=== branch_resolve_unit ===
branch_resolve_unit, zoomed window:
Region (94, 23) to (119, 48) µm. Cells in gray, sequential cells in the stronger gray; small squares are vias.
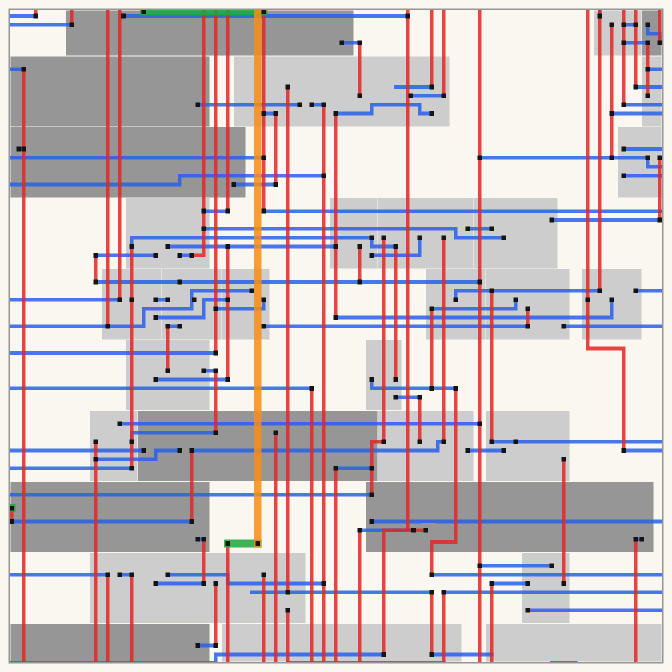

--- config.mk ---
export PLATFORM = sky130hd
export DESIGN_NAME = branch_resolve_unit
export DESIGN_NICKNAME = d
export VERILOG_FILES = /design/src/rtl/branch_resolve_unit.sv
export SDC_FILE = /design/constraint.sdc
export NUM_CORES = 1
export LEC_CHECK = 0
export CAP_MARGIN = 20
export CORE_MARGIN = 5
export CORE_UTILIZATION = 48
export DETAILED_ROUTE_END_ITERATION = 8
export PLACE_DENSITY_LB_ADDON = 0.08
export RECOVER_POWER = 50
export REMOVE_ABC_BUFFERS = 1
export SETUP_SLACK_MARGIN = 0.05
export SLEW_MARGIN = 20
export SYNTH_ARGS = -nofsm -noshare
export SYNTH_HDL_FRONTEND = slang
export SYNTH_SLANG_ARGS = --single-unit
--- constraint.sdc ---
create_clock -name clk -period 2.9 [get_ports clk]
set_input_delay 0.58 -clock clk [delete_from_list [all_inputs] [get_ports clk]]
set_output_delay 0.58 -clock clk [all_outputs]
set_load 0.01 [all_outputs]
--- src/rtl/branch_resolve_unit.sv ---
// Branch resolve unit: checks fetch-time predictions against EX outcomes.
// Optional perf counters are built when BRU_PERF_CNT_EN is defined.
module branch_resolve_unit #(
   parameter int QDEPTH       = 4,
   parameter int FLUSH_CYCLES = 2
) (
   input  logic        clk,
   input  logic        rst,
   input  logic        push_valid,
   input  logic [31:0] push_pc,
   input  logic        push_pred_taken,
   output logic        push_ready,
   input  logic        resolve_valid,
   input  logic        resolve_is_branch,
   input  logic        resolve_taken,
   input  logic [31:0] resolve_target,
   output logic [31:0] upd_pc,
   output logic        upd_is_branch,
   output logic        upd_is_taken,
   output logic        flush,
   output logic [31:0] redirect_pc,
   output logic        queue_empty,
`ifdef BRU_PERF_CNT_EN
   output logic [31:0] br_count,
   output logic [31:0] mispred_count,
`endif
   output logic        err_underflow
);

   localparam int PW = $clog2(QDEPTH);
   localparam int CW = PW + 1;
   localparam int FW = (FLUSH_CYCLES > 1) ? $clog2(FLUSH_CYCLES) : 1;
   localparam logic [CW-1:0] FULL  = CW'(QDEPTH);
   localparam logic [FW-1:0] FLOAD = FW'(FLUSH_CYCLES - 1);
   localparam logic [0:0] S_RUN   = 1'b0;
   localparam logic [0:0] S_FLUSH = 1'b1;

   logic [0:0]    state;
   logic [FW-1:0] fcnt;
   logic [PW-1:0] wptr;
   logic [PW-1:0] rptr;
   logic [CW-1:0] count;
   logic [31:0]   q_pc [QDEPTH];
   logic [QDEPTH-1:0] q_pred;

   logic        run;
   logic        push_fire;
   logic        pop;
   logic        act_taken;
   logic        mispred;
   logic [31:0] head_pc;
   logic        head_pred;
   logic [31:0] next_pc;

   assign run         = (state == S_RUN);
   assign push_ready  = (count != FULL) && run;
   assign queue_empty = (count == '0);
   assign push_fire   = push_valid && push_ready;
   assign pop         = resolve_valid && run && (count != '0);
   assign head_pc     = q_pc[rptr];
   assign head_pred   = q_pred[rptr];
   assign act_taken   = resolve_is_branch && resolve_taken;
   assign mispred     = pop && (head_pred != act_taken);
   assign next_pc     = act_taken ? resolve_target : head_pc + 32'd4;

   // Storage needs no reset; a push racing a mispredict is discarded.
   always_ff @(posedge clk) begin
      if (push_fire && !mispred) begin
         q_pc[wptr]   <= push_pc;
         q_pred[wptr] <= push_pred_taken;
      end
   end

   always_ff @(posedge clk or posedge rst) begin
      if (rst) begin
         state         <= S_RUN;
         fcnt          <= '0;
         wptr          <= '0;
         rptr          <= '0;
         count         <= '0;
         upd_pc        <= '0;
         upd_is_branch <= 1'b0;
         upd_is_taken  <= 1'b0;
         flush         <= 1'b0;
         redirect_pc   <= '0;
         err_underflow <= 1'b0;
      end else begin
         if (mispred) begin
            wptr  <= '0;
            rptr  <= '0;
            count <= '0;
            state <= S_FLUSH;
            fcnt  <= FLOAD;
         end else begin
            if (push_fire) wptr <= wptr + 1'b1;
            if (pop) rptr <= rptr + 1'b1;
            if (push_fire && !pop) count <= count + 1'b1;
            else if (pop && !push_fire) count <= count - 1'b1;
            if (state == S_FLUSH) begin
               if (fcnt == '0) state <= S_RUN;
               else fcnt <= fcnt - 1'b1;
            end
         end
         upd_pc        <= pop ? head_pc : '0;
         upd_is_branch <= pop && resolve_is_branch;
         upd_is_taken  <= pop && resolve_taken;
         flush         <= mispred;
         redirect_pc   <= mispred ? next_pc : '0;
         if (resolve_valid && run && (count == '0)) err_underflow <= 1'b1;
      end
   end

`ifdef BRU_PERF_CNT_EN
   always_ff @(posedge clk or posedge rst) begin
      if (rst) begin
         br_count      <= '0;
         mispred_count <= '0;
      end else begin
         if (pop && resolve_is_branch) br_count <= br_count + 32'd1;
         if (mispred) mispred_count <= mispred_count + 32'd1;
      end
   end
`endif

endmodule
=== ed_fout_packetizer ===
[config.mk]
export PLATFORM = sky130hd
export DESIGN_NAME = ed_fout_packetizer
export DESIGN_NICKNAME = d
export VERILOG_FILES = /design/src/rtl/ed_fout_packetizer_pkg.sv /design/src/rtl/ed_fout_packetizer_event_slot.sv /design/src/rtl/ed_fout_packetizer.sv
export SDC_FILE = /design/constraint.sdc
export NUM_CORES = 1
export LEC_CHECK = 0
export ABC_AREA = 1
export CAP_MARGIN = 0
export CORE_MARGIN = 2
export CORE_UTILIZATION = 45
export CTS_CLUSTER_DIAMETER = 200
export DETAILED_ROUTE_END_ITERATION = 8
export PLACE_DENSITY = 0.68
export SYNTH_ARGS = -nofsm -noshare
export SYNTH_HDL_FRONTEND = slang
export SYNTH_SLANG_ARGS = --single-unit
[constraint.sdc]
create_clock -name clock -period 6.1 [get_ports clock]
set_input_delay 0.61 -clock clock [delete_from_list [all_inputs] [get_ports clock]]
set_output_delay 0.61 -clock clock [all_outputs]
set_load 0.02 [all_outputs]
[src/rtl/ed_fout_packetizer_pkg.sv]
// Shared definitions for the energy-detection fout packetizer: header tag,
// window index width and FSM state encoding.
package ed_fout_packetizer_pkg;

  localparam logic [15:0] HDR_TAG_DEF = 16'hED01;
  localparam int          WIN_IDX_W   = 16;

  typedef enum logic [2:0] {
    S_IDLE,
    S_HDR0,
    S_HDR1,
    S_STREAM,
    S_DISCARD
  } state_t;

endpackage

[src/rtl/ed_fout_packetizer_event_slot.sv]
// One-deep pending-event register. Holds a window-end event that arrives while
// the packetizer is busy; flags a drop when a new event finds the slot occupied.
module ed_event_slot #(
  parameter int W = 8
) (
  input  logic         clock,
  input  logic         reset,
  input  logic         i_push,
  input  logic         i_pop,
  input  logic [W-1:0] i_data,
  output logic         o_full,
  output logic [W-1:0] o_data,
  output logic         o_drop
);

  logic         r_full;
  logic [W-1:0] r_data;

  // A push in the same cycle as the unload refills the slot instead of dropping.
  assign o_drop = i_push & r_full & ~i_pop;
  assign o_full = r_full;
  assign o_data = r_data;

  always_ff @(posedge clock or posedge reset) begin
    if (reset) begin
      r_full <= 1'b0;
      r_data <= '0;
    end else if (i_push & ~o_drop) begin
      r_full <= 1'b1;
      r_data <= i_data;
    end else if (i_pop) begin
      r_full <= 1'b0;
    end
  end

endmodule

[src/rtl/ed_fout_packetizer.sv]
// Drains one detection window from fout per end_sig: detected windows go out as an
// AXI-Stream packet (two header words + samples), others are popped and discarded.
module ed_fout_packetizer
  import ed_fout_packetizer_pkg::*;
#(
  parameter int          DATA_W   = 32,
  parameter int          ENERGY_W = 48,
  parameter int          WIN_LEN  = 1024,
  parameter int          CNT_W    = 11,
  parameter logic [15:0] HDR_TAG  = HDR_TAG_DEF
) (
  input  logic                clock,
  input  logic                reset,
  input  logic                end_sig,
  input  logic                det_result,
  input  logic [ENERGY_W-1:0] energy_in,
  input  logic [DATA_W-1:0]   fout_dout,
  input  logic                fout_empty,
  output logic                fout_pop,
  output logic [DATA_W-1:0]   m_tdata,
  output logic                m_tvalid,
  input  logic                m_tready,
  output logic                m_tlast,
  output logic                busy,
  output logic [7:0]          overrun_cnt
);

  localparam int              JOB_W    = 1 + ENERGY_W + WIN_IDX_W;
  localparam logic [CNT_W-1:0] LAST_CNT = CNT_W'(WIN_LEN - 1);

  state_t                       r_state, w_next;
  logic [WIN_IDX_W-1:0]         r_win_idx, r_job_idx;
  logic                         r_det;
  logic [ENERGY_W-1:0]          r_energy;
  logic [CNT_W-1:0]             r_cnt;
  logic [7:0]                   r_overrun;

  logic                         w_idle, w_direct, w_slot_push, w_slot_pop;
  logic                         w_slot_full, w_drop, w_job_load, w_last, w_ovf;
  logic [JOB_W-1:0]             w_event, w_slot_data, w_job;
  logic [ENERGY_W+DATA_W-1:0]   w_energy_ext;
  logic [DATA_W-1:0]            w_hdr0, w_hdr1;

  assign w_idle      = (r_state == S_IDLE);
  assign w_direct    = end_sig & w_idle & ~w_slot_full;
  assign w_slot_push = end_sig & ~w_direct;
  // A waiting event always wins the IDLE slot over a fresh end_sig.
  assign w_slot_pop  = w_idle & w_slot_full;
  assign w_job_load  = w_direct | w_slot_pop;
  assign w_event     = {det_result, energy_in, r_win_idx};
  assign w_job       = w_slot_pop ? w_slot_data : w_event;

  ed_event_slot #(.W(JOB_W)) u_slot (
    .clock  (clock),
    .reset  (reset),
    .i_push (w_slot_push),
    .i_pop  (w_slot_pop),
    .i_data (w_event),
    .o_full (w_slot_full),
    .o_data (w_slot_data),
    .o_drop (w_drop)
  );

  // Energy wider than the stream word saturates rather than wrapping.
  assign w_energy_ext = {{DATA_W{1'b0}}, r_energy};
  assign w_ovf        = |(w_energy_ext >> DATA_W);
  assign w_hdr1       = w_ovf ? '1 : w_energy_ext[DATA_W-1:0];
  assign w_hdr0       = DATA_W'({HDR_TAG, r_job_idx});
  assign w_last       = (r_cnt == LAST_CNT);

  assign busy        = ~w_idle | w_slot_full;
  assign overrun_cnt = r_overrun;

  always_ff @(posedge clock or posedge reset) begin
    if (reset) r_state <= S_IDLE;
    else       r_state <= w_next;
  end

  always_comb begin
    w_next   = r_state;
    fout_pop = 1'b0;
    m_tvalid = 1'b0;
    m_tdata  = '0;
    m_tlast  = 1'b0;
    case (r_state)
      S_IDLE: begin
        if (w_job_load) w_next = w_job[JOB_W-1] ? S_HDR0 : S_DISCARD;
      end
      S_HDR0: begin
        m_tvalid = 1'b1;
        m_tdata  = w_hdr0;
        if (m_tready) w_next = S_HDR1;
      end
      S_HDR1: begin
        m_tvalid = 1'b1;
        m_tdata  = w_hdr1;
        if (m_tready) w_next = S_STREAM;
      end
      S_STREAM: begin
        m_tvalid = ~fout_empty;
        m_tdata  = fout_dout;
        m_tlast  = w_last;
        fout_pop = m_tvalid & m_tready;
        if (fout_pop && w_last) w_next = S_IDLE;
      end
      S_DISCARD: begin
        fout_pop = ~fout_empty;
        if (fout_pop && w_last) w_next = S_IDLE;
      end
      default: w_next = S_IDLE;
    endcase
  end

  always_ff @(posedge clock or posedge reset) begin
    if (reset) begin
      r_win_idx <= '0;
      r_job_idx <= '0;
      r_det     <= 1'b0;
      r_energy  <= '0;
      r_cnt     <= '0;
      r_overrun <= '0;
    end else begin
      if (end_sig)    r_win_idx <= r_win_idx + 1'b1;
      if (w_job_load) {r_det, r_energy, r_job_idx} <= w_job;
      if (w_idle)        r_cnt <= '0;
      else if (fout_pop) r_cnt <= r_cnt + 1'b1;
      if (w_drop && r_overrun != 8'hFF) r_overrun <= r_overrun + 1'b1;
    end
  end

endmodule

=== rs232_tx ===
**src/rtl/rs232_pkg.sv**
```systemverilog
// rtl/rs232_pkg.sv - shared rs232 definitions for the transmitter and receiver
package rs232_pkg;

    typedef enum logic [2:0] {
        ST_IDLE   = 3'd0,
        ST_START  = 3'd1,
        ST_DATA   = 3'd2,
        ST_PARITY = 3'd3,
        ST_STOP   = 3'd4
    } rs232_state_e;

    localparam int   DATA_BITS   = 8;
    localparam logic IDLE_LEVEL  = 1'b1;
    localparam logic START_LEVEL = 1'b0;

    // Even parity: XOR over data and this bit is zero.
    function automatic logic even_parity(input logic [DATA_BITS-1:0] data);
        return ^data;
    endfunction

endpackage

```
**src/rtl/rs232_baud_tick.sv**
```systemverilog
// rtl/rs232_baud_tick.sv - bit-period counter emitting a one-cycle bit_tick
module rs232_baud_tick #(
    parameter int unsigned CLKS_PER_BIT = 1
) (
    input  logic clk,
    input  logic ARstN,
    input  logic clr,
    output logic bit_tick
);

    localparam int unsigned CNT_W = (CLKS_PER_BIT > 1) ? $clog2(CLKS_PER_BIT) : 1;
    localparam logic [CNT_W-1:0] LAST = CNT_W'(CLKS_PER_BIT - 1);

    logic [CNT_W-1:0] cnt_q, cnt_d;

    assign bit_tick = (cnt_q == LAST);

    always_comb begin
        cnt_d = cnt_q + 1'b1;
        if (clr || bit_tick) begin
            cnt_d = '0;
        end
    end

    always_ff @(posedge clk or negedge ARstN) begin
        if (!ARstN) begin
            cnt_q <= '0;
        end else begin
            cnt_q <= cnt_d;
        end
    end

endmodule

```
**src/rtl/rs232_tx.sv**
```systemverilog
// rtl/rs232_tx.sv - rs232 serial transmitter with one-entry holding register
module rs232_tx
    import rs232_pkg::*;
#(
    parameter int unsigned CLKS_PER_BIT = 1,
    parameter int unsigned STOP_BITS    = 1
) (
    input  logic       clk,
    input  logic       ARstN,
    input  logic       en,
    input  logic       ParityCheck,
    input  logic       load,
    input  logic [7:0] d_in,
    output logic       ready,
    output logic       busy,
    output logic       done,
    output logic       overrun,
    output logic       d_out
);

    localparam logic [2:0] LAST_BIT  = 3'(DATA_BITS - 1);
    localparam logic       LAST_STOP = 1'(STOP_BITS - 1);

    rs232_state_e state_q, state_d;
    logic [7:0]   hold_q, hold_d, shift_q, shift_d;
    logic         hold_full_q, hold_full_d;
    logic         par_q, par_d, pen_q, pen_d;
    logic [2:0]   bit_cnt_q, bit_cnt_d;
    logic         stop_cnt_q, stop_cnt_d;
    logic         line_q, line_d, busy_q, busy_d;
    logic         done_q, done_d, overrun_q, overrun_d;
    logic         transfer, bit_tick;

    // Counter is held at zero while idle so every frame starts on a full bit.
    rs232_baud_tick #(.CLKS_PER_BIT(CLKS_PER_BIT)) u_baud (
        .clk      (clk),
        .ARstN    (ARstN),
        .clr      (state_q == ST_IDLE),
        .bit_tick (bit_tick)
    );

    always_comb begin
        state_d    = state_q;
        shift_d    = shift_q;
        par_d      = par_q;
        pen_d      = pen_q;
        bit_cnt_d  = bit_cnt_q;
        stop_cnt_d = stop_cnt_q;
        done_d     = 1'b0;
        transfer   = 1'b0;
        case (state_q)
            ST_IDLE: begin
                if (hold_full_q && en) begin
                    transfer = 1'b1;
                    state_d  = ST_START;
                end
            end
            ST_START: begin
                if (bit_tick) begin
                    state_d   = ST_DATA;
                    bit_cnt_d = '0;
                end
            end
            ST_DATA: begin
                if (bit_tick) begin
                    shift_d   = shift_q >> 1;
                    bit_cnt_d = bit_cnt_q + 3'd1;
                    if (bit_cnt_q == LAST_BIT) begin
                        state_d    = pen_q ? ST_PARITY : ST_STOP;
                        stop_cnt_d = 1'b0;
                    end
                end
            end
            ST_PARITY: begin
                if (bit_tick) begin
                    state_d    = ST_STOP;
                    stop_cnt_d = 1'b0;
                end
            end
            ST_STOP: begin
                if (bit_tick) begin
                    if (stop_cnt_q == LAST_STOP) begin
                        done_d = 1'b1;
                        if (hold_full_q && en) begin
                            transfer = 1'b1;
                            state_d  = ST_START;
                        end else begin
                            state_d = ST_IDLE;
                        end
                    end else begin
                        stop_cnt_d = stop_cnt_q + 1'b1;
                    end
                end
            end
            default: state_d = ST_IDLE;
        endcase

        if (transfer) begin
            shift_d = hold_q;
            par_d   = even_parity(hold_q);
            pen_d   = ParityCheck;
        end

        hold_d      = hold_q;
        hold_full_d = hold_full_q;
        overrun_d   = load && hold_full_q;
        if (transfer) begin
            hold_full_d = 1'b0;
        end
        if (load && !hold_full_q) begin
            hold_d      = d_in;
            hold_full_d = 1'b1;
        end

        // Line level is derived from the next state so d_out is a plain flop.
        case (state_d)
            ST_START:  line_d = START_LEVEL;
            ST_DATA:   line_d = shift_d[0];
            ST_PARITY: line_d = par_d;
            default:   line_d = IDLE_LEVEL;
        endcase
        busy_d = (state_d != ST_IDLE);
    end

    always_ff @(posedge clk or negedge ARstN) begin
        if (!ARstN) begin
            state_q     <= ST_IDLE;
            hold_q      <= '0;
            hold_full_q <= 1'b0;
            shift_q     <= '0;
            par_q       <= 1'b0;
            pen_q       <= 1'b0;
            bit_cnt_q   <= '0;
            stop_cnt_q  <= 1'b0;
            line_q      <= IDLE_LEVEL;
            busy_q      <= 1'b0;
            done_q      <= 1'b0;
            overrun_q   <= 1'b0;
        end else begin
            state_q     <= state_d;
            hold_q      <= hold_d;
            hold_full_q <= hold_full_d;
            shift_q     <= shift_d;
            par_q       <= par_d;
            pen_q       <= pen_d;
            bit_cnt_q   <= bit_cnt_d;
            stop_cnt_q  <= stop_cnt_d;
            line_q      <= line_d;
            busy_q      <= busy_d;
            done_q      <= done_d;
            overrun_q   <= overrun_d;
        end
    end

    assign ready   = !hold_full_q;
    assign busy    = busy_q;
    assign done    = done_q;
    assign overrun = overrun_q;
    assign d_out   = line_q;

endmodule
```
**config.mk**
```make
export PLATFORM = sky130hd
export DESIGN_NAME = rs232_tx
export DESIGN_NICKNAME = d
export VERILOG_FILES = /design/src/rtl/rs232_pkg.sv /design/src/rtl/rs232_baud_tick.sv /design/src/rtl/rs232_tx.sv
export SDC_FILE = /design/constraint.sdc
export NUM_CORES = 1
export LEC_CHECK = 0
export CAP_MARGIN = 20
export CORE_UTILIZATION = 56
export CTS_BUF_LIST = sky130_fd_sc_hd__clkbuf_8
export CTS_CLUSTER_DIAMETER = 120
export DETAILED_ROUTE_END_ITERATION = 8
export PLACE_DENSITY_LB_ADDON = 0.25
export SLEW_MARGIN = 20
export SYNTH_ARGS = -nofsm -noshare
export SYNTH_HDL_FRONTEND = slang
export SYNTH_SLANG_ARGS = --single-unit
export TNS_END_PERCENT = 1
```
**constraint.sdc**
```tcl
create_clock -name clk -period 2.4 [get_ports clk]
set_input_delay 0.48 -clock clk [delete_from_list [all_inputs] [get_ports clk]]
set_output_delay 0.48 -clock clk [all_outputs]
set_load 0.1 [all_outputs]
```
=== fetch_unit_flat ===
File: src/rtl/fetch_unit_if.sv
// Instruction-memory request/response bus between the fetch stage and the I-cache.
interface fetch_unit_if;
    logic        ihit;
    logic [31:0] imemload;
    logic        imemREN;
    logic [31:0] imemaddr;

    modport master (input ihit, input imemload, output imemREN, output imemaddr);
    modport slave  (output ihit, output imemload, input imemREN, input imemaddr);
endinterface

File: src/rtl/fetch_unit.sv
// Instruction-fetch stage: owns the PC, issues I-memory reads and fills IF/ID.
// Optional HALT handling is compiled in with `define FETCH_HALT_EN.
module fetch_unit #(
    parameter logic [31:0] PC_INIT = 32'h0000_0000
) (
    input  logic                CLK,
    input  logic                nRST,
    fetch_unit_if.master        imem,
    input  logic                hazard,
    input  logic                dstall,
    input  logic                branch,
    input  logic                jump,
    input  logic [31:0]         branch_target,
    input  logic [31:0]         jump_target,
    output logic [31:0]         ifid_instr,
    output logic [31:0]         ifid_npc,
    output logic                ifid_valid,
    output logic                halted
);

    typedef enum logic [1:0] {FETCH = 2'd0, DROP = 2'd1, HALT = 2'd2} state_t;

    state_t      state, state_nxt;
    logic [31:0] pc_p0, pc_nxt;
    logic [31:0] redir_pc, redir_nxt;
    logic [31:0] instr_nxt, npc_nxt;
    logic        valid_nxt;
    logic [31:0] pc_plus4;
    logic [31:0] tgt;
    logic        is_halt;

    assign pc_plus4 = pc_p0 + 32'd4;
    // Jump outranks branch; targets are word-aligned on the way into the PC.
    assign tgt = (jump ? jump_target : branch_target) & 32'hFFFF_FFFC;

`ifdef FETCH_HALT_EN
    assign is_halt = (imem.imemload[31:26] == 6'h3F);
`else
    assign is_halt = 1'b0;
`endif

    always_ff @(posedge CLK or negedge nRST) begin
        if (!nRST) begin
            state <= FETCH;
        end else begin
            state <= state_nxt;
        end
    end

    // IF/ID boundary: PC, pending redirect target and the IF/ID register.
    always_ff @(posedge CLK or negedge nRST) begin
        if (!nRST) begin
            pc_p0      <= PC_INIT;
            redir_pc   <= 32'h0;
            ifid_instr <= 32'h0;
            ifid_npc   <= 32'h0;
            ifid_valid <= 1'b0;
        end else begin
            pc_p0      <= pc_nxt;
            redir_pc   <= redir_nxt;
            ifid_instr <= instr_nxt;
            ifid_npc   <= npc_nxt;
            ifid_valid <= valid_nxt;
        end
    end

    always_comb begin
        state_nxt = state;
        pc_nxt    = pc_p0;
        redir_nxt = redir_pc;
        instr_nxt = ifid_instr;
        npc_nxt   = ifid_npc;
        valid_nxt = ifid_valid;
        unique case (state)
            FETCH: begin
                // Stale operands under a hazard: redirects wait until it clears.
                if (!dstall && !hazard) begin
                    if (jump || branch) begin
                        instr_nxt = 32'h0;
                        valid_nxt = 1'b0;
                        if (imem.ihit) begin
                            pc_nxt = tgt;
                        end else begin
                            redir_nxt = tgt;
                            state_nxt = DROP;
                        end
                    end else if (imem.ihit) begin
                        instr_nxt = imem.imemload;
                        npc_nxt   = pc_plus4;
                        valid_nxt = 1'b1;
                        if (is_halt) begin
                            state_nxt = HALT;
                        end else begin
                            pc_nxt = pc_plus4;
                        end
                    end
                end
            end
            DROP: begin
                // The outstanding miss must complete before the new address is issued.
                if (!dstall && imem.ihit) begin
                    pc_nxt    = redir_pc;
                    state_nxt = FETCH;
                end
            end
            HALT: begin
                state_nxt = HALT;
            end
            default: begin
                state_nxt = FETCH;
            end
        endcase
    end

    always_comb begin
        imem.imemREN  = (state != HALT);
        imem.imemaddr = pc_p0;
`ifdef FETCH_HALT_EN
        halted        = (state == HALT);
`else
        halted        = 1'b0;
`endif
    end

endmodule

File: src/flat_wrapper.sv
// flat-port wrapper written by rule: the top's interface ports become plain ports
module fetch_unit_flat 
#(
    parameter logic [31:0] PC_INIT = 32'h0000_0000
)
  (CLK, nRST, hazard, dstall, branch, jump, branch_target, jump_target, ifid_instr, ifid_npc, ifid_valid, halted, imem_ihit, imem_imemload, imem_imemREN, imem_imemaddr);
  fetch_unit_if imem_i ();
  input  logic CLK;
  input  logic nRST;
  input  logic hazard;
  input  logic dstall;
  input  logic branch;
  input  logic jump;
  input  logic [31:0] branch_target;
  input  logic [31:0] jump_target;
  output logic [31:0] ifid_instr;
  output logic [31:0] ifid_npc;
  output logic ifid_valid;
  output logic halted;
  input wire logic [$bits(imem_i.ihit)-1:0] imem_ihit;
  input wire logic [$bits(imem_i.imemload)-1:0] imem_imemload;
  output wire logic [$bits(imem_i.imemREN)-1:0] imem_imemREN;
  output wire logic [$bits(imem_i.imemaddr)-1:0] imem_imemaddr;
  assign imem_i.ihit = imem_ihit;
  assign imem_i.imemload = imem_imemload;
  assign imem_imemREN = imem_i.imemREN;
  assign imem_imemaddr = imem_i.imemaddr;
  fetch_unit #(.PC_INIT(PC_INIT)) u_core (.CLK(CLK), .nRST(nRST), .imem(imem_i), .hazard(hazard), .dstall(dstall), .branch(branch), .jump(jump), .branch_target(branch_target), .jump_target(jump_target), .ifid_instr(ifid_instr), .ifid_npc(ifid_npc), .ifid_valid(ifid_valid), .halted(halted));
endmodule
File: config.mk
export PLATFORM = sky130hd
export DESIGN_NAME = fetch_unit_flat
export DESIGN_NICKNAME = d
export VERILOG_FILES = /design/src/rtl/fetch_unit_if.sv /design/src/rtl/fetch_unit.sv /design/src/flat_wrapper.sv
export SDC_FILE = /design/constraint.sdc
export NUM_CORES = 1
export LEC_CHECK = 0
export ABC_CLOCK_PERIOD_IN_PS = 2150
export CORE_AREA = 10 10 94 178
export DETAILED_ROUTE_END_ITERATION = 8
export DIE_AREA = 0 0 104 188
export GPL_TIMING_DRIVEN = 0
export PLACE_DENSITY_LB_ADDON = 0.25
export SLEW_MARGIN = 20
export SYNTH_ARGS = -nofsm -noshare
export SYNTH_HDL_FRONTEND = slang
export SYNTH_SLANG_ARGS = --single-unit
File: constraint.sdc
create_clock -name CLK -period 2.15 [get_ports CLK]
set_input_delay 0.43 -clock CLK [delete_from_list [all_inputs] [get_ports CLK]]
set_output_delay 0.43 -clock CLK [all_outputs]
set_load 0.03 [all_outputs]
fetch_unit_flat, congestion heat map:
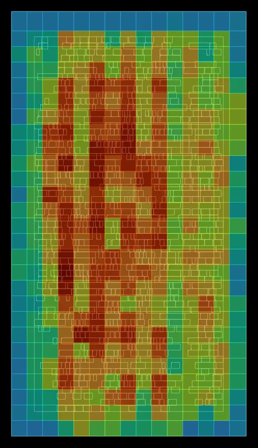
all-layer global routing usage: 23.4%
Top Usage Layer GRT: met2
GR Util met3: 5.36%

==> run_results.csv, fetch_unit_flat <==
group,metric,value,unit
power,maxPowerGroup,"sequential cells",
synth,topCellsByArea,"dfrtp_1 49%, nand2_1 4.7%, a21oi_1 4.6%",
cells_and_area,layout.nonclk_buf_share,24.4,%
cts,ctsHoldBuffers,1,
power,p_seq,0.00336,W
placed_design,finalWeightedCongestion,0.904,
cells_and_area,final_layout_top_logic_cells,"187 x clkdlybuf4s50_1, 123 x dfrtp_1, 78 x nand2_1",
power,p_comb,0.00309,W
floorplanning,num_rows,61,
placed_design,preCtsSetupSlack,-731,ps
detailed_routing,dr_wl_met3,1.43,mm
cells_and_area,fill_cells,1175,
min_path,hold_start,"u_core.ifid_npc[4]$_DFFE_PN0P_",
critical_path,r2r-start,"u_core.imem.imemaddr[3]$_DFFE_PN0P_",
status,status,"finished clean",
floorplanning,taps,189,
detailed_routing,ant_nets,0,
==> fetch_unit_flat: registers in the layout (all words and copies together) (netlist names) <==
name	flops
u_core.ifid_instr	32
u_core.ifid_npc	30
u_core.ifid_valid	1
u_core.imem.imemaddr	30
u_core.redir_pc	30
u_core.state	2
==> fetch_unit_flat: per-stage QoR <==
| stage | power, W | utilization, % |
|---|---|---|
| 5_1_grt | 0.00994 | 66.9 |
| 3_3_place_gp | 0.00635 | 61.0 |
| 6_report | 0.00951 | 66.9 |
| 3_5_place_dp | 0.00644 | 61.2 |
| 2_1_floorplan | 0.00497 | - |
| 4_1_cts | 0.00952 | 66.3 |
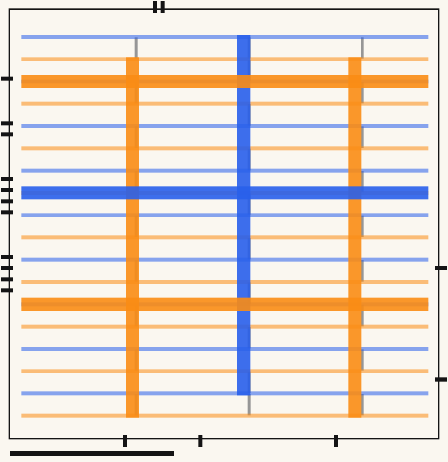
rs232_tx: floorplan with the power grid
The bar under the picture is 20 µm long. Pins as bars on the die edge. Tap cells in gray.
- blue: VDD
- orange: VSS
- met5 straps: 3
- met1 rails: 18
- rows: 17
- met4 straps: 3
chip width: 52.2 µm
Peak VDD IR: 1240 µV
Die Height: 52.2 µm

==> run_results.csv, rs232_tx <==
group,metric,value,unit
global_routing,gr-max-usage-layer,"met2",
timing,period_minus_slack,1880,ps
cts,ctsHoldBuffers,0,
cts,cts_root_buf,"clkbuf_8",
cells_and_area,final_layout_top_logic_cells,"29 x dfrtp_1, 12 x clkdlybuf4s50_1, 10 x nor2_1",
status,status,"finished clean",
global_routing,gr-total-overflow,0,
timing,hold-worst-slack,527,ps
power,p_leak,0.723,nW
timing,finalSetupTns,0,ps
critical_path,r2r-start,"bit_cnt_q[0]$_DFFE_PN0P_",
global_routing,grt_use_met1,30.5,%
synth,ys_seq_share,53.2,%
cts,numClockSinks,30,
run,log.warning_count,26,
cells_and_area,fin_util,73.7,%
detailed_routing,wl_per_cell,15.5,µm
synth,synthXorXnorAreaFrac,4.34,%
critical_path,crit_path_start,"bit_cnt_q[0]$_DFFE_PN0P_",
min_path,hold_start,"par_q$_DFF_PN0_",
timing,hold_viol,0,
timing,setup_ws,518,ps
rs232_tx: where the power goes:
part / switching, W / internal, W
registers: 0.000223 / 0.000744
logic: 0.000622 / 0.000494
clock network: 0.000193 / 0.000305
total: 0.00104 / 0.00154
rs232_tx: registers in the layout (all words and copies together) (netlist names), 3 cells and up:
register	flops
state_q	3
bit_cnt_q	3
shift_q	8
hold_q	8
rs232_tx: critical path, delay by kind of cell (launching register included):
kind            cells  cell delay [ps]
compound gates      2              370
fa+ha+maj           2              360
buf+inv             1              100
flops               1              390
simple gates        2              530
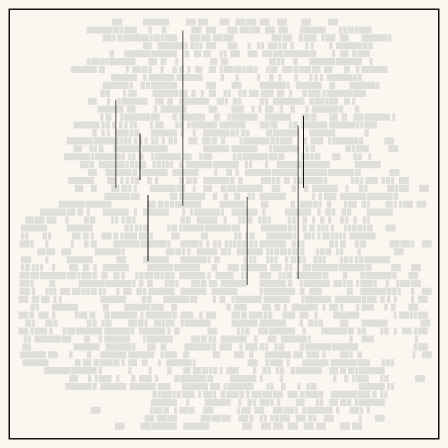
ed_fout_packetizer: met4 routing
Cells faint in the background.
- share of all routed wire: 1.1%
- main direction: vertical
- nets with wire on the layer: 4
- wire length on this layer: 235 µm
- longest straight run: 59.8 µm
vias: 7176
final WL: 21.5 mm

==> run_results.csv, ed_fout_packetizer <==
group,metric,value,unit
timing,max_slew.worst_pin.slew,1230,ps
cells_and_area,diodes,0,
timing,finClkSkew,9.23,ps
cts,path_clk_slew,60,ps
cts,cts_resized,0,
cts,numCtsBuffers,17,
cells_and_area,fin_cells,1433,
detailed_routing,wl_met1,10.2,mm
placed_design,place_hpwl,13.8,mm
detailed_routing,drt_iter0_markers,394,
run,log.warning_count,30,
cells_and_area,fin_util,54.4,%
detailed_routing,dr.pass1.iters,5,
global_routing,grt_start_max_net_pins,111,
power,power,0.00574,W
status,status,"finished clean",
global_routing,gr-total-overflow,0,
cts,numClockSinks,168,
global_routing,grt_use_met2,34.2,%
detailed_routing,wl_per_cell,15.0,µm
cells_and_area,area_dominant_class,"sequential cells",
power,p_seq,0.00190,W
min_path,min-delay-path-class,"reg2reg",
critical_path,worst_setup_path_end_kind,"output pin",
synth,synth_area,9190,µm²
synth,compound_area_share,19.6,%
cells_and_area,layout.comb_gates.multi_input,680,
cells_and_area,final_layout_top_logic_cells,"177 x nand2_1, 168 x dfrtp_1, 145 x inv_1",
cts,clk_latency,420,ps
cells_and_area,layout.cells.most_common,"nand2_1",
min_path,hold_start,"u_slot.o_data[35]$_DFFE_PP0P_",
critical_path,reg2reg_depth,7,
floorplanning,die_w,147,µm
cells_and_area,seq_share,38.3,%
detailed_routing,wl_met2,10.2,mm
run,maxCapViolCount,0,
global_routing,grt_pass1_vias,7059,
synth,yosys_area,9190,µm²
[ed_fout_packetizer: critical path: cells and delay by family, from the launching register on]
family / cells / cell delay, ps
DFF: 1 / 470
and+or+nand+nor: 4 / 700
buffers and inverters: 2 / 1510
[ed_fout_packetizer: state kept, by name, indices dropped and copies added (netlist names)]
signal,cells
r_cnt,11
r_energy,48
overrun_cnt,8
u_slot.o_full,1
r_win_idx,16
r_state,3
r_job_idx,16
u_slot.o_data,65
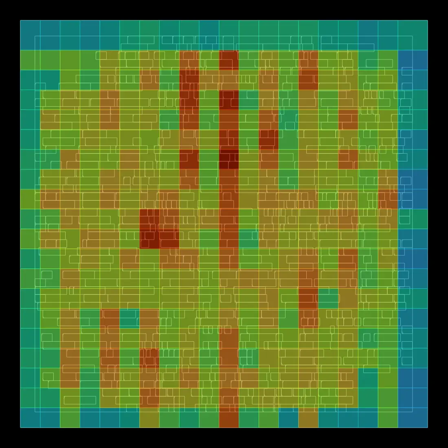
branch_resolve_unit: congestion heat map
GR Util met3: 3.24%
routed len/inst: 20.0 µm
Top Usage Layer GRT: met2
grt met2 use: 32.2%
GR Layer Usage met1: 24.1%

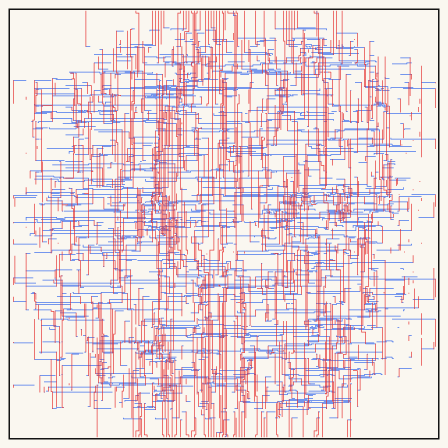
branch_resolve_unit: metal layers overlaid
Two of the layers only.
- red: metal 2 (wire length 9370 µm)
- blue: metal 1 (wire length 7650 µm)
final WL: 18.4 mm
all-layer global routing usage: 18.6%
vias: 4858

## Picture notes: 'zoomed window' of branch_resolve_unit
- blue: metal 1
- orange: metal 4
- red: metal 2
- green: metal 3
- netlist names of flops here include: `q_pc` (6), `redirect_pc` (1)
- most frequent: edfxtp_1 (6)
- sequential cells in the window: 7
- cells with their middle in the window: 29

==> run_results.csv, branch_resolve_unit <==
group,metric,value,unit
cells_and_area,top_regs,"q_pc (128), redirect_pc (32), upd_pc (32)",
critical_path,crit_type,"reg2reg",
synth,top_cell,"edfxtp_1",
critical_path,cp-endpoint,"redirect_pc[24]$_DFF_PP0_",
cells_and_area,inv_count,9,
critical_path,ff2ff_setup_slack,280,ps
power,p_leak,4.00,nW
critical_path,cp_top_family,"simple AND/OR/NAND/NOR gates",
cells_and_area,fin_cells,917,
synth,fa_ha_area_share,0.996,%
cells_and_area,layout.nets,751,
placed_design,finalWeightedCongestion,0.761,
timing,max_slew.worst_pin.slew,1320,ps
critical_path,worstReg2RegEnd,"redirect_pc[24]$_DFF_PP0_",
timing,period_minus_slack,2620,ps
status,status,"finished clean",
timing,maxSlewViolCount,0,
power,swShare,29.5,%
cells_and_area,layout.nonclk_buf_share,15.6,%
global_routing,grt_pass1_vias,5208,
power,p_int,0.00709,W
cells_and_area,seq_share,54.5,%
synth,ys.flops,209,
cts,numClockSinks,209,
cells_and_area,area_growth,30.5,%
critical_path,crit_top_cell,"buf_4",
min_path,min-delay-path-class,"reg2reg",
synth,synth.cellmix.simpleShare,8.53,%
timing,hold_viol,0,
[branch_resolve_unit: cell usage in the layout (no fill, tap or decap), drive strengths merged, types with 12 or more instances in the layout]
master | synthesis | final
a211oi | 12 | 12
buf | 13 | 32
dlygate4sd3 | 0 | 37
clkdlybuf4s50 | 0 | 103
dfrtp | 77 | 77
edfxtp | 132 | 132
xor2 | 19 | 19
nor2 | 24 | 24
a21oi | 23 | 23
nand2 | 19 | 19
clkbuf | 13 | 30
xnor2 | 15 | 15
and2 | 39 | 39
nand3 | 13 | 13
o21ai | 20 | 20
mux4 | 33 | 33

=== core_top_mc ===
core_top_mc, metal layers overlaid:
Two of the layers only.
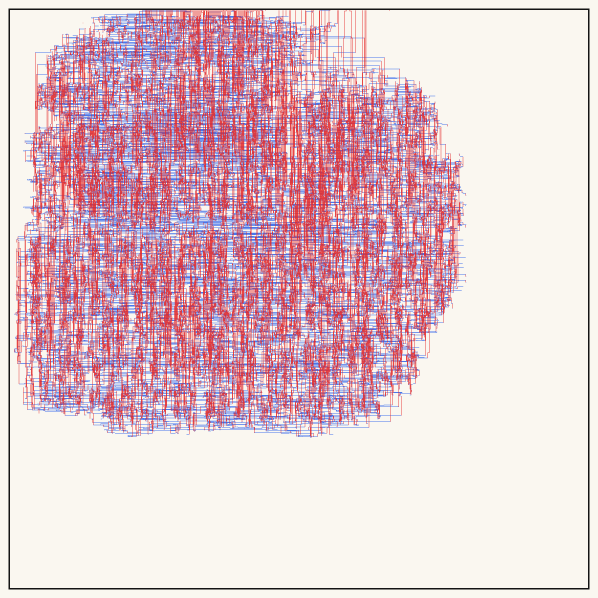

[config.mk]
export PLATFORM = sky130hd
export DESIGN_NAME = core_top_mc
export DESIGN_NICKNAME = d
export VERILOG_FILES = /design/src/rtl/core_mc_pkg.sv /design/src/rtl/core_mc_ctrl.sv /design/src/rtl/core_top_mc.sv
export SDC_FILE = /design/constraint.sdc
export NUM_CORES = 2
export LEC_CHECK = 0
export ABC_AREA = 1
export CAP_MARGIN = 20
export CORE_MARGIN = 4
export CORE_UTILIZATION = 25
export DETAILED_ROUTE_END_ITERATION = 16
export DONT_BUFFER_PORTS = 1
export SYNTH_ARGS = -nofsm -noshare
export SYNTH_HDL_FRONTEND = slang
export SYNTH_HIERARCHICAL = 1
export SYNTH_SLANG_ARGS = --single-unit
[constraint.sdc]
create_clock -name clk -period 7.5 [get_ports clk]
set_input_delay 1.5 -clock clk [delete_from_list [all_inputs] [get_ports clk]]
set_output_delay 1.5 -clock clk [all_outputs]
set_load 0.01 [all_outputs]
[src/rtl/core_mc_pkg.sv]
// Shared types for the multi-cycle core: sequencer states, jump types,
// ALU operations, operand selects and the instruction decoder.
package core_mc_pkg;

  typedef enum logic [1:0] {
    S_FETCH = 2'd0,
    S_EXEC  = 2'd1,
    S_MEM   = 2'd2,
    S_WB    = 2'd3
  } state_t;

  localparam logic [2:0] J_TYPE_NOP = 3'd0;
  localparam logic [2:0] J_TYPE_BEQ = 3'd1;
  localparam logic [2:0] J_TYPE_JAL = 3'd2;
  localparam logic [2:0] J_TYPE_JR  = 3'd3;
  localparam logic [2:0] J_TYPE_J   = 3'd4;

  localparam int PC_STEP = 4;

  typedef enum logic [2:0] {
    ALU_ADD, ALU_SUB, ALU_AND, ALU_OR, ALU_SLT, ALU_SLL, ALU_PASSB
  } alu_op_t;

  // Second ALU operand: register rt, sign-extended immediate, or pc+4 (JAL link)
  typedef enum logic [1:0] {SSEL_RS2, SSEL_IMM, SSEL_PC4} ssel_t;

  typedef struct packed {
    logic [4:0]  rs;
    logic [4:0]  rt;
    logic [4:0]  wr_reg;
    logic [4:0]  shamt;
    logic [15:0] imm16;
    logic [25:0] target;
    alu_op_t     alu_op;
    ssel_t       ssel;
    logic [2:0]  jtype;
    logic        we_regfile;
    logic        we_dmem;
    logic        is_load;
  } dec_t;

  function automatic dec_t decode(input logic [31:0] ir);
    dec_t d;
    d        = '0;
    d.rs     = ir[25:21];
    d.rt     = ir[20:16];
    d.shamt  = ir[10:6];
    d.imm16  = ir[15:0];
    d.target = ir[25:0];
    d.alu_op = ALU_ADD;
    d.ssel   = SSEL_RS2;
    d.jtype  = J_TYPE_NOP;
    case (ir[31:26])
      6'h00: begin
        d.wr_reg     = ir[15:11];
        d.we_regfile = 1'b1;
        case (ir[5:0])
          6'h00: d.alu_op = ALU_SLL;
          6'h08: begin d.jtype = J_TYPE_JR; d.we_regfile = 1'b0; end
          6'h20: d.alu_op = ALU_ADD;
          6'h22: d.alu_op = ALU_SUB;
          6'h24: d.alu_op = ALU_AND;
          6'h25: d.alu_op = ALU_OR;
          6'h2A: d.alu_op = ALU_SLT;
          default: d.we_regfile = 1'b0;
        endcase
      end
      6'h02: d.jtype = J_TYPE_J;
      6'h03: begin
        d.jtype      = J_TYPE_JAL;
        d.wr_reg     = 5'd31;
        d.we_regfile = 1'b1;
        d.alu_op     = ALU_PASSB;
        d.ssel       = SSEL_PC4;
      end
      6'h04: begin d.jtype = J_TYPE_BEQ; d.alu_op = ALU_SUB; end
      6'h08: begin d.wr_reg = ir[20:16]; d.we_regfile = 1'b1; d.ssel = SSEL_IMM; end
      6'h23: begin
        d.wr_reg     = ir[20:16];
        d.we_regfile = 1'b1;
        d.is_load    = 1'b1;
        d.ssel       = SSEL_IMM;
      end
      6'h2B: begin d.we_dmem = 1'b1; d.ssel = SSEL_IMM; end
      default: ;
    endcase
    return d;
  endfunction

endpackage

[src/rtl/core_mc_ctrl.sv]
// Instruction sequencer for the multi-cycle core.
//   state | meaning
//   FETCH | read instruction at pc, wait for mem_ready
//   EXEC  | decode/ALU, latch alu_q, sdata, next_pc
//   MEM   | data load/store at alu_q, wait for mem_ready
//   WB    | register write-back, commit pc and retire
// Ports: clk, rst (async, active-high); mem_ready in; is_load/we_dmem from
// decode; state, mem_req, mem_we and datapath latch enables out.
module core_mc_ctrl
  import core_mc_pkg::*;
(
  input  logic   clk,
  input  logic   rst,
  input  logic   mem_ready,
  input  logic   is_load,
  input  logic   we_dmem,
  output state_t state,
  output logic   mem_req,
  output logic   mem_we,
  output logic   ir_en,
  output logic   exec_en,
  output logic   mdr_en,
  output logic   wb_en,
  output logic   commit
);

  logic xfer;

  always_ff @(posedge clk or posedge rst) begin
    if (rst) begin
      state <= S_FETCH;
    end else begin
      case (state)
        S_FETCH: if (xfer) state <= S_EXEC;
        S_EXEC:  state <= (is_load || we_dmem) ? S_MEM : S_WB;
        S_MEM:   if (xfer) state <= is_load ? S_WB : S_FETCH;
        S_WB:    state <= S_FETCH;
        default: state <= S_FETCH;
      endcase
    end
  end

  // Request is decoded from the state register so a zero-wait memory costs
  // one cycle per memory state; rst gates it so an abort drops it at once.
  assign mem_req = ~rst & ((state == S_FETCH) || (state == S_MEM));
  assign xfer    = mem_req & mem_ready;
  assign mem_we  = mem_req & (state == S_MEM) & we_dmem;
  assign ir_en   = xfer & (state == S_FETCH);
  assign exec_en = (state == S_EXEC);
  assign mdr_en  = xfer & (state == S_MEM) & is_load;
  assign wb_en   = (state == S_WB);
  // Stores retire on their memory handshake; everything else in WB.
  assign commit  = wb_en | (xfer & (state == S_MEM) & ~is_load);

endmodule

[src/rtl/core_top_mc.sv]
// Multi-cycle core: FETCH/EXEC/MEM/WB over one shared memory port with a
// req/ready handshake. Holds the datapath registers, decode, register file
// and ALU; sequencing lives in core_mc_ctrl.
// Ports: clk, rst (async, active-high); mem_req/mem_we/mem_addr/mem_wdata
// out, mem_ready/mem_rdata in; dbg_pc (pc register), retired (instr count).
module core_top_mc
  import core_mc_pkg::*;
#(
  parameter int                DWIDTH    = 32,
  parameter int                AWIDTH    = 32,
  parameter logic [AWIDTH-1:0] RESET_PC  = '0,
  parameter int                CNT_WIDTH = 32
) (
  input  logic                 clk,
  input  logic                 rst,
  output logic                 mem_req,
  output logic                 mem_we,
  output logic [AWIDTH-1:0]    mem_addr,
  output logic [DWIDTH-1:0]    mem_wdata,
  input  logic                 mem_ready,
  input  logic [DWIDTH-1:0]    mem_rdata,
  output logic [AWIDTH-1:0]    dbg_pc,
  output logic [CNT_WIDTH-1:0] retired
);

  state_t            state;
  logic              ir_en, exec_en, mdr_en, wb_en, commit;
  logic [AWIDTH-1:0] pc, next_pc, pc4, br_target, jump_addr, npc;
  logic [31:0]       ir;
  logic [DWIDTH-1:0] mdr, alu_q, sdata;
  logic [DWIDTH-1:0] rs1_v, rs2_v, imm_ext, alu_b, alu_y, wb_data;
  logic [DWIDTH-1:0] rf [32];
  logic              zero, rf_we;
  dec_t              dec;

  assign dec = decode(ir);

  core_mc_ctrl u_ctrl (
    .clk       (clk),
    .rst       (rst),
    .mem_ready (mem_ready),
    .is_load   (dec.is_load),
    .we_dmem   (dec.we_dmem),
    .state     (state),
    .mem_req   (mem_req),
    .mem_we    (mem_we),
    .ir_en     (ir_en),
    .exec_en   (exec_en),
    .mdr_en    (mdr_en),
    .wb_en     (wb_en),
    .commit    (commit)
  );

  // Register file: $0 reads as zero and writes to it are dropped.
  assign rs1_v   = (dec.rs == 5'd0) ? '0 : rf[dec.rs];
  assign rs2_v   = (dec.rt == 5'd0) ? '0 : rf[dec.rt];
  assign wb_data = dec.is_load ? mdr : alu_q;
  assign rf_we   = wb_en & dec.we_regfile & (dec.wr_reg != 5'd0);

  always_ff @(posedge clk) begin
    if (rf_we) rf[dec.wr_reg] <= wb_data;
  end

  assign imm_ext = {{(DWIDTH-16){dec.imm16[15]}}, dec.imm16};

  always_comb begin
    alu_b = rs2_v;
    case (dec.ssel)
      SSEL_IMM: alu_b = imm_ext;
      SSEL_PC4: alu_b = DWIDTH'(pc4);
      default:  alu_b = rs2_v;
    endcase
  end

  always_comb begin
    alu_y = '0;
    case (dec.alu_op)
      ALU_ADD:   alu_y = rs1_v + alu_b;
      ALU_SUB:   alu_y = rs1_v - alu_b;
      ALU_AND:   alu_y = rs1_v & alu_b;
      ALU_OR:    alu_y = rs1_v | alu_b;
      ALU_SLT:   alu_y = {{(DWIDTH-1){1'b0}}, $signed(rs1_v) < $signed(alu_b)};
      ALU_SLL:   alu_y = alu_b << dec.shamt;
      ALU_PASSB: alu_y = alu_b;
      default:   alu_y = '0;
    endcase
  end

  assign zero = (alu_y == '0);

  // All PC arithmetic is AWIDTH bits and wraps naturally.
  assign pc4       = pc + AWIDTH'(PC_STEP);
  assign br_target = pc4 + {{(AWIDTH-18){dec.imm16[15]}}, dec.imm16, 2'b00};
  // Jump keeps the upper bits of pc+4 and replaces the low 28 bits.
  assign jump_addr = (pc4 & ~AWIDTH'(28'hFFF_FFFF)) | AWIDTH'({dec.target, 2'b00});

  always_comb begin
    npc = pc4;
    case (dec.jtype)
      J_TYPE_BEQ: npc = zero ? br_target : pc4;
      J_TYPE_JAL: npc = jump_addr;
      J_TYPE_J:   npc = jump_addr;
      J_TYPE_JR:  npc = AWIDTH'(rs1_v);
      default:    npc = pc4;
    endcase
  end

  always_ff @(posedge clk or posedge rst) begin
    if (rst) begin
      pc      <= RESET_PC;
      next_pc <= RESET_PC;
      ir      <= '0;
      mdr     <= '0;
      alu_q   <= '0;
      sdata   <= '0;
      retired <= '0;
    end else begin
      if (ir_en) ir <= mem_rdata[31:0];
      if (exec_en) begin
        alu_q   <= alu_y;
        sdata   <= rs2_v;
        next_pc <= npc;
      end
      if (mdr_en) mdr <= mem_rdata;
      if (commit) begin
        pc      <= next_pc;
        retired <= retired + CNT_WIDTH'(1);
      end
    end
  end

  // Address and store data come from registers that only change on a
  // handshake, so they hold steady while memory stalls.
  assign mem_addr  = (state == S_MEM) ? AWIDTH'(alu_q) : pc;
  assign mem_wdata = sdata;
  assign dbg_pc    = pc;

endmodule
=== spi_slave_rx ===
==> src/rtl/spi_slave_rx.sv <==
// SPI receive end: oversampled cs/sclk/mosi, one DATA_W word per chip-select frame.
// Latency: done/err are registered, one clk after the detected final sclk fall or cs rise (about 3 clk after the pin edge).
// Backpressure: none; done is a one-clk strobe and dout holds until the next done.
//
// Ports:
//   clk, rst_n      system clock, synchronous active-low reset
//   cs, sclk, mosi  SPI pins from the master, asynchronous to clk
//   dout            last complete received word
//   done            one-clk pulse, dout has just been updated
//   err             one-clk pulse, frame aborted by an early cs release
//   busy            high while a frame is in progress
//
// Build option: define SPI_SLAVE_RX_MSB_FIRST_EN to shift bits in MSB-first
// (first captured bit lands in dout[DATA_W-1]). Default is LSB-first.

module spi_slave_rx #(
    parameter int DATA_W     = 12,
    parameter int SKIP_EDGES = 1
) (
    input  logic              clk,
    input  logic              rst_n,
    input  logic              cs,
    input  logic              sclk,
    input  logic              mosi,
    output logic [DATA_W-1:0] dout,
    output logic              done,
    output logic              err,
    output logic              busy
);

    localparam int BCNT_W = $clog2(DATA_W + 1);
    // SKIP_EDGES may be 0, in which case the skip counter is unused but must
    // still have a legal width.
    localparam int SKIP_W = (SKIP_EDGES < 1) ? 1 : $clog2(SKIP_EDGES + 1);

    typedef enum logic [1:0] {
        IDLE  = 2'd0,
        SKIP  = 2'd1,
        SHIFT = 2'd2,
        HOLD  = 2'd3
    } state_t;

    // ------------------------------------------------------------------
    // Input synchronizers plus one extra stage on cs/sclk for edge detect
    // ------------------------------------------------------------------
    logic cs_s1, cs_s2, cs_prev;
    logic sclk_s1, sclk_s2, sclk_prev;
    logic mosi_s1, mosi_s2;

    always_ff @(posedge clk) begin
        if (!rst_n) begin
            // cs idles high, so its chain resets to 1 to avoid a false cs_fall
            cs_s1     <= 1'b1;
            cs_s2     <= 1'b1;
            cs_prev   <= 1'b1;
            sclk_s1   <= 1'b0;
            sclk_s2   <= 1'b0;
            sclk_prev <= 1'b0;
            mosi_s1   <= 1'b0;
            mosi_s2   <= 1'b0;
        end else begin
            cs_s1     <= cs;
            cs_s2     <= cs_s1;
            cs_prev   <= cs_s2;
            sclk_s1   <= sclk;
            sclk_s2   <= sclk_s1;
            sclk_prev <= sclk_s2;
            mosi_s1   <= mosi;
            mosi_s2   <= mosi_s1;
        end
    end

    logic sclk_fall, cs_fall, cs_rise;

    assign sclk_fall = sclk_prev & ~sclk_s2;
    assign cs_fall   = cs_prev & ~cs_s2;
    assign cs_rise   = ~cs_prev & cs_s2;

    // ------------------------------------------------------------------
    // FSM and datapath state
    // ------------------------------------------------------------------
    state_t              state, state_nxt;
    logic [BCNT_W-1:0]   bit_cnt, bit_cnt_nxt;
    logic [SKIP_W-1:0]   skip_cnt, skip_cnt_nxt;
    logic [DATA_W-1:0]   shreg, shreg_nxt;
    logic [DATA_W-1:0]   dout_nxt;
    logic                done_nxt, err_nxt, busy_nxt;
    logic [DATA_W-1:0]   shifted;

    // The word as it would look with the current synced mosi bit shifted in.
    // Shifting (rather than indexing by bit_cnt) leaves the first bit in its
    // final position only after exactly DATA_W shifts.
`ifdef SPI_SLAVE_RX_MSB_FIRST_EN
    assign shifted = {shreg[DATA_W-2:0], mosi_s2};
`else
    assign shifted = {mosi_s2, shreg[DATA_W-1:1]};
`endif

    // The state where a new frame starts right after cs falls.
    localparam state_t FIRST_ST = (SKIP_EDGES == 0) ? SHIFT : SKIP;

    always_comb begin
        state_nxt    = state;
        bit_cnt_nxt  = bit_cnt;
        skip_cnt_nxt = skip_cnt;
        shreg_nxt    = shreg;
        dout_nxt     = dout;
        done_nxt     = 1'b0;
        err_nxt      = 1'b0;

        case (state)
            IDLE: begin
                // sclk activity with cs high is ignored here
                if (cs_fall) begin
                    state_nxt    = FIRST_ST;
                    bit_cnt_nxt  = '0;
                    skip_cnt_nxt = '0;
                    shreg_nxt    = '0;
                end
            end

            SKIP: begin
                // cs_rise takes priority over a coincident sclk_fall
                if (cs_rise) begin
                    state_nxt = IDLE;
                    err_nxt   = 1'b1;
                end else if (sclk_fall) begin
                    skip_cnt_nxt = skip_cnt + SKIP_W'(1);
                    if (skip_cnt == SKIP_W'(SKIP_EDGES - 1)) begin
                        state_nxt = SHIFT;
                    end
                end
            end

            SHIFT: begin
                if (cs_rise) begin
                    state_nxt = IDLE;
                    err_nxt   = 1'b1;
                end else if (sclk_fall) begin
                    shreg_nxt   = shifted;
                    bit_cnt_nxt = bit_cnt + BCNT_W'(1);
                    if (bit_cnt == BCNT_W'(DATA_W - 1)) begin
                        dout_nxt  = shifted;
                        done_nxt  = 1'b1;
                        state_nxt = HOLD;
                    end
                end
            end

            HOLD: begin
                // A cs_fall seen here means the rise was missed: treat it as
                // rise-then-fall and open a new frame straight away.
                if (cs_fall) begin
                    state_nxt    = FIRST_ST;
                    bit_cnt_nxt  = '0;
                    skip_cnt_nxt = '0;
                    shreg_nxt    = '0;
                end else if (cs_rise) begin
                    state_nxt = IDLE;
                end
            end

            default: begin
                state_nxt = IDLE;
            end
        endcase

        // busy is registered alongside state so it tracks it exactly
        busy_nxt = (state_nxt != IDLE);
    end

    always_ff @(posedge clk) begin
        if (!rst_n) begin
            state    <= IDLE;
            bit_cnt  <= '0;
            skip_cnt <= '0;
            shreg    <= '0;
            dout     <= '0;
            done     <= 1'b0;
            err      <= 1'b0;
            busy     <= 1'b0;
        end else begin
            state    <= state_nxt;
            bit_cnt  <= bit_cnt_nxt;
            skip_cnt <= skip_cnt_nxt;
            shreg    <= shreg_nxt;
            dout     <= dout_nxt;
            done     <= done_nxt;
            err      <= err_nxt;
            busy     <= busy_nxt;
        end
    end

endmodule

==> config.mk <==
export PLATFORM = sky130hd
export DESIGN_NAME = spi_slave_rx
export DESIGN_NICKNAME = d
export VERILOG_FILES = /design/src/rtl/spi_slave_rx.sv
export SDC_FILE = /design/constraint.sdc
export NUM_CORES = 1
export LEC_CHECK = 0
export CAP_MARGIN = 20
export CORE_MARGIN = 1
export CORE_UTILIZATION = 54
export DETAILED_ROUTE_END_ITERATION = 7
export GPL_ROUTABILITY_DRIVEN = 0
export PLACE_DENSITY = 0.86
export SKIP_LAST_GASP = 1
export SLEW_MARGIN = 0
export SYNTH_ARGS = -nofsm -noshare
export SYNTH_HDL_FRONTEND = slang
export SYNTH_SLANG_ARGS = --single-unit
==> constraint.sdc <==
create_clock -name clk -period 2.16 [get_ports clk]
set_input_delay 0.324 -clock clk [delete_from_list [all_inputs] [get_ports clk]]
set_output_delay 0.324 -clock clk [all_outputs]
set_load 0.005 [all_outputs]
=== kpscan ===
$ cat src/rtl/kpscan.sv
// kpscan: column scanner, row synchroniser and debouncer for a 4x4 matrix keypad.
// Drives one-hot-low column strobes, samples the active-low rows through a
// two-flop synchroniser and locks onto a single debounced key. The locked
// column (kpc) and row code (kpr_q) feed the downstream key decoder.
//
// Build option:
//   KPSCAN_REPEAT_EN - when defined, kp_press also pulses every REPEAT_CYCLES
//                      clocks while a key stays held. When undefined no repeat
//                      logic exists and each accepted press gives one pulse.
module kpscan #(
    parameter int SCAN_CYCLES     = 50000,
    parameter int DEBOUNCE_CYCLES = 1000000,
    parameter int REPEAT_CYCLES   = 25000000
) (
    input  logic       clk,
    input  logic       reset_n,
    input  logic [3:0] kpr,
    output logic [3:0] kpc,
    output logic [3:0] kpr_q,
    output logic       kphit,
    output logic       kp_press
);

    localparam int SCAN_W = (SCAN_CYCLES > 1) ? $clog2(SCAN_CYCLES) : 1;
    localparam int DEB_W  = (DEBOUNCE_CYCLES > 1) ? $clog2(DEBOUNCE_CYCLES) : 1;

    localparam logic [SCAN_W-1:0] SCAN_LAST = SCAN_W'(SCAN_CYCLES - 1);
    localparam logic [DEB_W-1:0]  DEB_LAST  = DEB_W'(DEBOUNCE_CYCLES - 1);

    // A pulse period below two clocks would merge repeat pulses into a level.
    if (SCAN_CYCLES < 1 || DEBOUNCE_CYCLES < 1 || REPEAT_CYCLES < 2) begin : g_param_check
        $error("kpscan: SCAN_CYCLES and DEBOUNCE_CYCLES must be >= 1, REPEAT_CYCLES >= 2");
    end

    typedef enum logic [1:0] {
        ST_SCAN        = 2'd0,
        ST_DEB_PRESS   = 2'd1,
        ST_PRESSED     = 2'd2,
        ST_DEB_RELEASE = 2'd3
    } state_t;

    // A usable row code has exactly one row pulled low.
    function automatic logic row_valid(input logic [3:0] row);
        logic [3:0] low;
        low = ~row;
        return (low != 4'h0) && ((low & (low - 4'h1)) == 4'h0);
    endfunction

    // Next column strobe: 0111 -> 1011 -> 1101 -> 1110 -> 0111.
    function automatic logic [3:0] col_rotate(input logic [3:0] col);
        return {col[0], col[3:1]};
    endfunction

    state_t            state_r;
    state_t            state_nxt_s;
    logic [3:0]        kpr_meta_r;
    logic [3:0]        kpr_s_r;
    logic [3:0]        row_cap_r;
    logic [3:0]        row_cap_nxt_s;
    logic [SCAN_W-1:0] dwell_r;
    logic [SCAN_W-1:0] dwell_nxt_s;
    logic [DEB_W-1:0]  deb_cnt_r;
    logic [DEB_W-1:0]  deb_cnt_nxt_s;
    logic [3:0]        kpc_r;
    logic [3:0]        kpc_nxt_s;
    logic [3:0]        kpr_q_r;
    logic [3:0]        kpr_q_nxt_s;
    logic              kphit_r;
    logic              kphit_nxt_s;
    logic              kp_press_r;
    logic              kp_press_nxt_s;
    logic              row_ok_s;
    logic              row_idle_s;
    logic              row_same_s;

`ifdef KPSCAN_REPEAT_EN
    localparam int REP_W = $clog2(REPEAT_CYCLES);
    localparam logic [REP_W-1:0] REP_LAST = REP_W'(REPEAT_CYCLES - 1);

    logic [REP_W-1:0]  rep_cnt_r;
    logic [REP_W-1:0]  rep_cnt_nxt_s;
`endif

    assign row_ok_s   = row_valid(kpr_s_r);
    assign row_idle_s = (kpr_s_r == 4'hF);
    assign row_same_s = (kpr_s_r == row_cap_r);

    // Two-flop synchroniser for the asynchronous row inputs (idle rows read high).
    always_ff @(posedge clk or negedge reset_n) begin
        if (!reset_n) begin
            kpr_meta_r <= 4'hF;
            kpr_s_r    <= 4'hF;
        end else begin
            kpr_meta_r <= kpr;
            kpr_s_r    <= kpr_meta_r;
        end
    end

    // FSM state register.
    always_ff @(posedge clk or negedge reset_n) begin
        if (!reset_n) begin
            state_r <= ST_SCAN;
        end else begin
            state_r <= state_nxt_s;
        end
    end

    // FSM next-state decode.
    always_comb begin
        state_nxt_s = state_r;
        case (state_r)
            ST_SCAN: begin
                if (dwell_r == SCAN_LAST && row_ok_s) begin
                    state_nxt_s = ST_DEB_PRESS;
                end else begin
                    state_nxt_s = ST_SCAN;
                end
            end
            ST_DEB_PRESS: begin
                if (!row_same_s) begin
                    state_nxt_s = ST_SCAN;
                end else if (deb_cnt_r == DEB_LAST) begin
                    state_nxt_s = ST_PRESSED;
                end else begin
                    state_nxt_s = ST_DEB_PRESS;
                end
            end
            ST_PRESSED: begin
                if (row_idle_s) begin
                    state_nxt_s = ST_DEB_RELEASE;
                end else begin
                    state_nxt_s = ST_PRESSED;
                end
            end
            ST_DEB_RELEASE: begin
                if (!row_idle_s) begin
                    state_nxt_s = ST_PRESSED;
                end else if (deb_cnt_r == DEB_LAST) begin
                    state_nxt_s = ST_SCAN;
                end else begin
                    state_nxt_s = ST_DEB_RELEASE;
                end
            end
            default: begin
                state_nxt_s = ST_SCAN;
            end
        endcase
    end

    // FSM output/datapath decode: next values of counters, capture and outputs.
    always_comb begin
        kpc_nxt_s      = kpc_r;
        kpr_q_nxt_s    = kpr_q_r;
        kphit_nxt_s    = kphit_r;
        kp_press_nxt_s = 1'b0;
        row_cap_nxt_s  = row_cap_r;
        dwell_nxt_s    = dwell_r;
        deb_cnt_nxt_s  = deb_cnt_r;
`ifdef KPSCAN_REPEAT_EN
        rep_cnt_nxt_s  = rep_cnt_r;
`endif
        case (state_r)
            ST_SCAN: begin
                if (dwell_r == SCAN_LAST) begin
                    dwell_nxt_s = {SCAN_W{1'b0}};
                    if (row_ok_s) begin
                        // Column stays driven so the key can be debounced.
                        row_cap_nxt_s = kpr_s_r;
                        deb_cnt_nxt_s = {DEB_W{1'b0}};
                    end else begin
                        kpc_nxt_s = col_rotate(kpc_r);
                    end
                end else begin
                    dwell_nxt_s = dwell_r + SCAN_W'(1);
                end
            end
            ST_DEB_PRESS: begin
                if (!row_same_s) begin
                    kpc_nxt_s     = col_rotate(kpc_r);
                    dwell_nxt_s   = {SCAN_W{1'b0}};
                    deb_cnt_nxt_s = {DEB_W{1'b0}};
                end else if (deb_cnt_r == DEB_LAST) begin
                    kphit_nxt_s    = 1'b1;
                    kpr_q_nxt_s    = row_cap_r;
                    kp_press_nxt_s = 1'b1;
                    deb_cnt_nxt_s  = {DEB_W{1'b0}};
`ifdef KPSCAN_REPEAT_EN
                    rep_cnt_nxt_s  = {REP_W{1'b0}};
`endif
                end else begin
                    deb_cnt_nxt_s = deb_cnt_r + DEB_W'(1);
                end
            end
            ST_PRESSED: begin
                if (row_idle_s) begin
                    deb_cnt_nxt_s = {DEB_W{1'b0}};
                end else begin
                    deb_cnt_nxt_s = deb_cnt_r;
                end
`ifdef KPSCAN_REPEAT_EN
                if (rep_cnt_r == REP_LAST) begin
                    kp_press_nxt_s = 1'b1;
                    rep_cnt_nxt_s  = {REP_W{1'b0}};
                end else begin
                    rep_cnt_nxt_s  = rep_cnt_r + REP_W'(1);
                end
`endif
            end
            ST_DEB_RELEASE: begin
                if (!row_idle_s) begin
                    deb_cnt_nxt_s = {DEB_W{1'b0}};
                end else if (deb_cnt_r == DEB_LAST) begin
                    kphit_nxt_s   = 1'b0;
                    kpr_q_nxt_s   = 4'hF;
                    kpc_nxt_s     = col_rotate(kpc_r);
                    dwell_nxt_s   = {SCAN_W{1'b0}};
                    deb_cnt_nxt_s = {DEB_W{1'b0}};
                end else begin
                    deb_cnt_nxt_s = deb_cnt_r + DEB_W'(1);
                end
            end
            default: begin
                kpc_nxt_s     = 4'b0111;
                kpr_q_nxt_s   = 4'hF;
                kphit_nxt_s   = 1'b0;
                dwell_nxt_s   = {SCAN_W{1'b0}};
                deb_cnt_nxt_s = {DEB_W{1'b0}};
            end
        endcase
    end

    // Datapath and output registers.
    always_ff @(posedge clk or negedge reset_n) begin
        if (!reset_n) begin
            kpc_r      <= 4'b0111;
            kpr_q_r    <= 4'hF;
            kphit_r    <= 1'b0;
            kp_press_r <= 1'b0;
            row_cap_r  <= 4'hF;
            dwell_r    <= {SCAN_W{1'b0}};
            deb_cnt_r  <= {DEB_W{1'b0}};
        end else begin
            kpc_r      <= kpc_nxt_s;
            kpr_q_r    <= kpr_q_nxt_s;
            kphit_r    <= kphit_nxt_s;
            kp_press_r <= kp_press_nxt_s;
            row_cap_r  <= row_cap_nxt_s;
            dwell_r    <= dwell_nxt_s;
            deb_cnt_r  <= deb_cnt_nxt_s;
        end
    end

`ifdef KPSCAN_REPEAT_EN
    // Auto-repeat counter; advances only while the key is held in PRESSED.
    always_ff @(posedge clk or negedge reset_n) begin
        if (!reset_n) begin
            rep_cnt_r <= {REP_W{1'b0}};
        end else begin
            rep_cnt_r <= rep_cnt_nxt_s;
        end
    end
`endif

    assign kpc      = kpc_r;
    assign kpr_q    = kpr_q_r;
    assign kphit    = kphit_r;
    assign kp_press = kp_press_r;

endmodule
$ cat config.mk
export PLATFORM = sky130hd
export DESIGN_NAME = kpscan
export DESIGN_NICKNAME = d
export VERILOG_FILES = /design/src/rtl/kpscan.sv
export SDC_FILE = /design/constraint.sdc
export NUM_CORES = 1
export LEC_CHECK = 0
export ABC_AREA = 1
export CORE_MARGIN = 10
export CORE_UTILIZATION = 31
export DETAILED_ROUTE_END_ITERATION = 10
export DONT_BUFFER_PORTS = 1
export SLEW_MARGIN = 20
export SYNTH_ARGS = -nofsm -noshare
export SYNTH_HDL_FRONTEND = slang
export SYNTH_SLANG_ARGS = --single-unit
$ cat constraint.sdc
create_clock -name clk -period 2.16 [get_ports clk]
set_input_delay 0.432 -clock clk [delete_from_list [all_inputs] [get_ports clk]]
set_output_delay 0.432 -clock clk [all_outputs]
set_load 0.05 [all_outputs]
=== control_sequencer ===
$ cat src/rtl/control_sequencer.sv
// rtl/control_sequencer.sv - fetch/decode/execute control sequencer with mfc wait-state timeout
module control_sequencer #(
  parameter int MFC_TIMEOUT = 15
) (
  input  logic        clk,
  input  logic        reset,
  input  logic [31:0] ir,
  input  logic        cond_true,
  input  logic        mfc,
  output logic [1:0]  ma,
  output logic [1:0]  mb,
  output logic [1:0]  mf,
  output logic [1:0]  mi,
  output logic [1:0]  mj,
  output logic [2:0]  mc,
  output logic        md,
  output logic        me,
  output logic        mg,
  output logic        mh,
  output logic [4:0]  op,
  output logic        rf_ld,
  output logic        ir_ld,
  output logic        mar_ld,
  output logic        mdr_ld,
  output logic        flags_ld,
  output logic        mem_en,
  output logic        mem_rw,
  output logic        fault,
  output logic [3:0]  state
);

  typedef enum logic [3:0] {
    S_IDLE    = 4'd0,
    S_F0      = 4'd1,
    S_F1      = 4'd2,
    S_F2      = 4'd3,
    S_DECODE  = 4'd4,
    S_DP      = 4'd5,
    S_LS_ADDR = 4'd6,
    S_LD_WAIT = 4'd7,
    S_LD_WB   = 4'd8,
    S_ST_WAIT = 4'd9,
    S_BR_LINK = 4'd10,
    S_BR      = 4'd11,
    S_FAULT   = 4'd15
  } state_t;

  localparam logic [4:0] OP_PASS_A = 5'h10;
  localparam logic [4:0] OP_ADD    = 5'h04;
  localparam logic [4:0] OP_SUB    = 5'h02;
  localparam logic [7:0] TMO       = 8'(MFC_TIMEOUT);

  state_t     cur;
  state_t     nxt;
  logic [7:0] wait_cnt;
  logic       cur_is_wait;
  logic       nxt_is_wait;
  logic       timed_out;
  logic       unused_ir;

  assign unused_ir   = ^{ir[31:28], ir[22:21], ir[19:0]};
  assign cur_is_wait = (cur == S_F2) || (cur == S_LD_WAIT) || (cur == S_ST_WAIT);
  assign nxt_is_wait = (nxt == S_F2) || (nxt == S_LD_WAIT) || (nxt == S_ST_WAIT);
  assign timed_out   = (wait_cnt == TMO);
  assign state       = cur;

  always_comb begin
    nxt = S_FAULT;
    case (cur)
      S_IDLE:    nxt = S_F0;
      S_F0:      nxt = S_F1;
      S_F1:      nxt = S_F2;
      S_F2: begin
        if (mfc)            nxt = S_DECODE;
        else if (timed_out) nxt = S_FAULT;
        else                nxt = S_F2;
      end
      S_DECODE: begin
        if (!cond_true)               nxt = S_F0;
        else if (ir[27:26] == 2'b00)  nxt = S_DP;
        else if (ir[27:26] == 2'b01)  nxt = S_LS_ADDR;
        else if (ir[27:25] == 3'b101) nxt = ir[24] ? S_BR_LINK : S_BR;
        else                          nxt = S_FAULT;
      end
      S_DP:      nxt = S_F0;
      S_LS_ADDR: nxt = ir[20] ? S_LD_WAIT : S_ST_WAIT;
      S_LD_WAIT: begin
        if (mfc)            nxt = S_LD_WB;
        else if (timed_out) nxt = S_FAULT;
        else                nxt = S_LD_WAIT;
      end
      S_LD_WB:   nxt = S_F0;
      S_ST_WAIT: begin
        if (mfc)            nxt = S_F0;
        else if (timed_out) nxt = S_FAULT;
        else                nxt = S_ST_WAIT;
      end
      S_BR_LINK: nxt = S_BR;
      S_BR:      nxt = S_F0;
      S_FAULT:   nxt = S_FAULT;
      default:   nxt = S_FAULT;
    endcase
  end

  // The counter restarts whenever a wait state is newly entered.
  always_ff @(posedge clk or posedge reset) begin
    if (reset) begin
      cur      <= S_IDLE;
      wait_cnt <= 8'd0;
    end else begin
      cur <= nxt;
      if (nxt_is_wait && (nxt != cur))
        wait_cnt <= 8'd0;
      else if (cur_is_wait && !mfc)
        wait_cnt <= wait_cnt + 8'd1;
    end
  end

  always_comb begin
    ma       = 2'd0;
    mb       = 2'd0;
    mf       = 2'd0;
    mi       = 2'd0;
    mj       = 2'd0;
    mc       = 3'd0;
    md       = 1'b0;
    me       = 1'b0;
    mg       = 1'b0;
    mh       = 1'b0;
    op       = 5'd0;
    rf_ld    = 1'b0;
    ir_ld    = 1'b0;
    mar_ld   = 1'b0;
    mdr_ld   = 1'b0;
    flags_ld = 1'b0;
    mem_en   = 1'b0;
    mem_rw   = 1'b0;
    fault    = 1'b0;
    case (cur)
      S_F0: begin
        ma     = 2'd2;
        md     = 1'b1;
        op     = OP_PASS_A;
        mar_ld = 1'b1;
      end
      S_F1: begin
        ma     = 2'd2;
        mb     = 2'd3;
        md     = 1'b1;
        op     = OP_ADD;
        mc     = 3'd3;
        rf_ld  = 1'b1;
        mem_en = 1'b1;
        mem_rw = 1'b1;
      end
      S_F2: begin
        mem_en = 1'b1;
        mem_rw = 1'b1;
        mh     = 1'b1;
        ir_ld  = mfc;
      end
      S_DP: begin
        mb       = 2'd1;
        // Compare-class opcodes (8..11) only update flags.
        rf_ld    = (ir[24:23] != 2'b10);
        flags_ld = ir[20];
      end
      S_LS_ADDR: begin
        mb     = 2'd2;
        md     = 1'b1;
        op     = ir[23] ? OP_ADD : OP_SUB;
        mar_ld = 1'b1;
        if (!ir[20]) begin
          mdr_ld = 1'b1;
          mj     = 2'd2;
          mg     = 1'b1;
        end
      end
      S_LD_WAIT: begin
        mem_en = 1'b1;
        mem_rw = 1'b1;
        mh     = 1'b1;
        mdr_ld = mfc;
      end
      S_LD_WB: begin
        mf    = 2'd1;
        rf_ld = 1'b1;
      end
      S_ST_WAIT: begin
        mem_en = 1'b1;
      end
      S_BR_LINK: begin
        ma    = 2'd2;
        md    = 1'b1;
        op    = OP_PASS_A;
        mc    = 3'd2;
        rf_ld = 1'b1;
      end
      S_BR: begin
        ma    = 2'd2;
        mb    = 2'd2;
        md    = 1'b1;
        op    = OP_ADD;
        mc    = 3'd3;
        rf_ld = 1'b1;
      end
      S_FAULT: fault = 1'b1;
      default: ;
    endcase
  end

endmodule

$ cat config.mk
export PLATFORM = sky130hd
export DESIGN_NAME = control_sequencer
export DESIGN_NICKNAME = d
export VERILOG_FILES = /design/src/rtl/control_sequencer.sv
export SDC_FILE = /design/constraint.sdc
export NUM_CORES = 1
export LEC_CHECK = 0
export CELL_PAD_IN_SITES_DETAIL_PLACEMENT = 1
export CELL_PAD_IN_SITES_GLOBAL_PLACEMENT = 1
export CORE_MARGIN = 8
export CORE_UTILIZATION = 26
export DETAILED_ROUTE_END_ITERATION = 12
export MAX_ROUTING_LAYER = met4
export PLACE_DENSITY_LB_ADDON = 0.1
export SYNTH_ARGS = -nofsm -noshare
export SYNTH_HDL_FRONTEND = slang
export SYNTH_SLANG_ARGS = --single-unit
$ cat constraint.sdc
create_clock -name clk -period 2.85 [get_ports clk]
set_clock_uncertainty 0.2 [all_clocks]
set_input_delay 0.855 -clock clk [delete_from_list [all_inputs] [get_ports clk]]
set_output_delay 0.855 -clock clk [all_outputs]
set_load 0.01 [all_outputs]
core_top_mc, met4 routing:
Cells faint in the background.
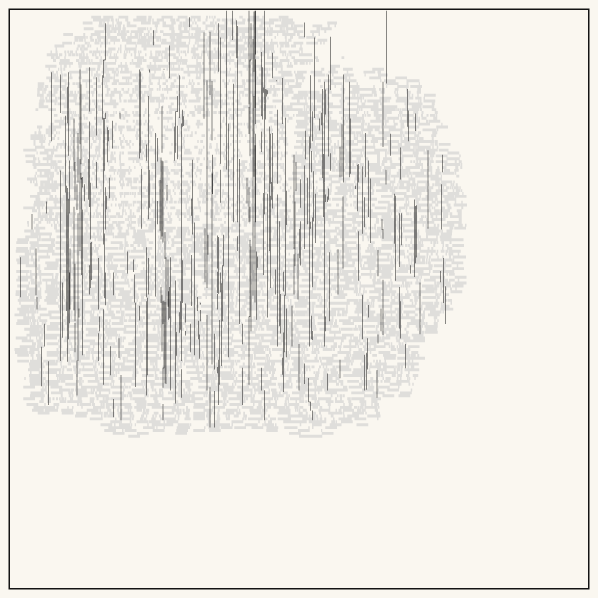
- longest straight run: 241 µm
- wire length on this layer: 16100 µm
- nets with wire on the layer: 205
- main direction: vertical
final WL: 295 mm
vias: 65330

## Picture notes: 'metal layers overlaid' of core_top_mc
- red: metal 2 (wire length 127 mm)
- blue: metal 1 (wire length 120 mm)
routed len/inst: 23.7 µm
all-layer global routing usage: 19.1%

==> run_results.csv, core_top_mc <==
group,metric,value,unit
critical_path,critPathBufInv,6,
cts,tritoncts,"built",
cells_and_area,area_dominant_class,"sequential cells",
global_routing,grt_pass1_vias,58917,
synth,synthMuxAreaShare,0.0470,%
timing,max_slew.worst_pin.slew,1160,ps
synth,ys_seq_share,50.7,%
cts,numCtsBuffers,142,
synth,yosys_area,71800,µm²
critical_path,worst_setup_path_end_kind,"register",
synth,synth_area,71800,µm²
cts,path_clk_slew,60,ps
cells_and_area,buffers,204,
status,status,"finished clean",
critical_path,cp-endpoint,"next_pc[6]$_DFFE_PP0P_",
cells_and_area,seq_share,45.0,%
timing,finClkSkew,37.5,ps
timing,period_minus_slack,6720,ps
cells_and_area,fin_cells,12420,
cells_and_area,clk_share,5.51,%
run,log.warning_count,111,
synth,yosysTopAreaCellShare,42.8,%
synth,common_cells,"2045 x nand2_1, 1024 x edfxtp_1, 988 x nand3_1",
floorplanning,die_h,544,µm
synth,fa_ha_area_share,2.35,%
global_routing,gr-max-usage-layer,"met2",
placed_design,preCtsSetupSlack,964,ps
floorplanning,taps,3762,
critical_path,crit_fanout,73,
cts,cts_root_buf,"clkbuf_16",
cells_and_area,fin_util,28.4,%
timing,max-slew-margin-rel,22.4,%
core_top_mc: flip-flops by register name (all words and copies together), names as in the netlist:
| register | cells |
|---|---|
| rf | 1024 |
| alu_q | 32 |
| dbg_pc | 32 |
| ir | 32 |
| mdr | 32 |
| mem_wdata | 32 |
| next_pc | 32 |
| retired | 32 |
| u_ctrl/state | 2 |
core_top_mc: per-layer routing:
layer,vias up,routed length (µm)
li1,29497,-
met1,31267,120000
met2,3820,127000
met3,732,31700
met4,14,16100
met5,-,98
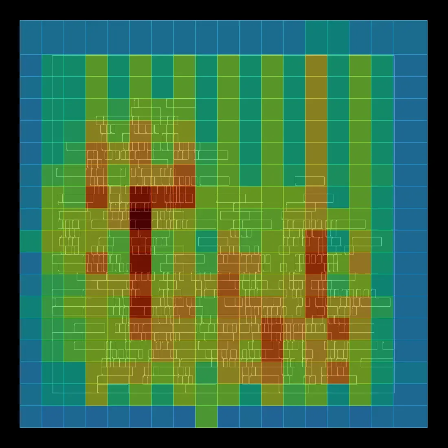
kpscan: congestion heat map
all-layer global routing usage: 11.3%
Util after Layout: 36.1%

==> run_results.csv, kpscan <==
group,metric,value,unit
timing,hold_viol,0,
min_path,hold_depth,0,
cells_and_area,clk_share,6.82,%
timing,max_slew.worst_pin.slew,514,ps
cts,numClockSinks,60,
cts,cts_root_buf,"clkbuf_16",
cts,numCtsBuffers,9,
placed_design,portBuffers,0,
min_path,hold_start,"kpr[2]",
timing,finalSetupViolations,0,
critical_path,cp_top_family,"simple AND/OR/NAND/NOR gates",
detailed_routing,wl_per_cell,13.5,µm
cells_and_area,area_dominant_class,"combinational gates",
status,status,"finished clean",
timing,fmax,522,MHz
synth,synth_area,3620,µm²
cts,h-tree-depth,3,
synth,ys.flop_type,"dfrtp_1",
cells_and_area,drive_above_1_share,12.1,%
synth,syn_area_per_cell,7.41,µm²
critical_path,worst_setup_path_end_kind,"register",
floorplanning,die_h,128,µm
synth,yosysUniqueCellTypes,36,
critical_path,crit_path_top_delay_cell,"dfrtp_1",
critical_path,critPathBufInv,0,
synth,synthXorXnorAreaFrac,4.60,%
timing,maxSlewViolCount,0,
detailed_routing,remaining_drc_errors,0,
placed_design,preCtsSetupSlack,242,ps
cells_and_area,top_regs,"deb_cnt_r (20), dwell_r (16)",
floorplanning,io_pins,16,
synth,ys_cells,488,
critical_path,crit_type,"reg2reg",
synth,ys_warn_count,0,
critical_path,crit_cells,10,
synth,yosys_area,3620,µm²
-- kpscan: metrics by stage --
stage	cell area [µm²]	utilization [%]	std cells
floorplan	3620	-	488
global placement	3810	33.3	630
detailed placement	3810	33.3	630
CTS	4130	36.1	648
global route	4130	36.1	648
finish	4130	36.1	648
-- kpscan: layer usage --
| metal | GRT usage (%) | up-vias | wire (µm) |
|---|---|---|---|
| met2 | 18.4 | 45 | 4180 |
| met3 | 2.89 | 14 | 328 |
| li1 | - | 1628 | - |
| met5 | 0 | - | 0 |
| met1 | 14.0 | 1511 | 4080 |
| met4 | 4.70 | 0 | 132 |
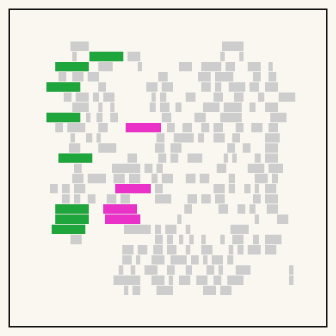
control_sequencer: sequential cells grouped by signal name
Other cells in gray.
- magenta: `state` (placed flops 4)
- green: `wait_cnt` (placed flops 8)
Reg area: 304 µm²
fraction of area in registers: 16.4%
Util after Layout: 40.1%

==> run_results.csv, control_sequencer <==
group,metric,value,unit
global_routing,grt_usage,12.5,%
cells_and_area,layout.cells.most_common,"buf_4",
cells_and_area,fill_cells,560,
cells_and_area,layout.comb_gates.multi_input,123,
critical_path,crit_fanout,2,
status,status,"finished clean",
floorplanning,io_pins,70,
cts,clk_latency,240,ps
timing,grt_setup_unrepaired,"no",
cells_and_area,logic_area,848,µm²
critical_path,cpPeakStageDelay,490,ps
cts,ctsHoldBuffers,0,
critical_path,reg2reg_depth,9,
floorplanning,dieArea,7140,µm²
detailed_routing,wl_per_cell,16.5,µm
synth,fa_ha_area_share,1.03,%
run,maxCapViolCount,0,
global_routing,gr-total-overflow,0,
critical_path,ff2ff_setup_slack,400,ps
synth,ys_seq_share,24.6,%
cells_and_area,area_growth,52.1,%
placed_design,portBuffers,34,
synth,ys_warn_count,0,
placed_design,dp_cells,253,
detailed_routing,ant_nets,0,
critical_path,worstReg2RegEnd,"wait_cnt[3]$_DFFE_PP0P_",
timing,fmax,358,MHz
cells_and_area,final_layout_top_logic_cells,"22 x buf_4, 13 x clkdlybuf4s50_1, 10 x nor2_1",
cells_and_area,drive_above_1_share,30.9,%
min_path,hold_depth,2,
[control_sequencer: routing by layer]
| layer | global-route usage (%) | part of all wire, % | wire length, µm |
|---|---|---|---|
| met4 | 4.85 | 1.0 | 44 |
| met3 | 2.24 | 4.5 | 190 |
| met2 | 22.1 | 52 | 2220 |
| met5 | - | 0 | 0 |
| met1 | 13.5 | 42 | 1790 |
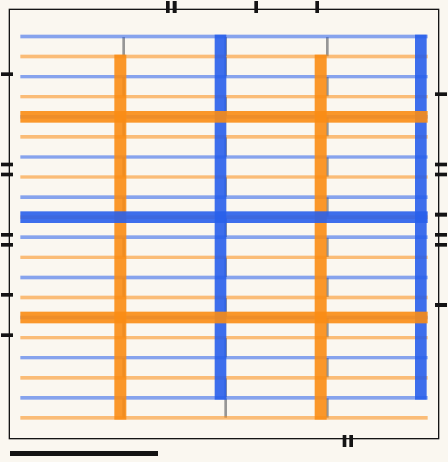
spi_slave_rx: floorplan with the power grid
The bar under the picture is 20 µm long. Pins as bars on the die edge. Tap cells in gray.
- blue: VDD
- orange: VSS
- met1 rails: 20
- met4 straps: 4
- signal pins: 20
- tap cells: 31
Die Height: 58.0 µm
core footprint: 2850 µm²
chip width: 58.0 µm

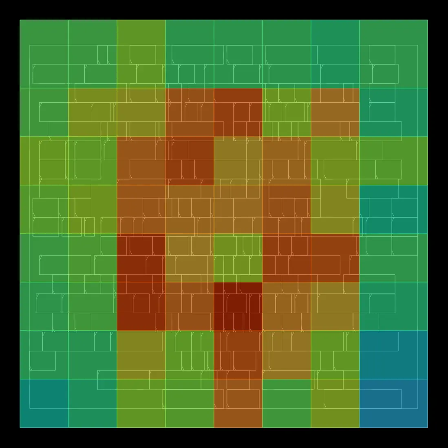
spi_slave_rx: congestion heat map
Top Usage Layer GRT: met2
grt met2 use: 41.5%
routed len/inst: 14.9 µm

==> run_results.csv, spi_slave_rx <==
group,metric,value,unit
timing,period_minus_slack,2010,ps
cts,h-tree-depth,2,
critical_path,worst_setup_path_end_kind,"register",
timing,hold_viol,0,
placed_design,place_hpwl,2.45,mm
placed_design,portBuffers,19,
synth,yosys_area,1690,µm²
placed_design,dp_cells,224,
status,status,"finished clean",
cts,numCtsBuffers,5,
critical_path,crit_fanout,14,
cts,tritoncts,"built",
synth,synthMuxAreaShare,7.69,%
synth,netlist_instances,180,
critical_path,cp.arrival,2300,ps
synth,ys_cells,180,
synth,fa_ha_area_share,3.70,%
synth,synth_nets,190,
==> spi_slave_rx: worst max-delay path, cell delays in order (launching register included) <==
cell	delay, ps
dfxtp_1	400
inv_1	110
ha_1	340
nor3b_2	260
a21oi_2	150
or4_1	540
a21oi_1	160
==> spi_slave_rx: layout make-up <==
type                       count  area [µm²]  share of cell area (%)
sequential                    41         821                    41.5
inverter                       7        26.3                    1.33
multi-input combinational    122         800                    40.4
tap                           31        38.8                    1.96
clock inverter                 2        35.0                    1.77
clock buffer                   5        37.5                    1.90
timing repair buffer          23         220                    11.1

==> layout pictures side by side <==
Metal layers overlaid.
Two of the layers only.
panel A
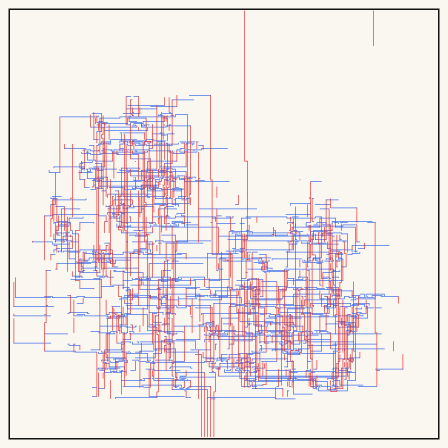
panel B
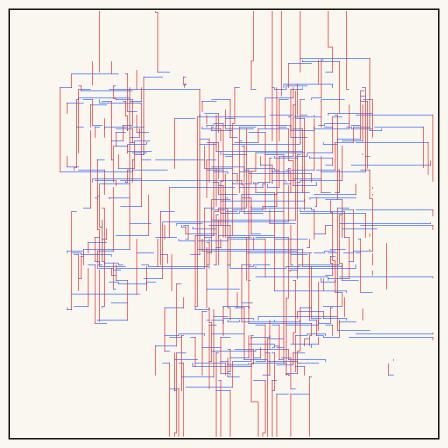
panel C
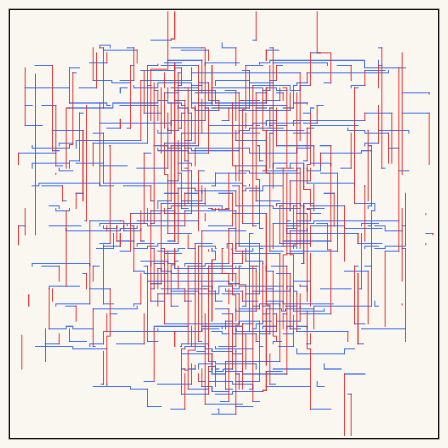
Of these, least wire: panel C
Of these, most wire: panel A
spi_slave_rx is panel C.
kpscan is panel A.
control_sequencer is panel B.

Key to panel A:
- red: metal 2 (wire length 4180 µm)
- blue: metal 1 (wire length 4080 µm)



==> screenshots <==
Congestion heat map.
image #1
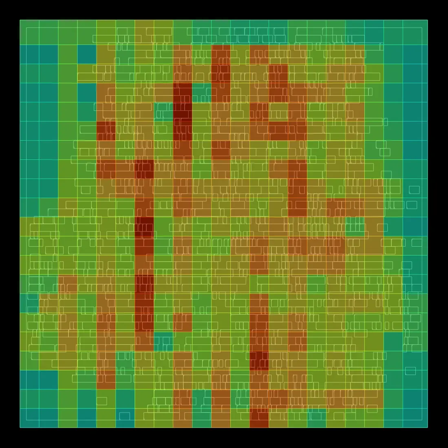
image #2
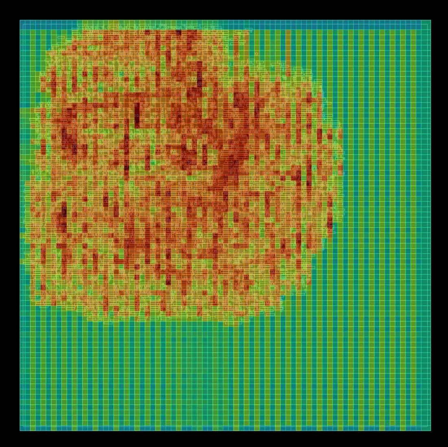
image #3
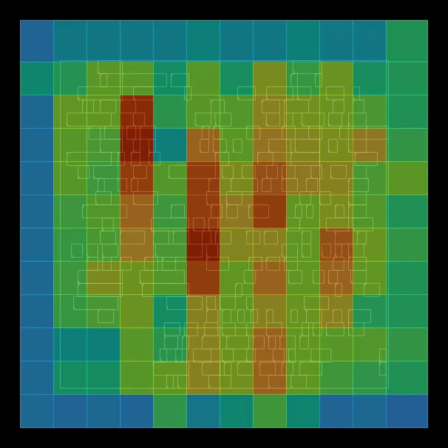
image #4
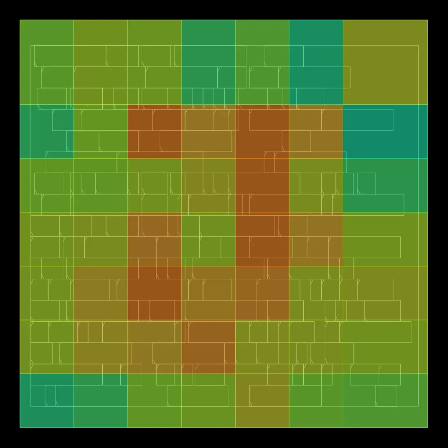
core_top_mc is image #2.
rs232_tx is image #4.
ed_fout_packetizer is image #1.
control_sequencer is image #3.
Of these, lowest utilization: image #2
Of these, highest utilization: image #4


==> gallery <==
Floorplan with the power grid.
picture 1
The bar under the picture is 20 µm long. Pins as bars on the die edge. Tap cells in gray.
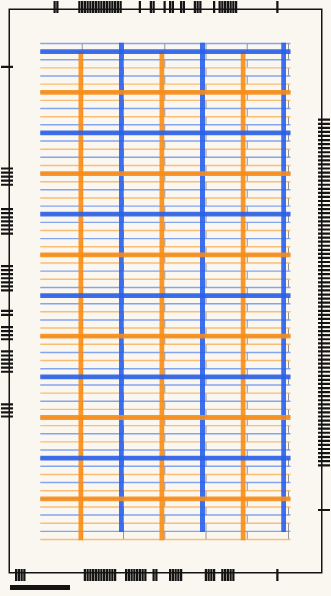
picture 2
The bar under the picture is 50 µm long. Pins as bars on the die edge. Tap cells in gray.
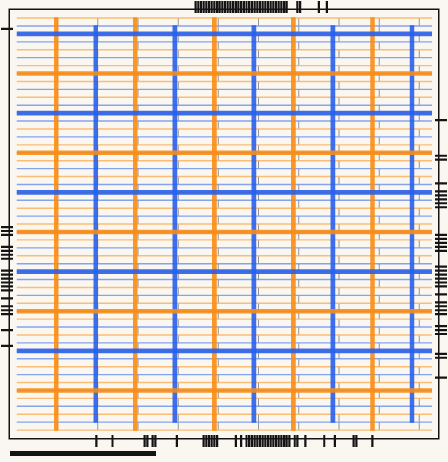
picture 3
The bar under the picture is 200 µm long. Pins as bars on the die edge. Tap cells in gray.
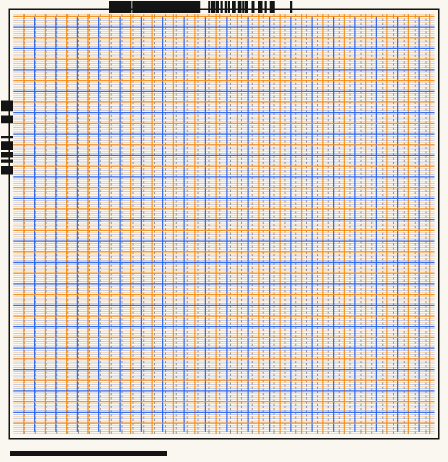
picture 4
The bar under the picture is 20 µm long. Pins as bars on the die edge. Tap cells in gray.
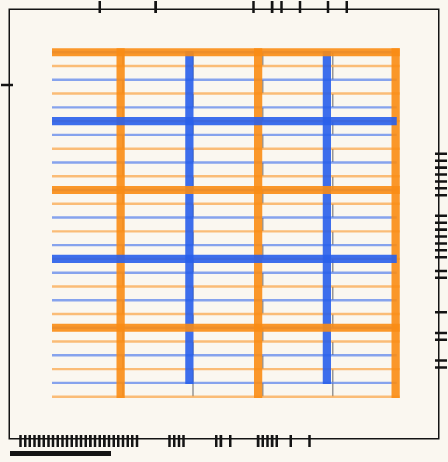
picture 5
The bar under the picture is 50 µm long. Pins as bars on the die edge. Tap cells in gray.
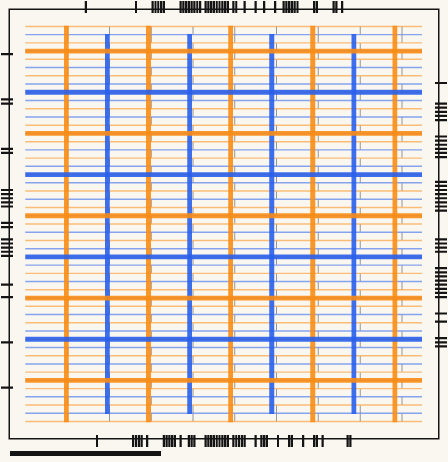
picture 6
The bar under the picture is 50 µm long. Pins as bars on the die edge. Tap cells in gray.
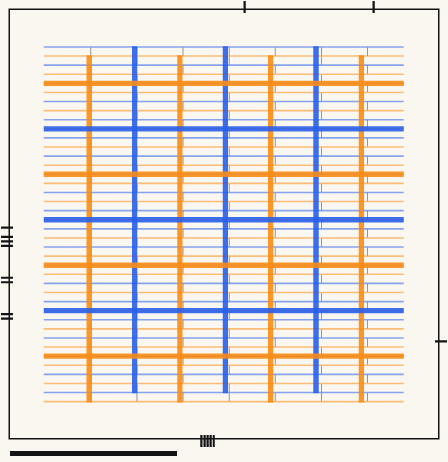
control_sequencer is picture 4.
fetch_unit_flat is picture 1.
core_top_mc is picture 3.
kpscan is picture 6.
ed_fout_packetizer is picture 2.
branch_resolve_unit is picture 5.

Key to picture 1:
- blue: VDD
- orange: VSS
- signal pins: 202
- met1 rails: 62

Power figures rest on the tool's default switching activity, not on a simulated workload.
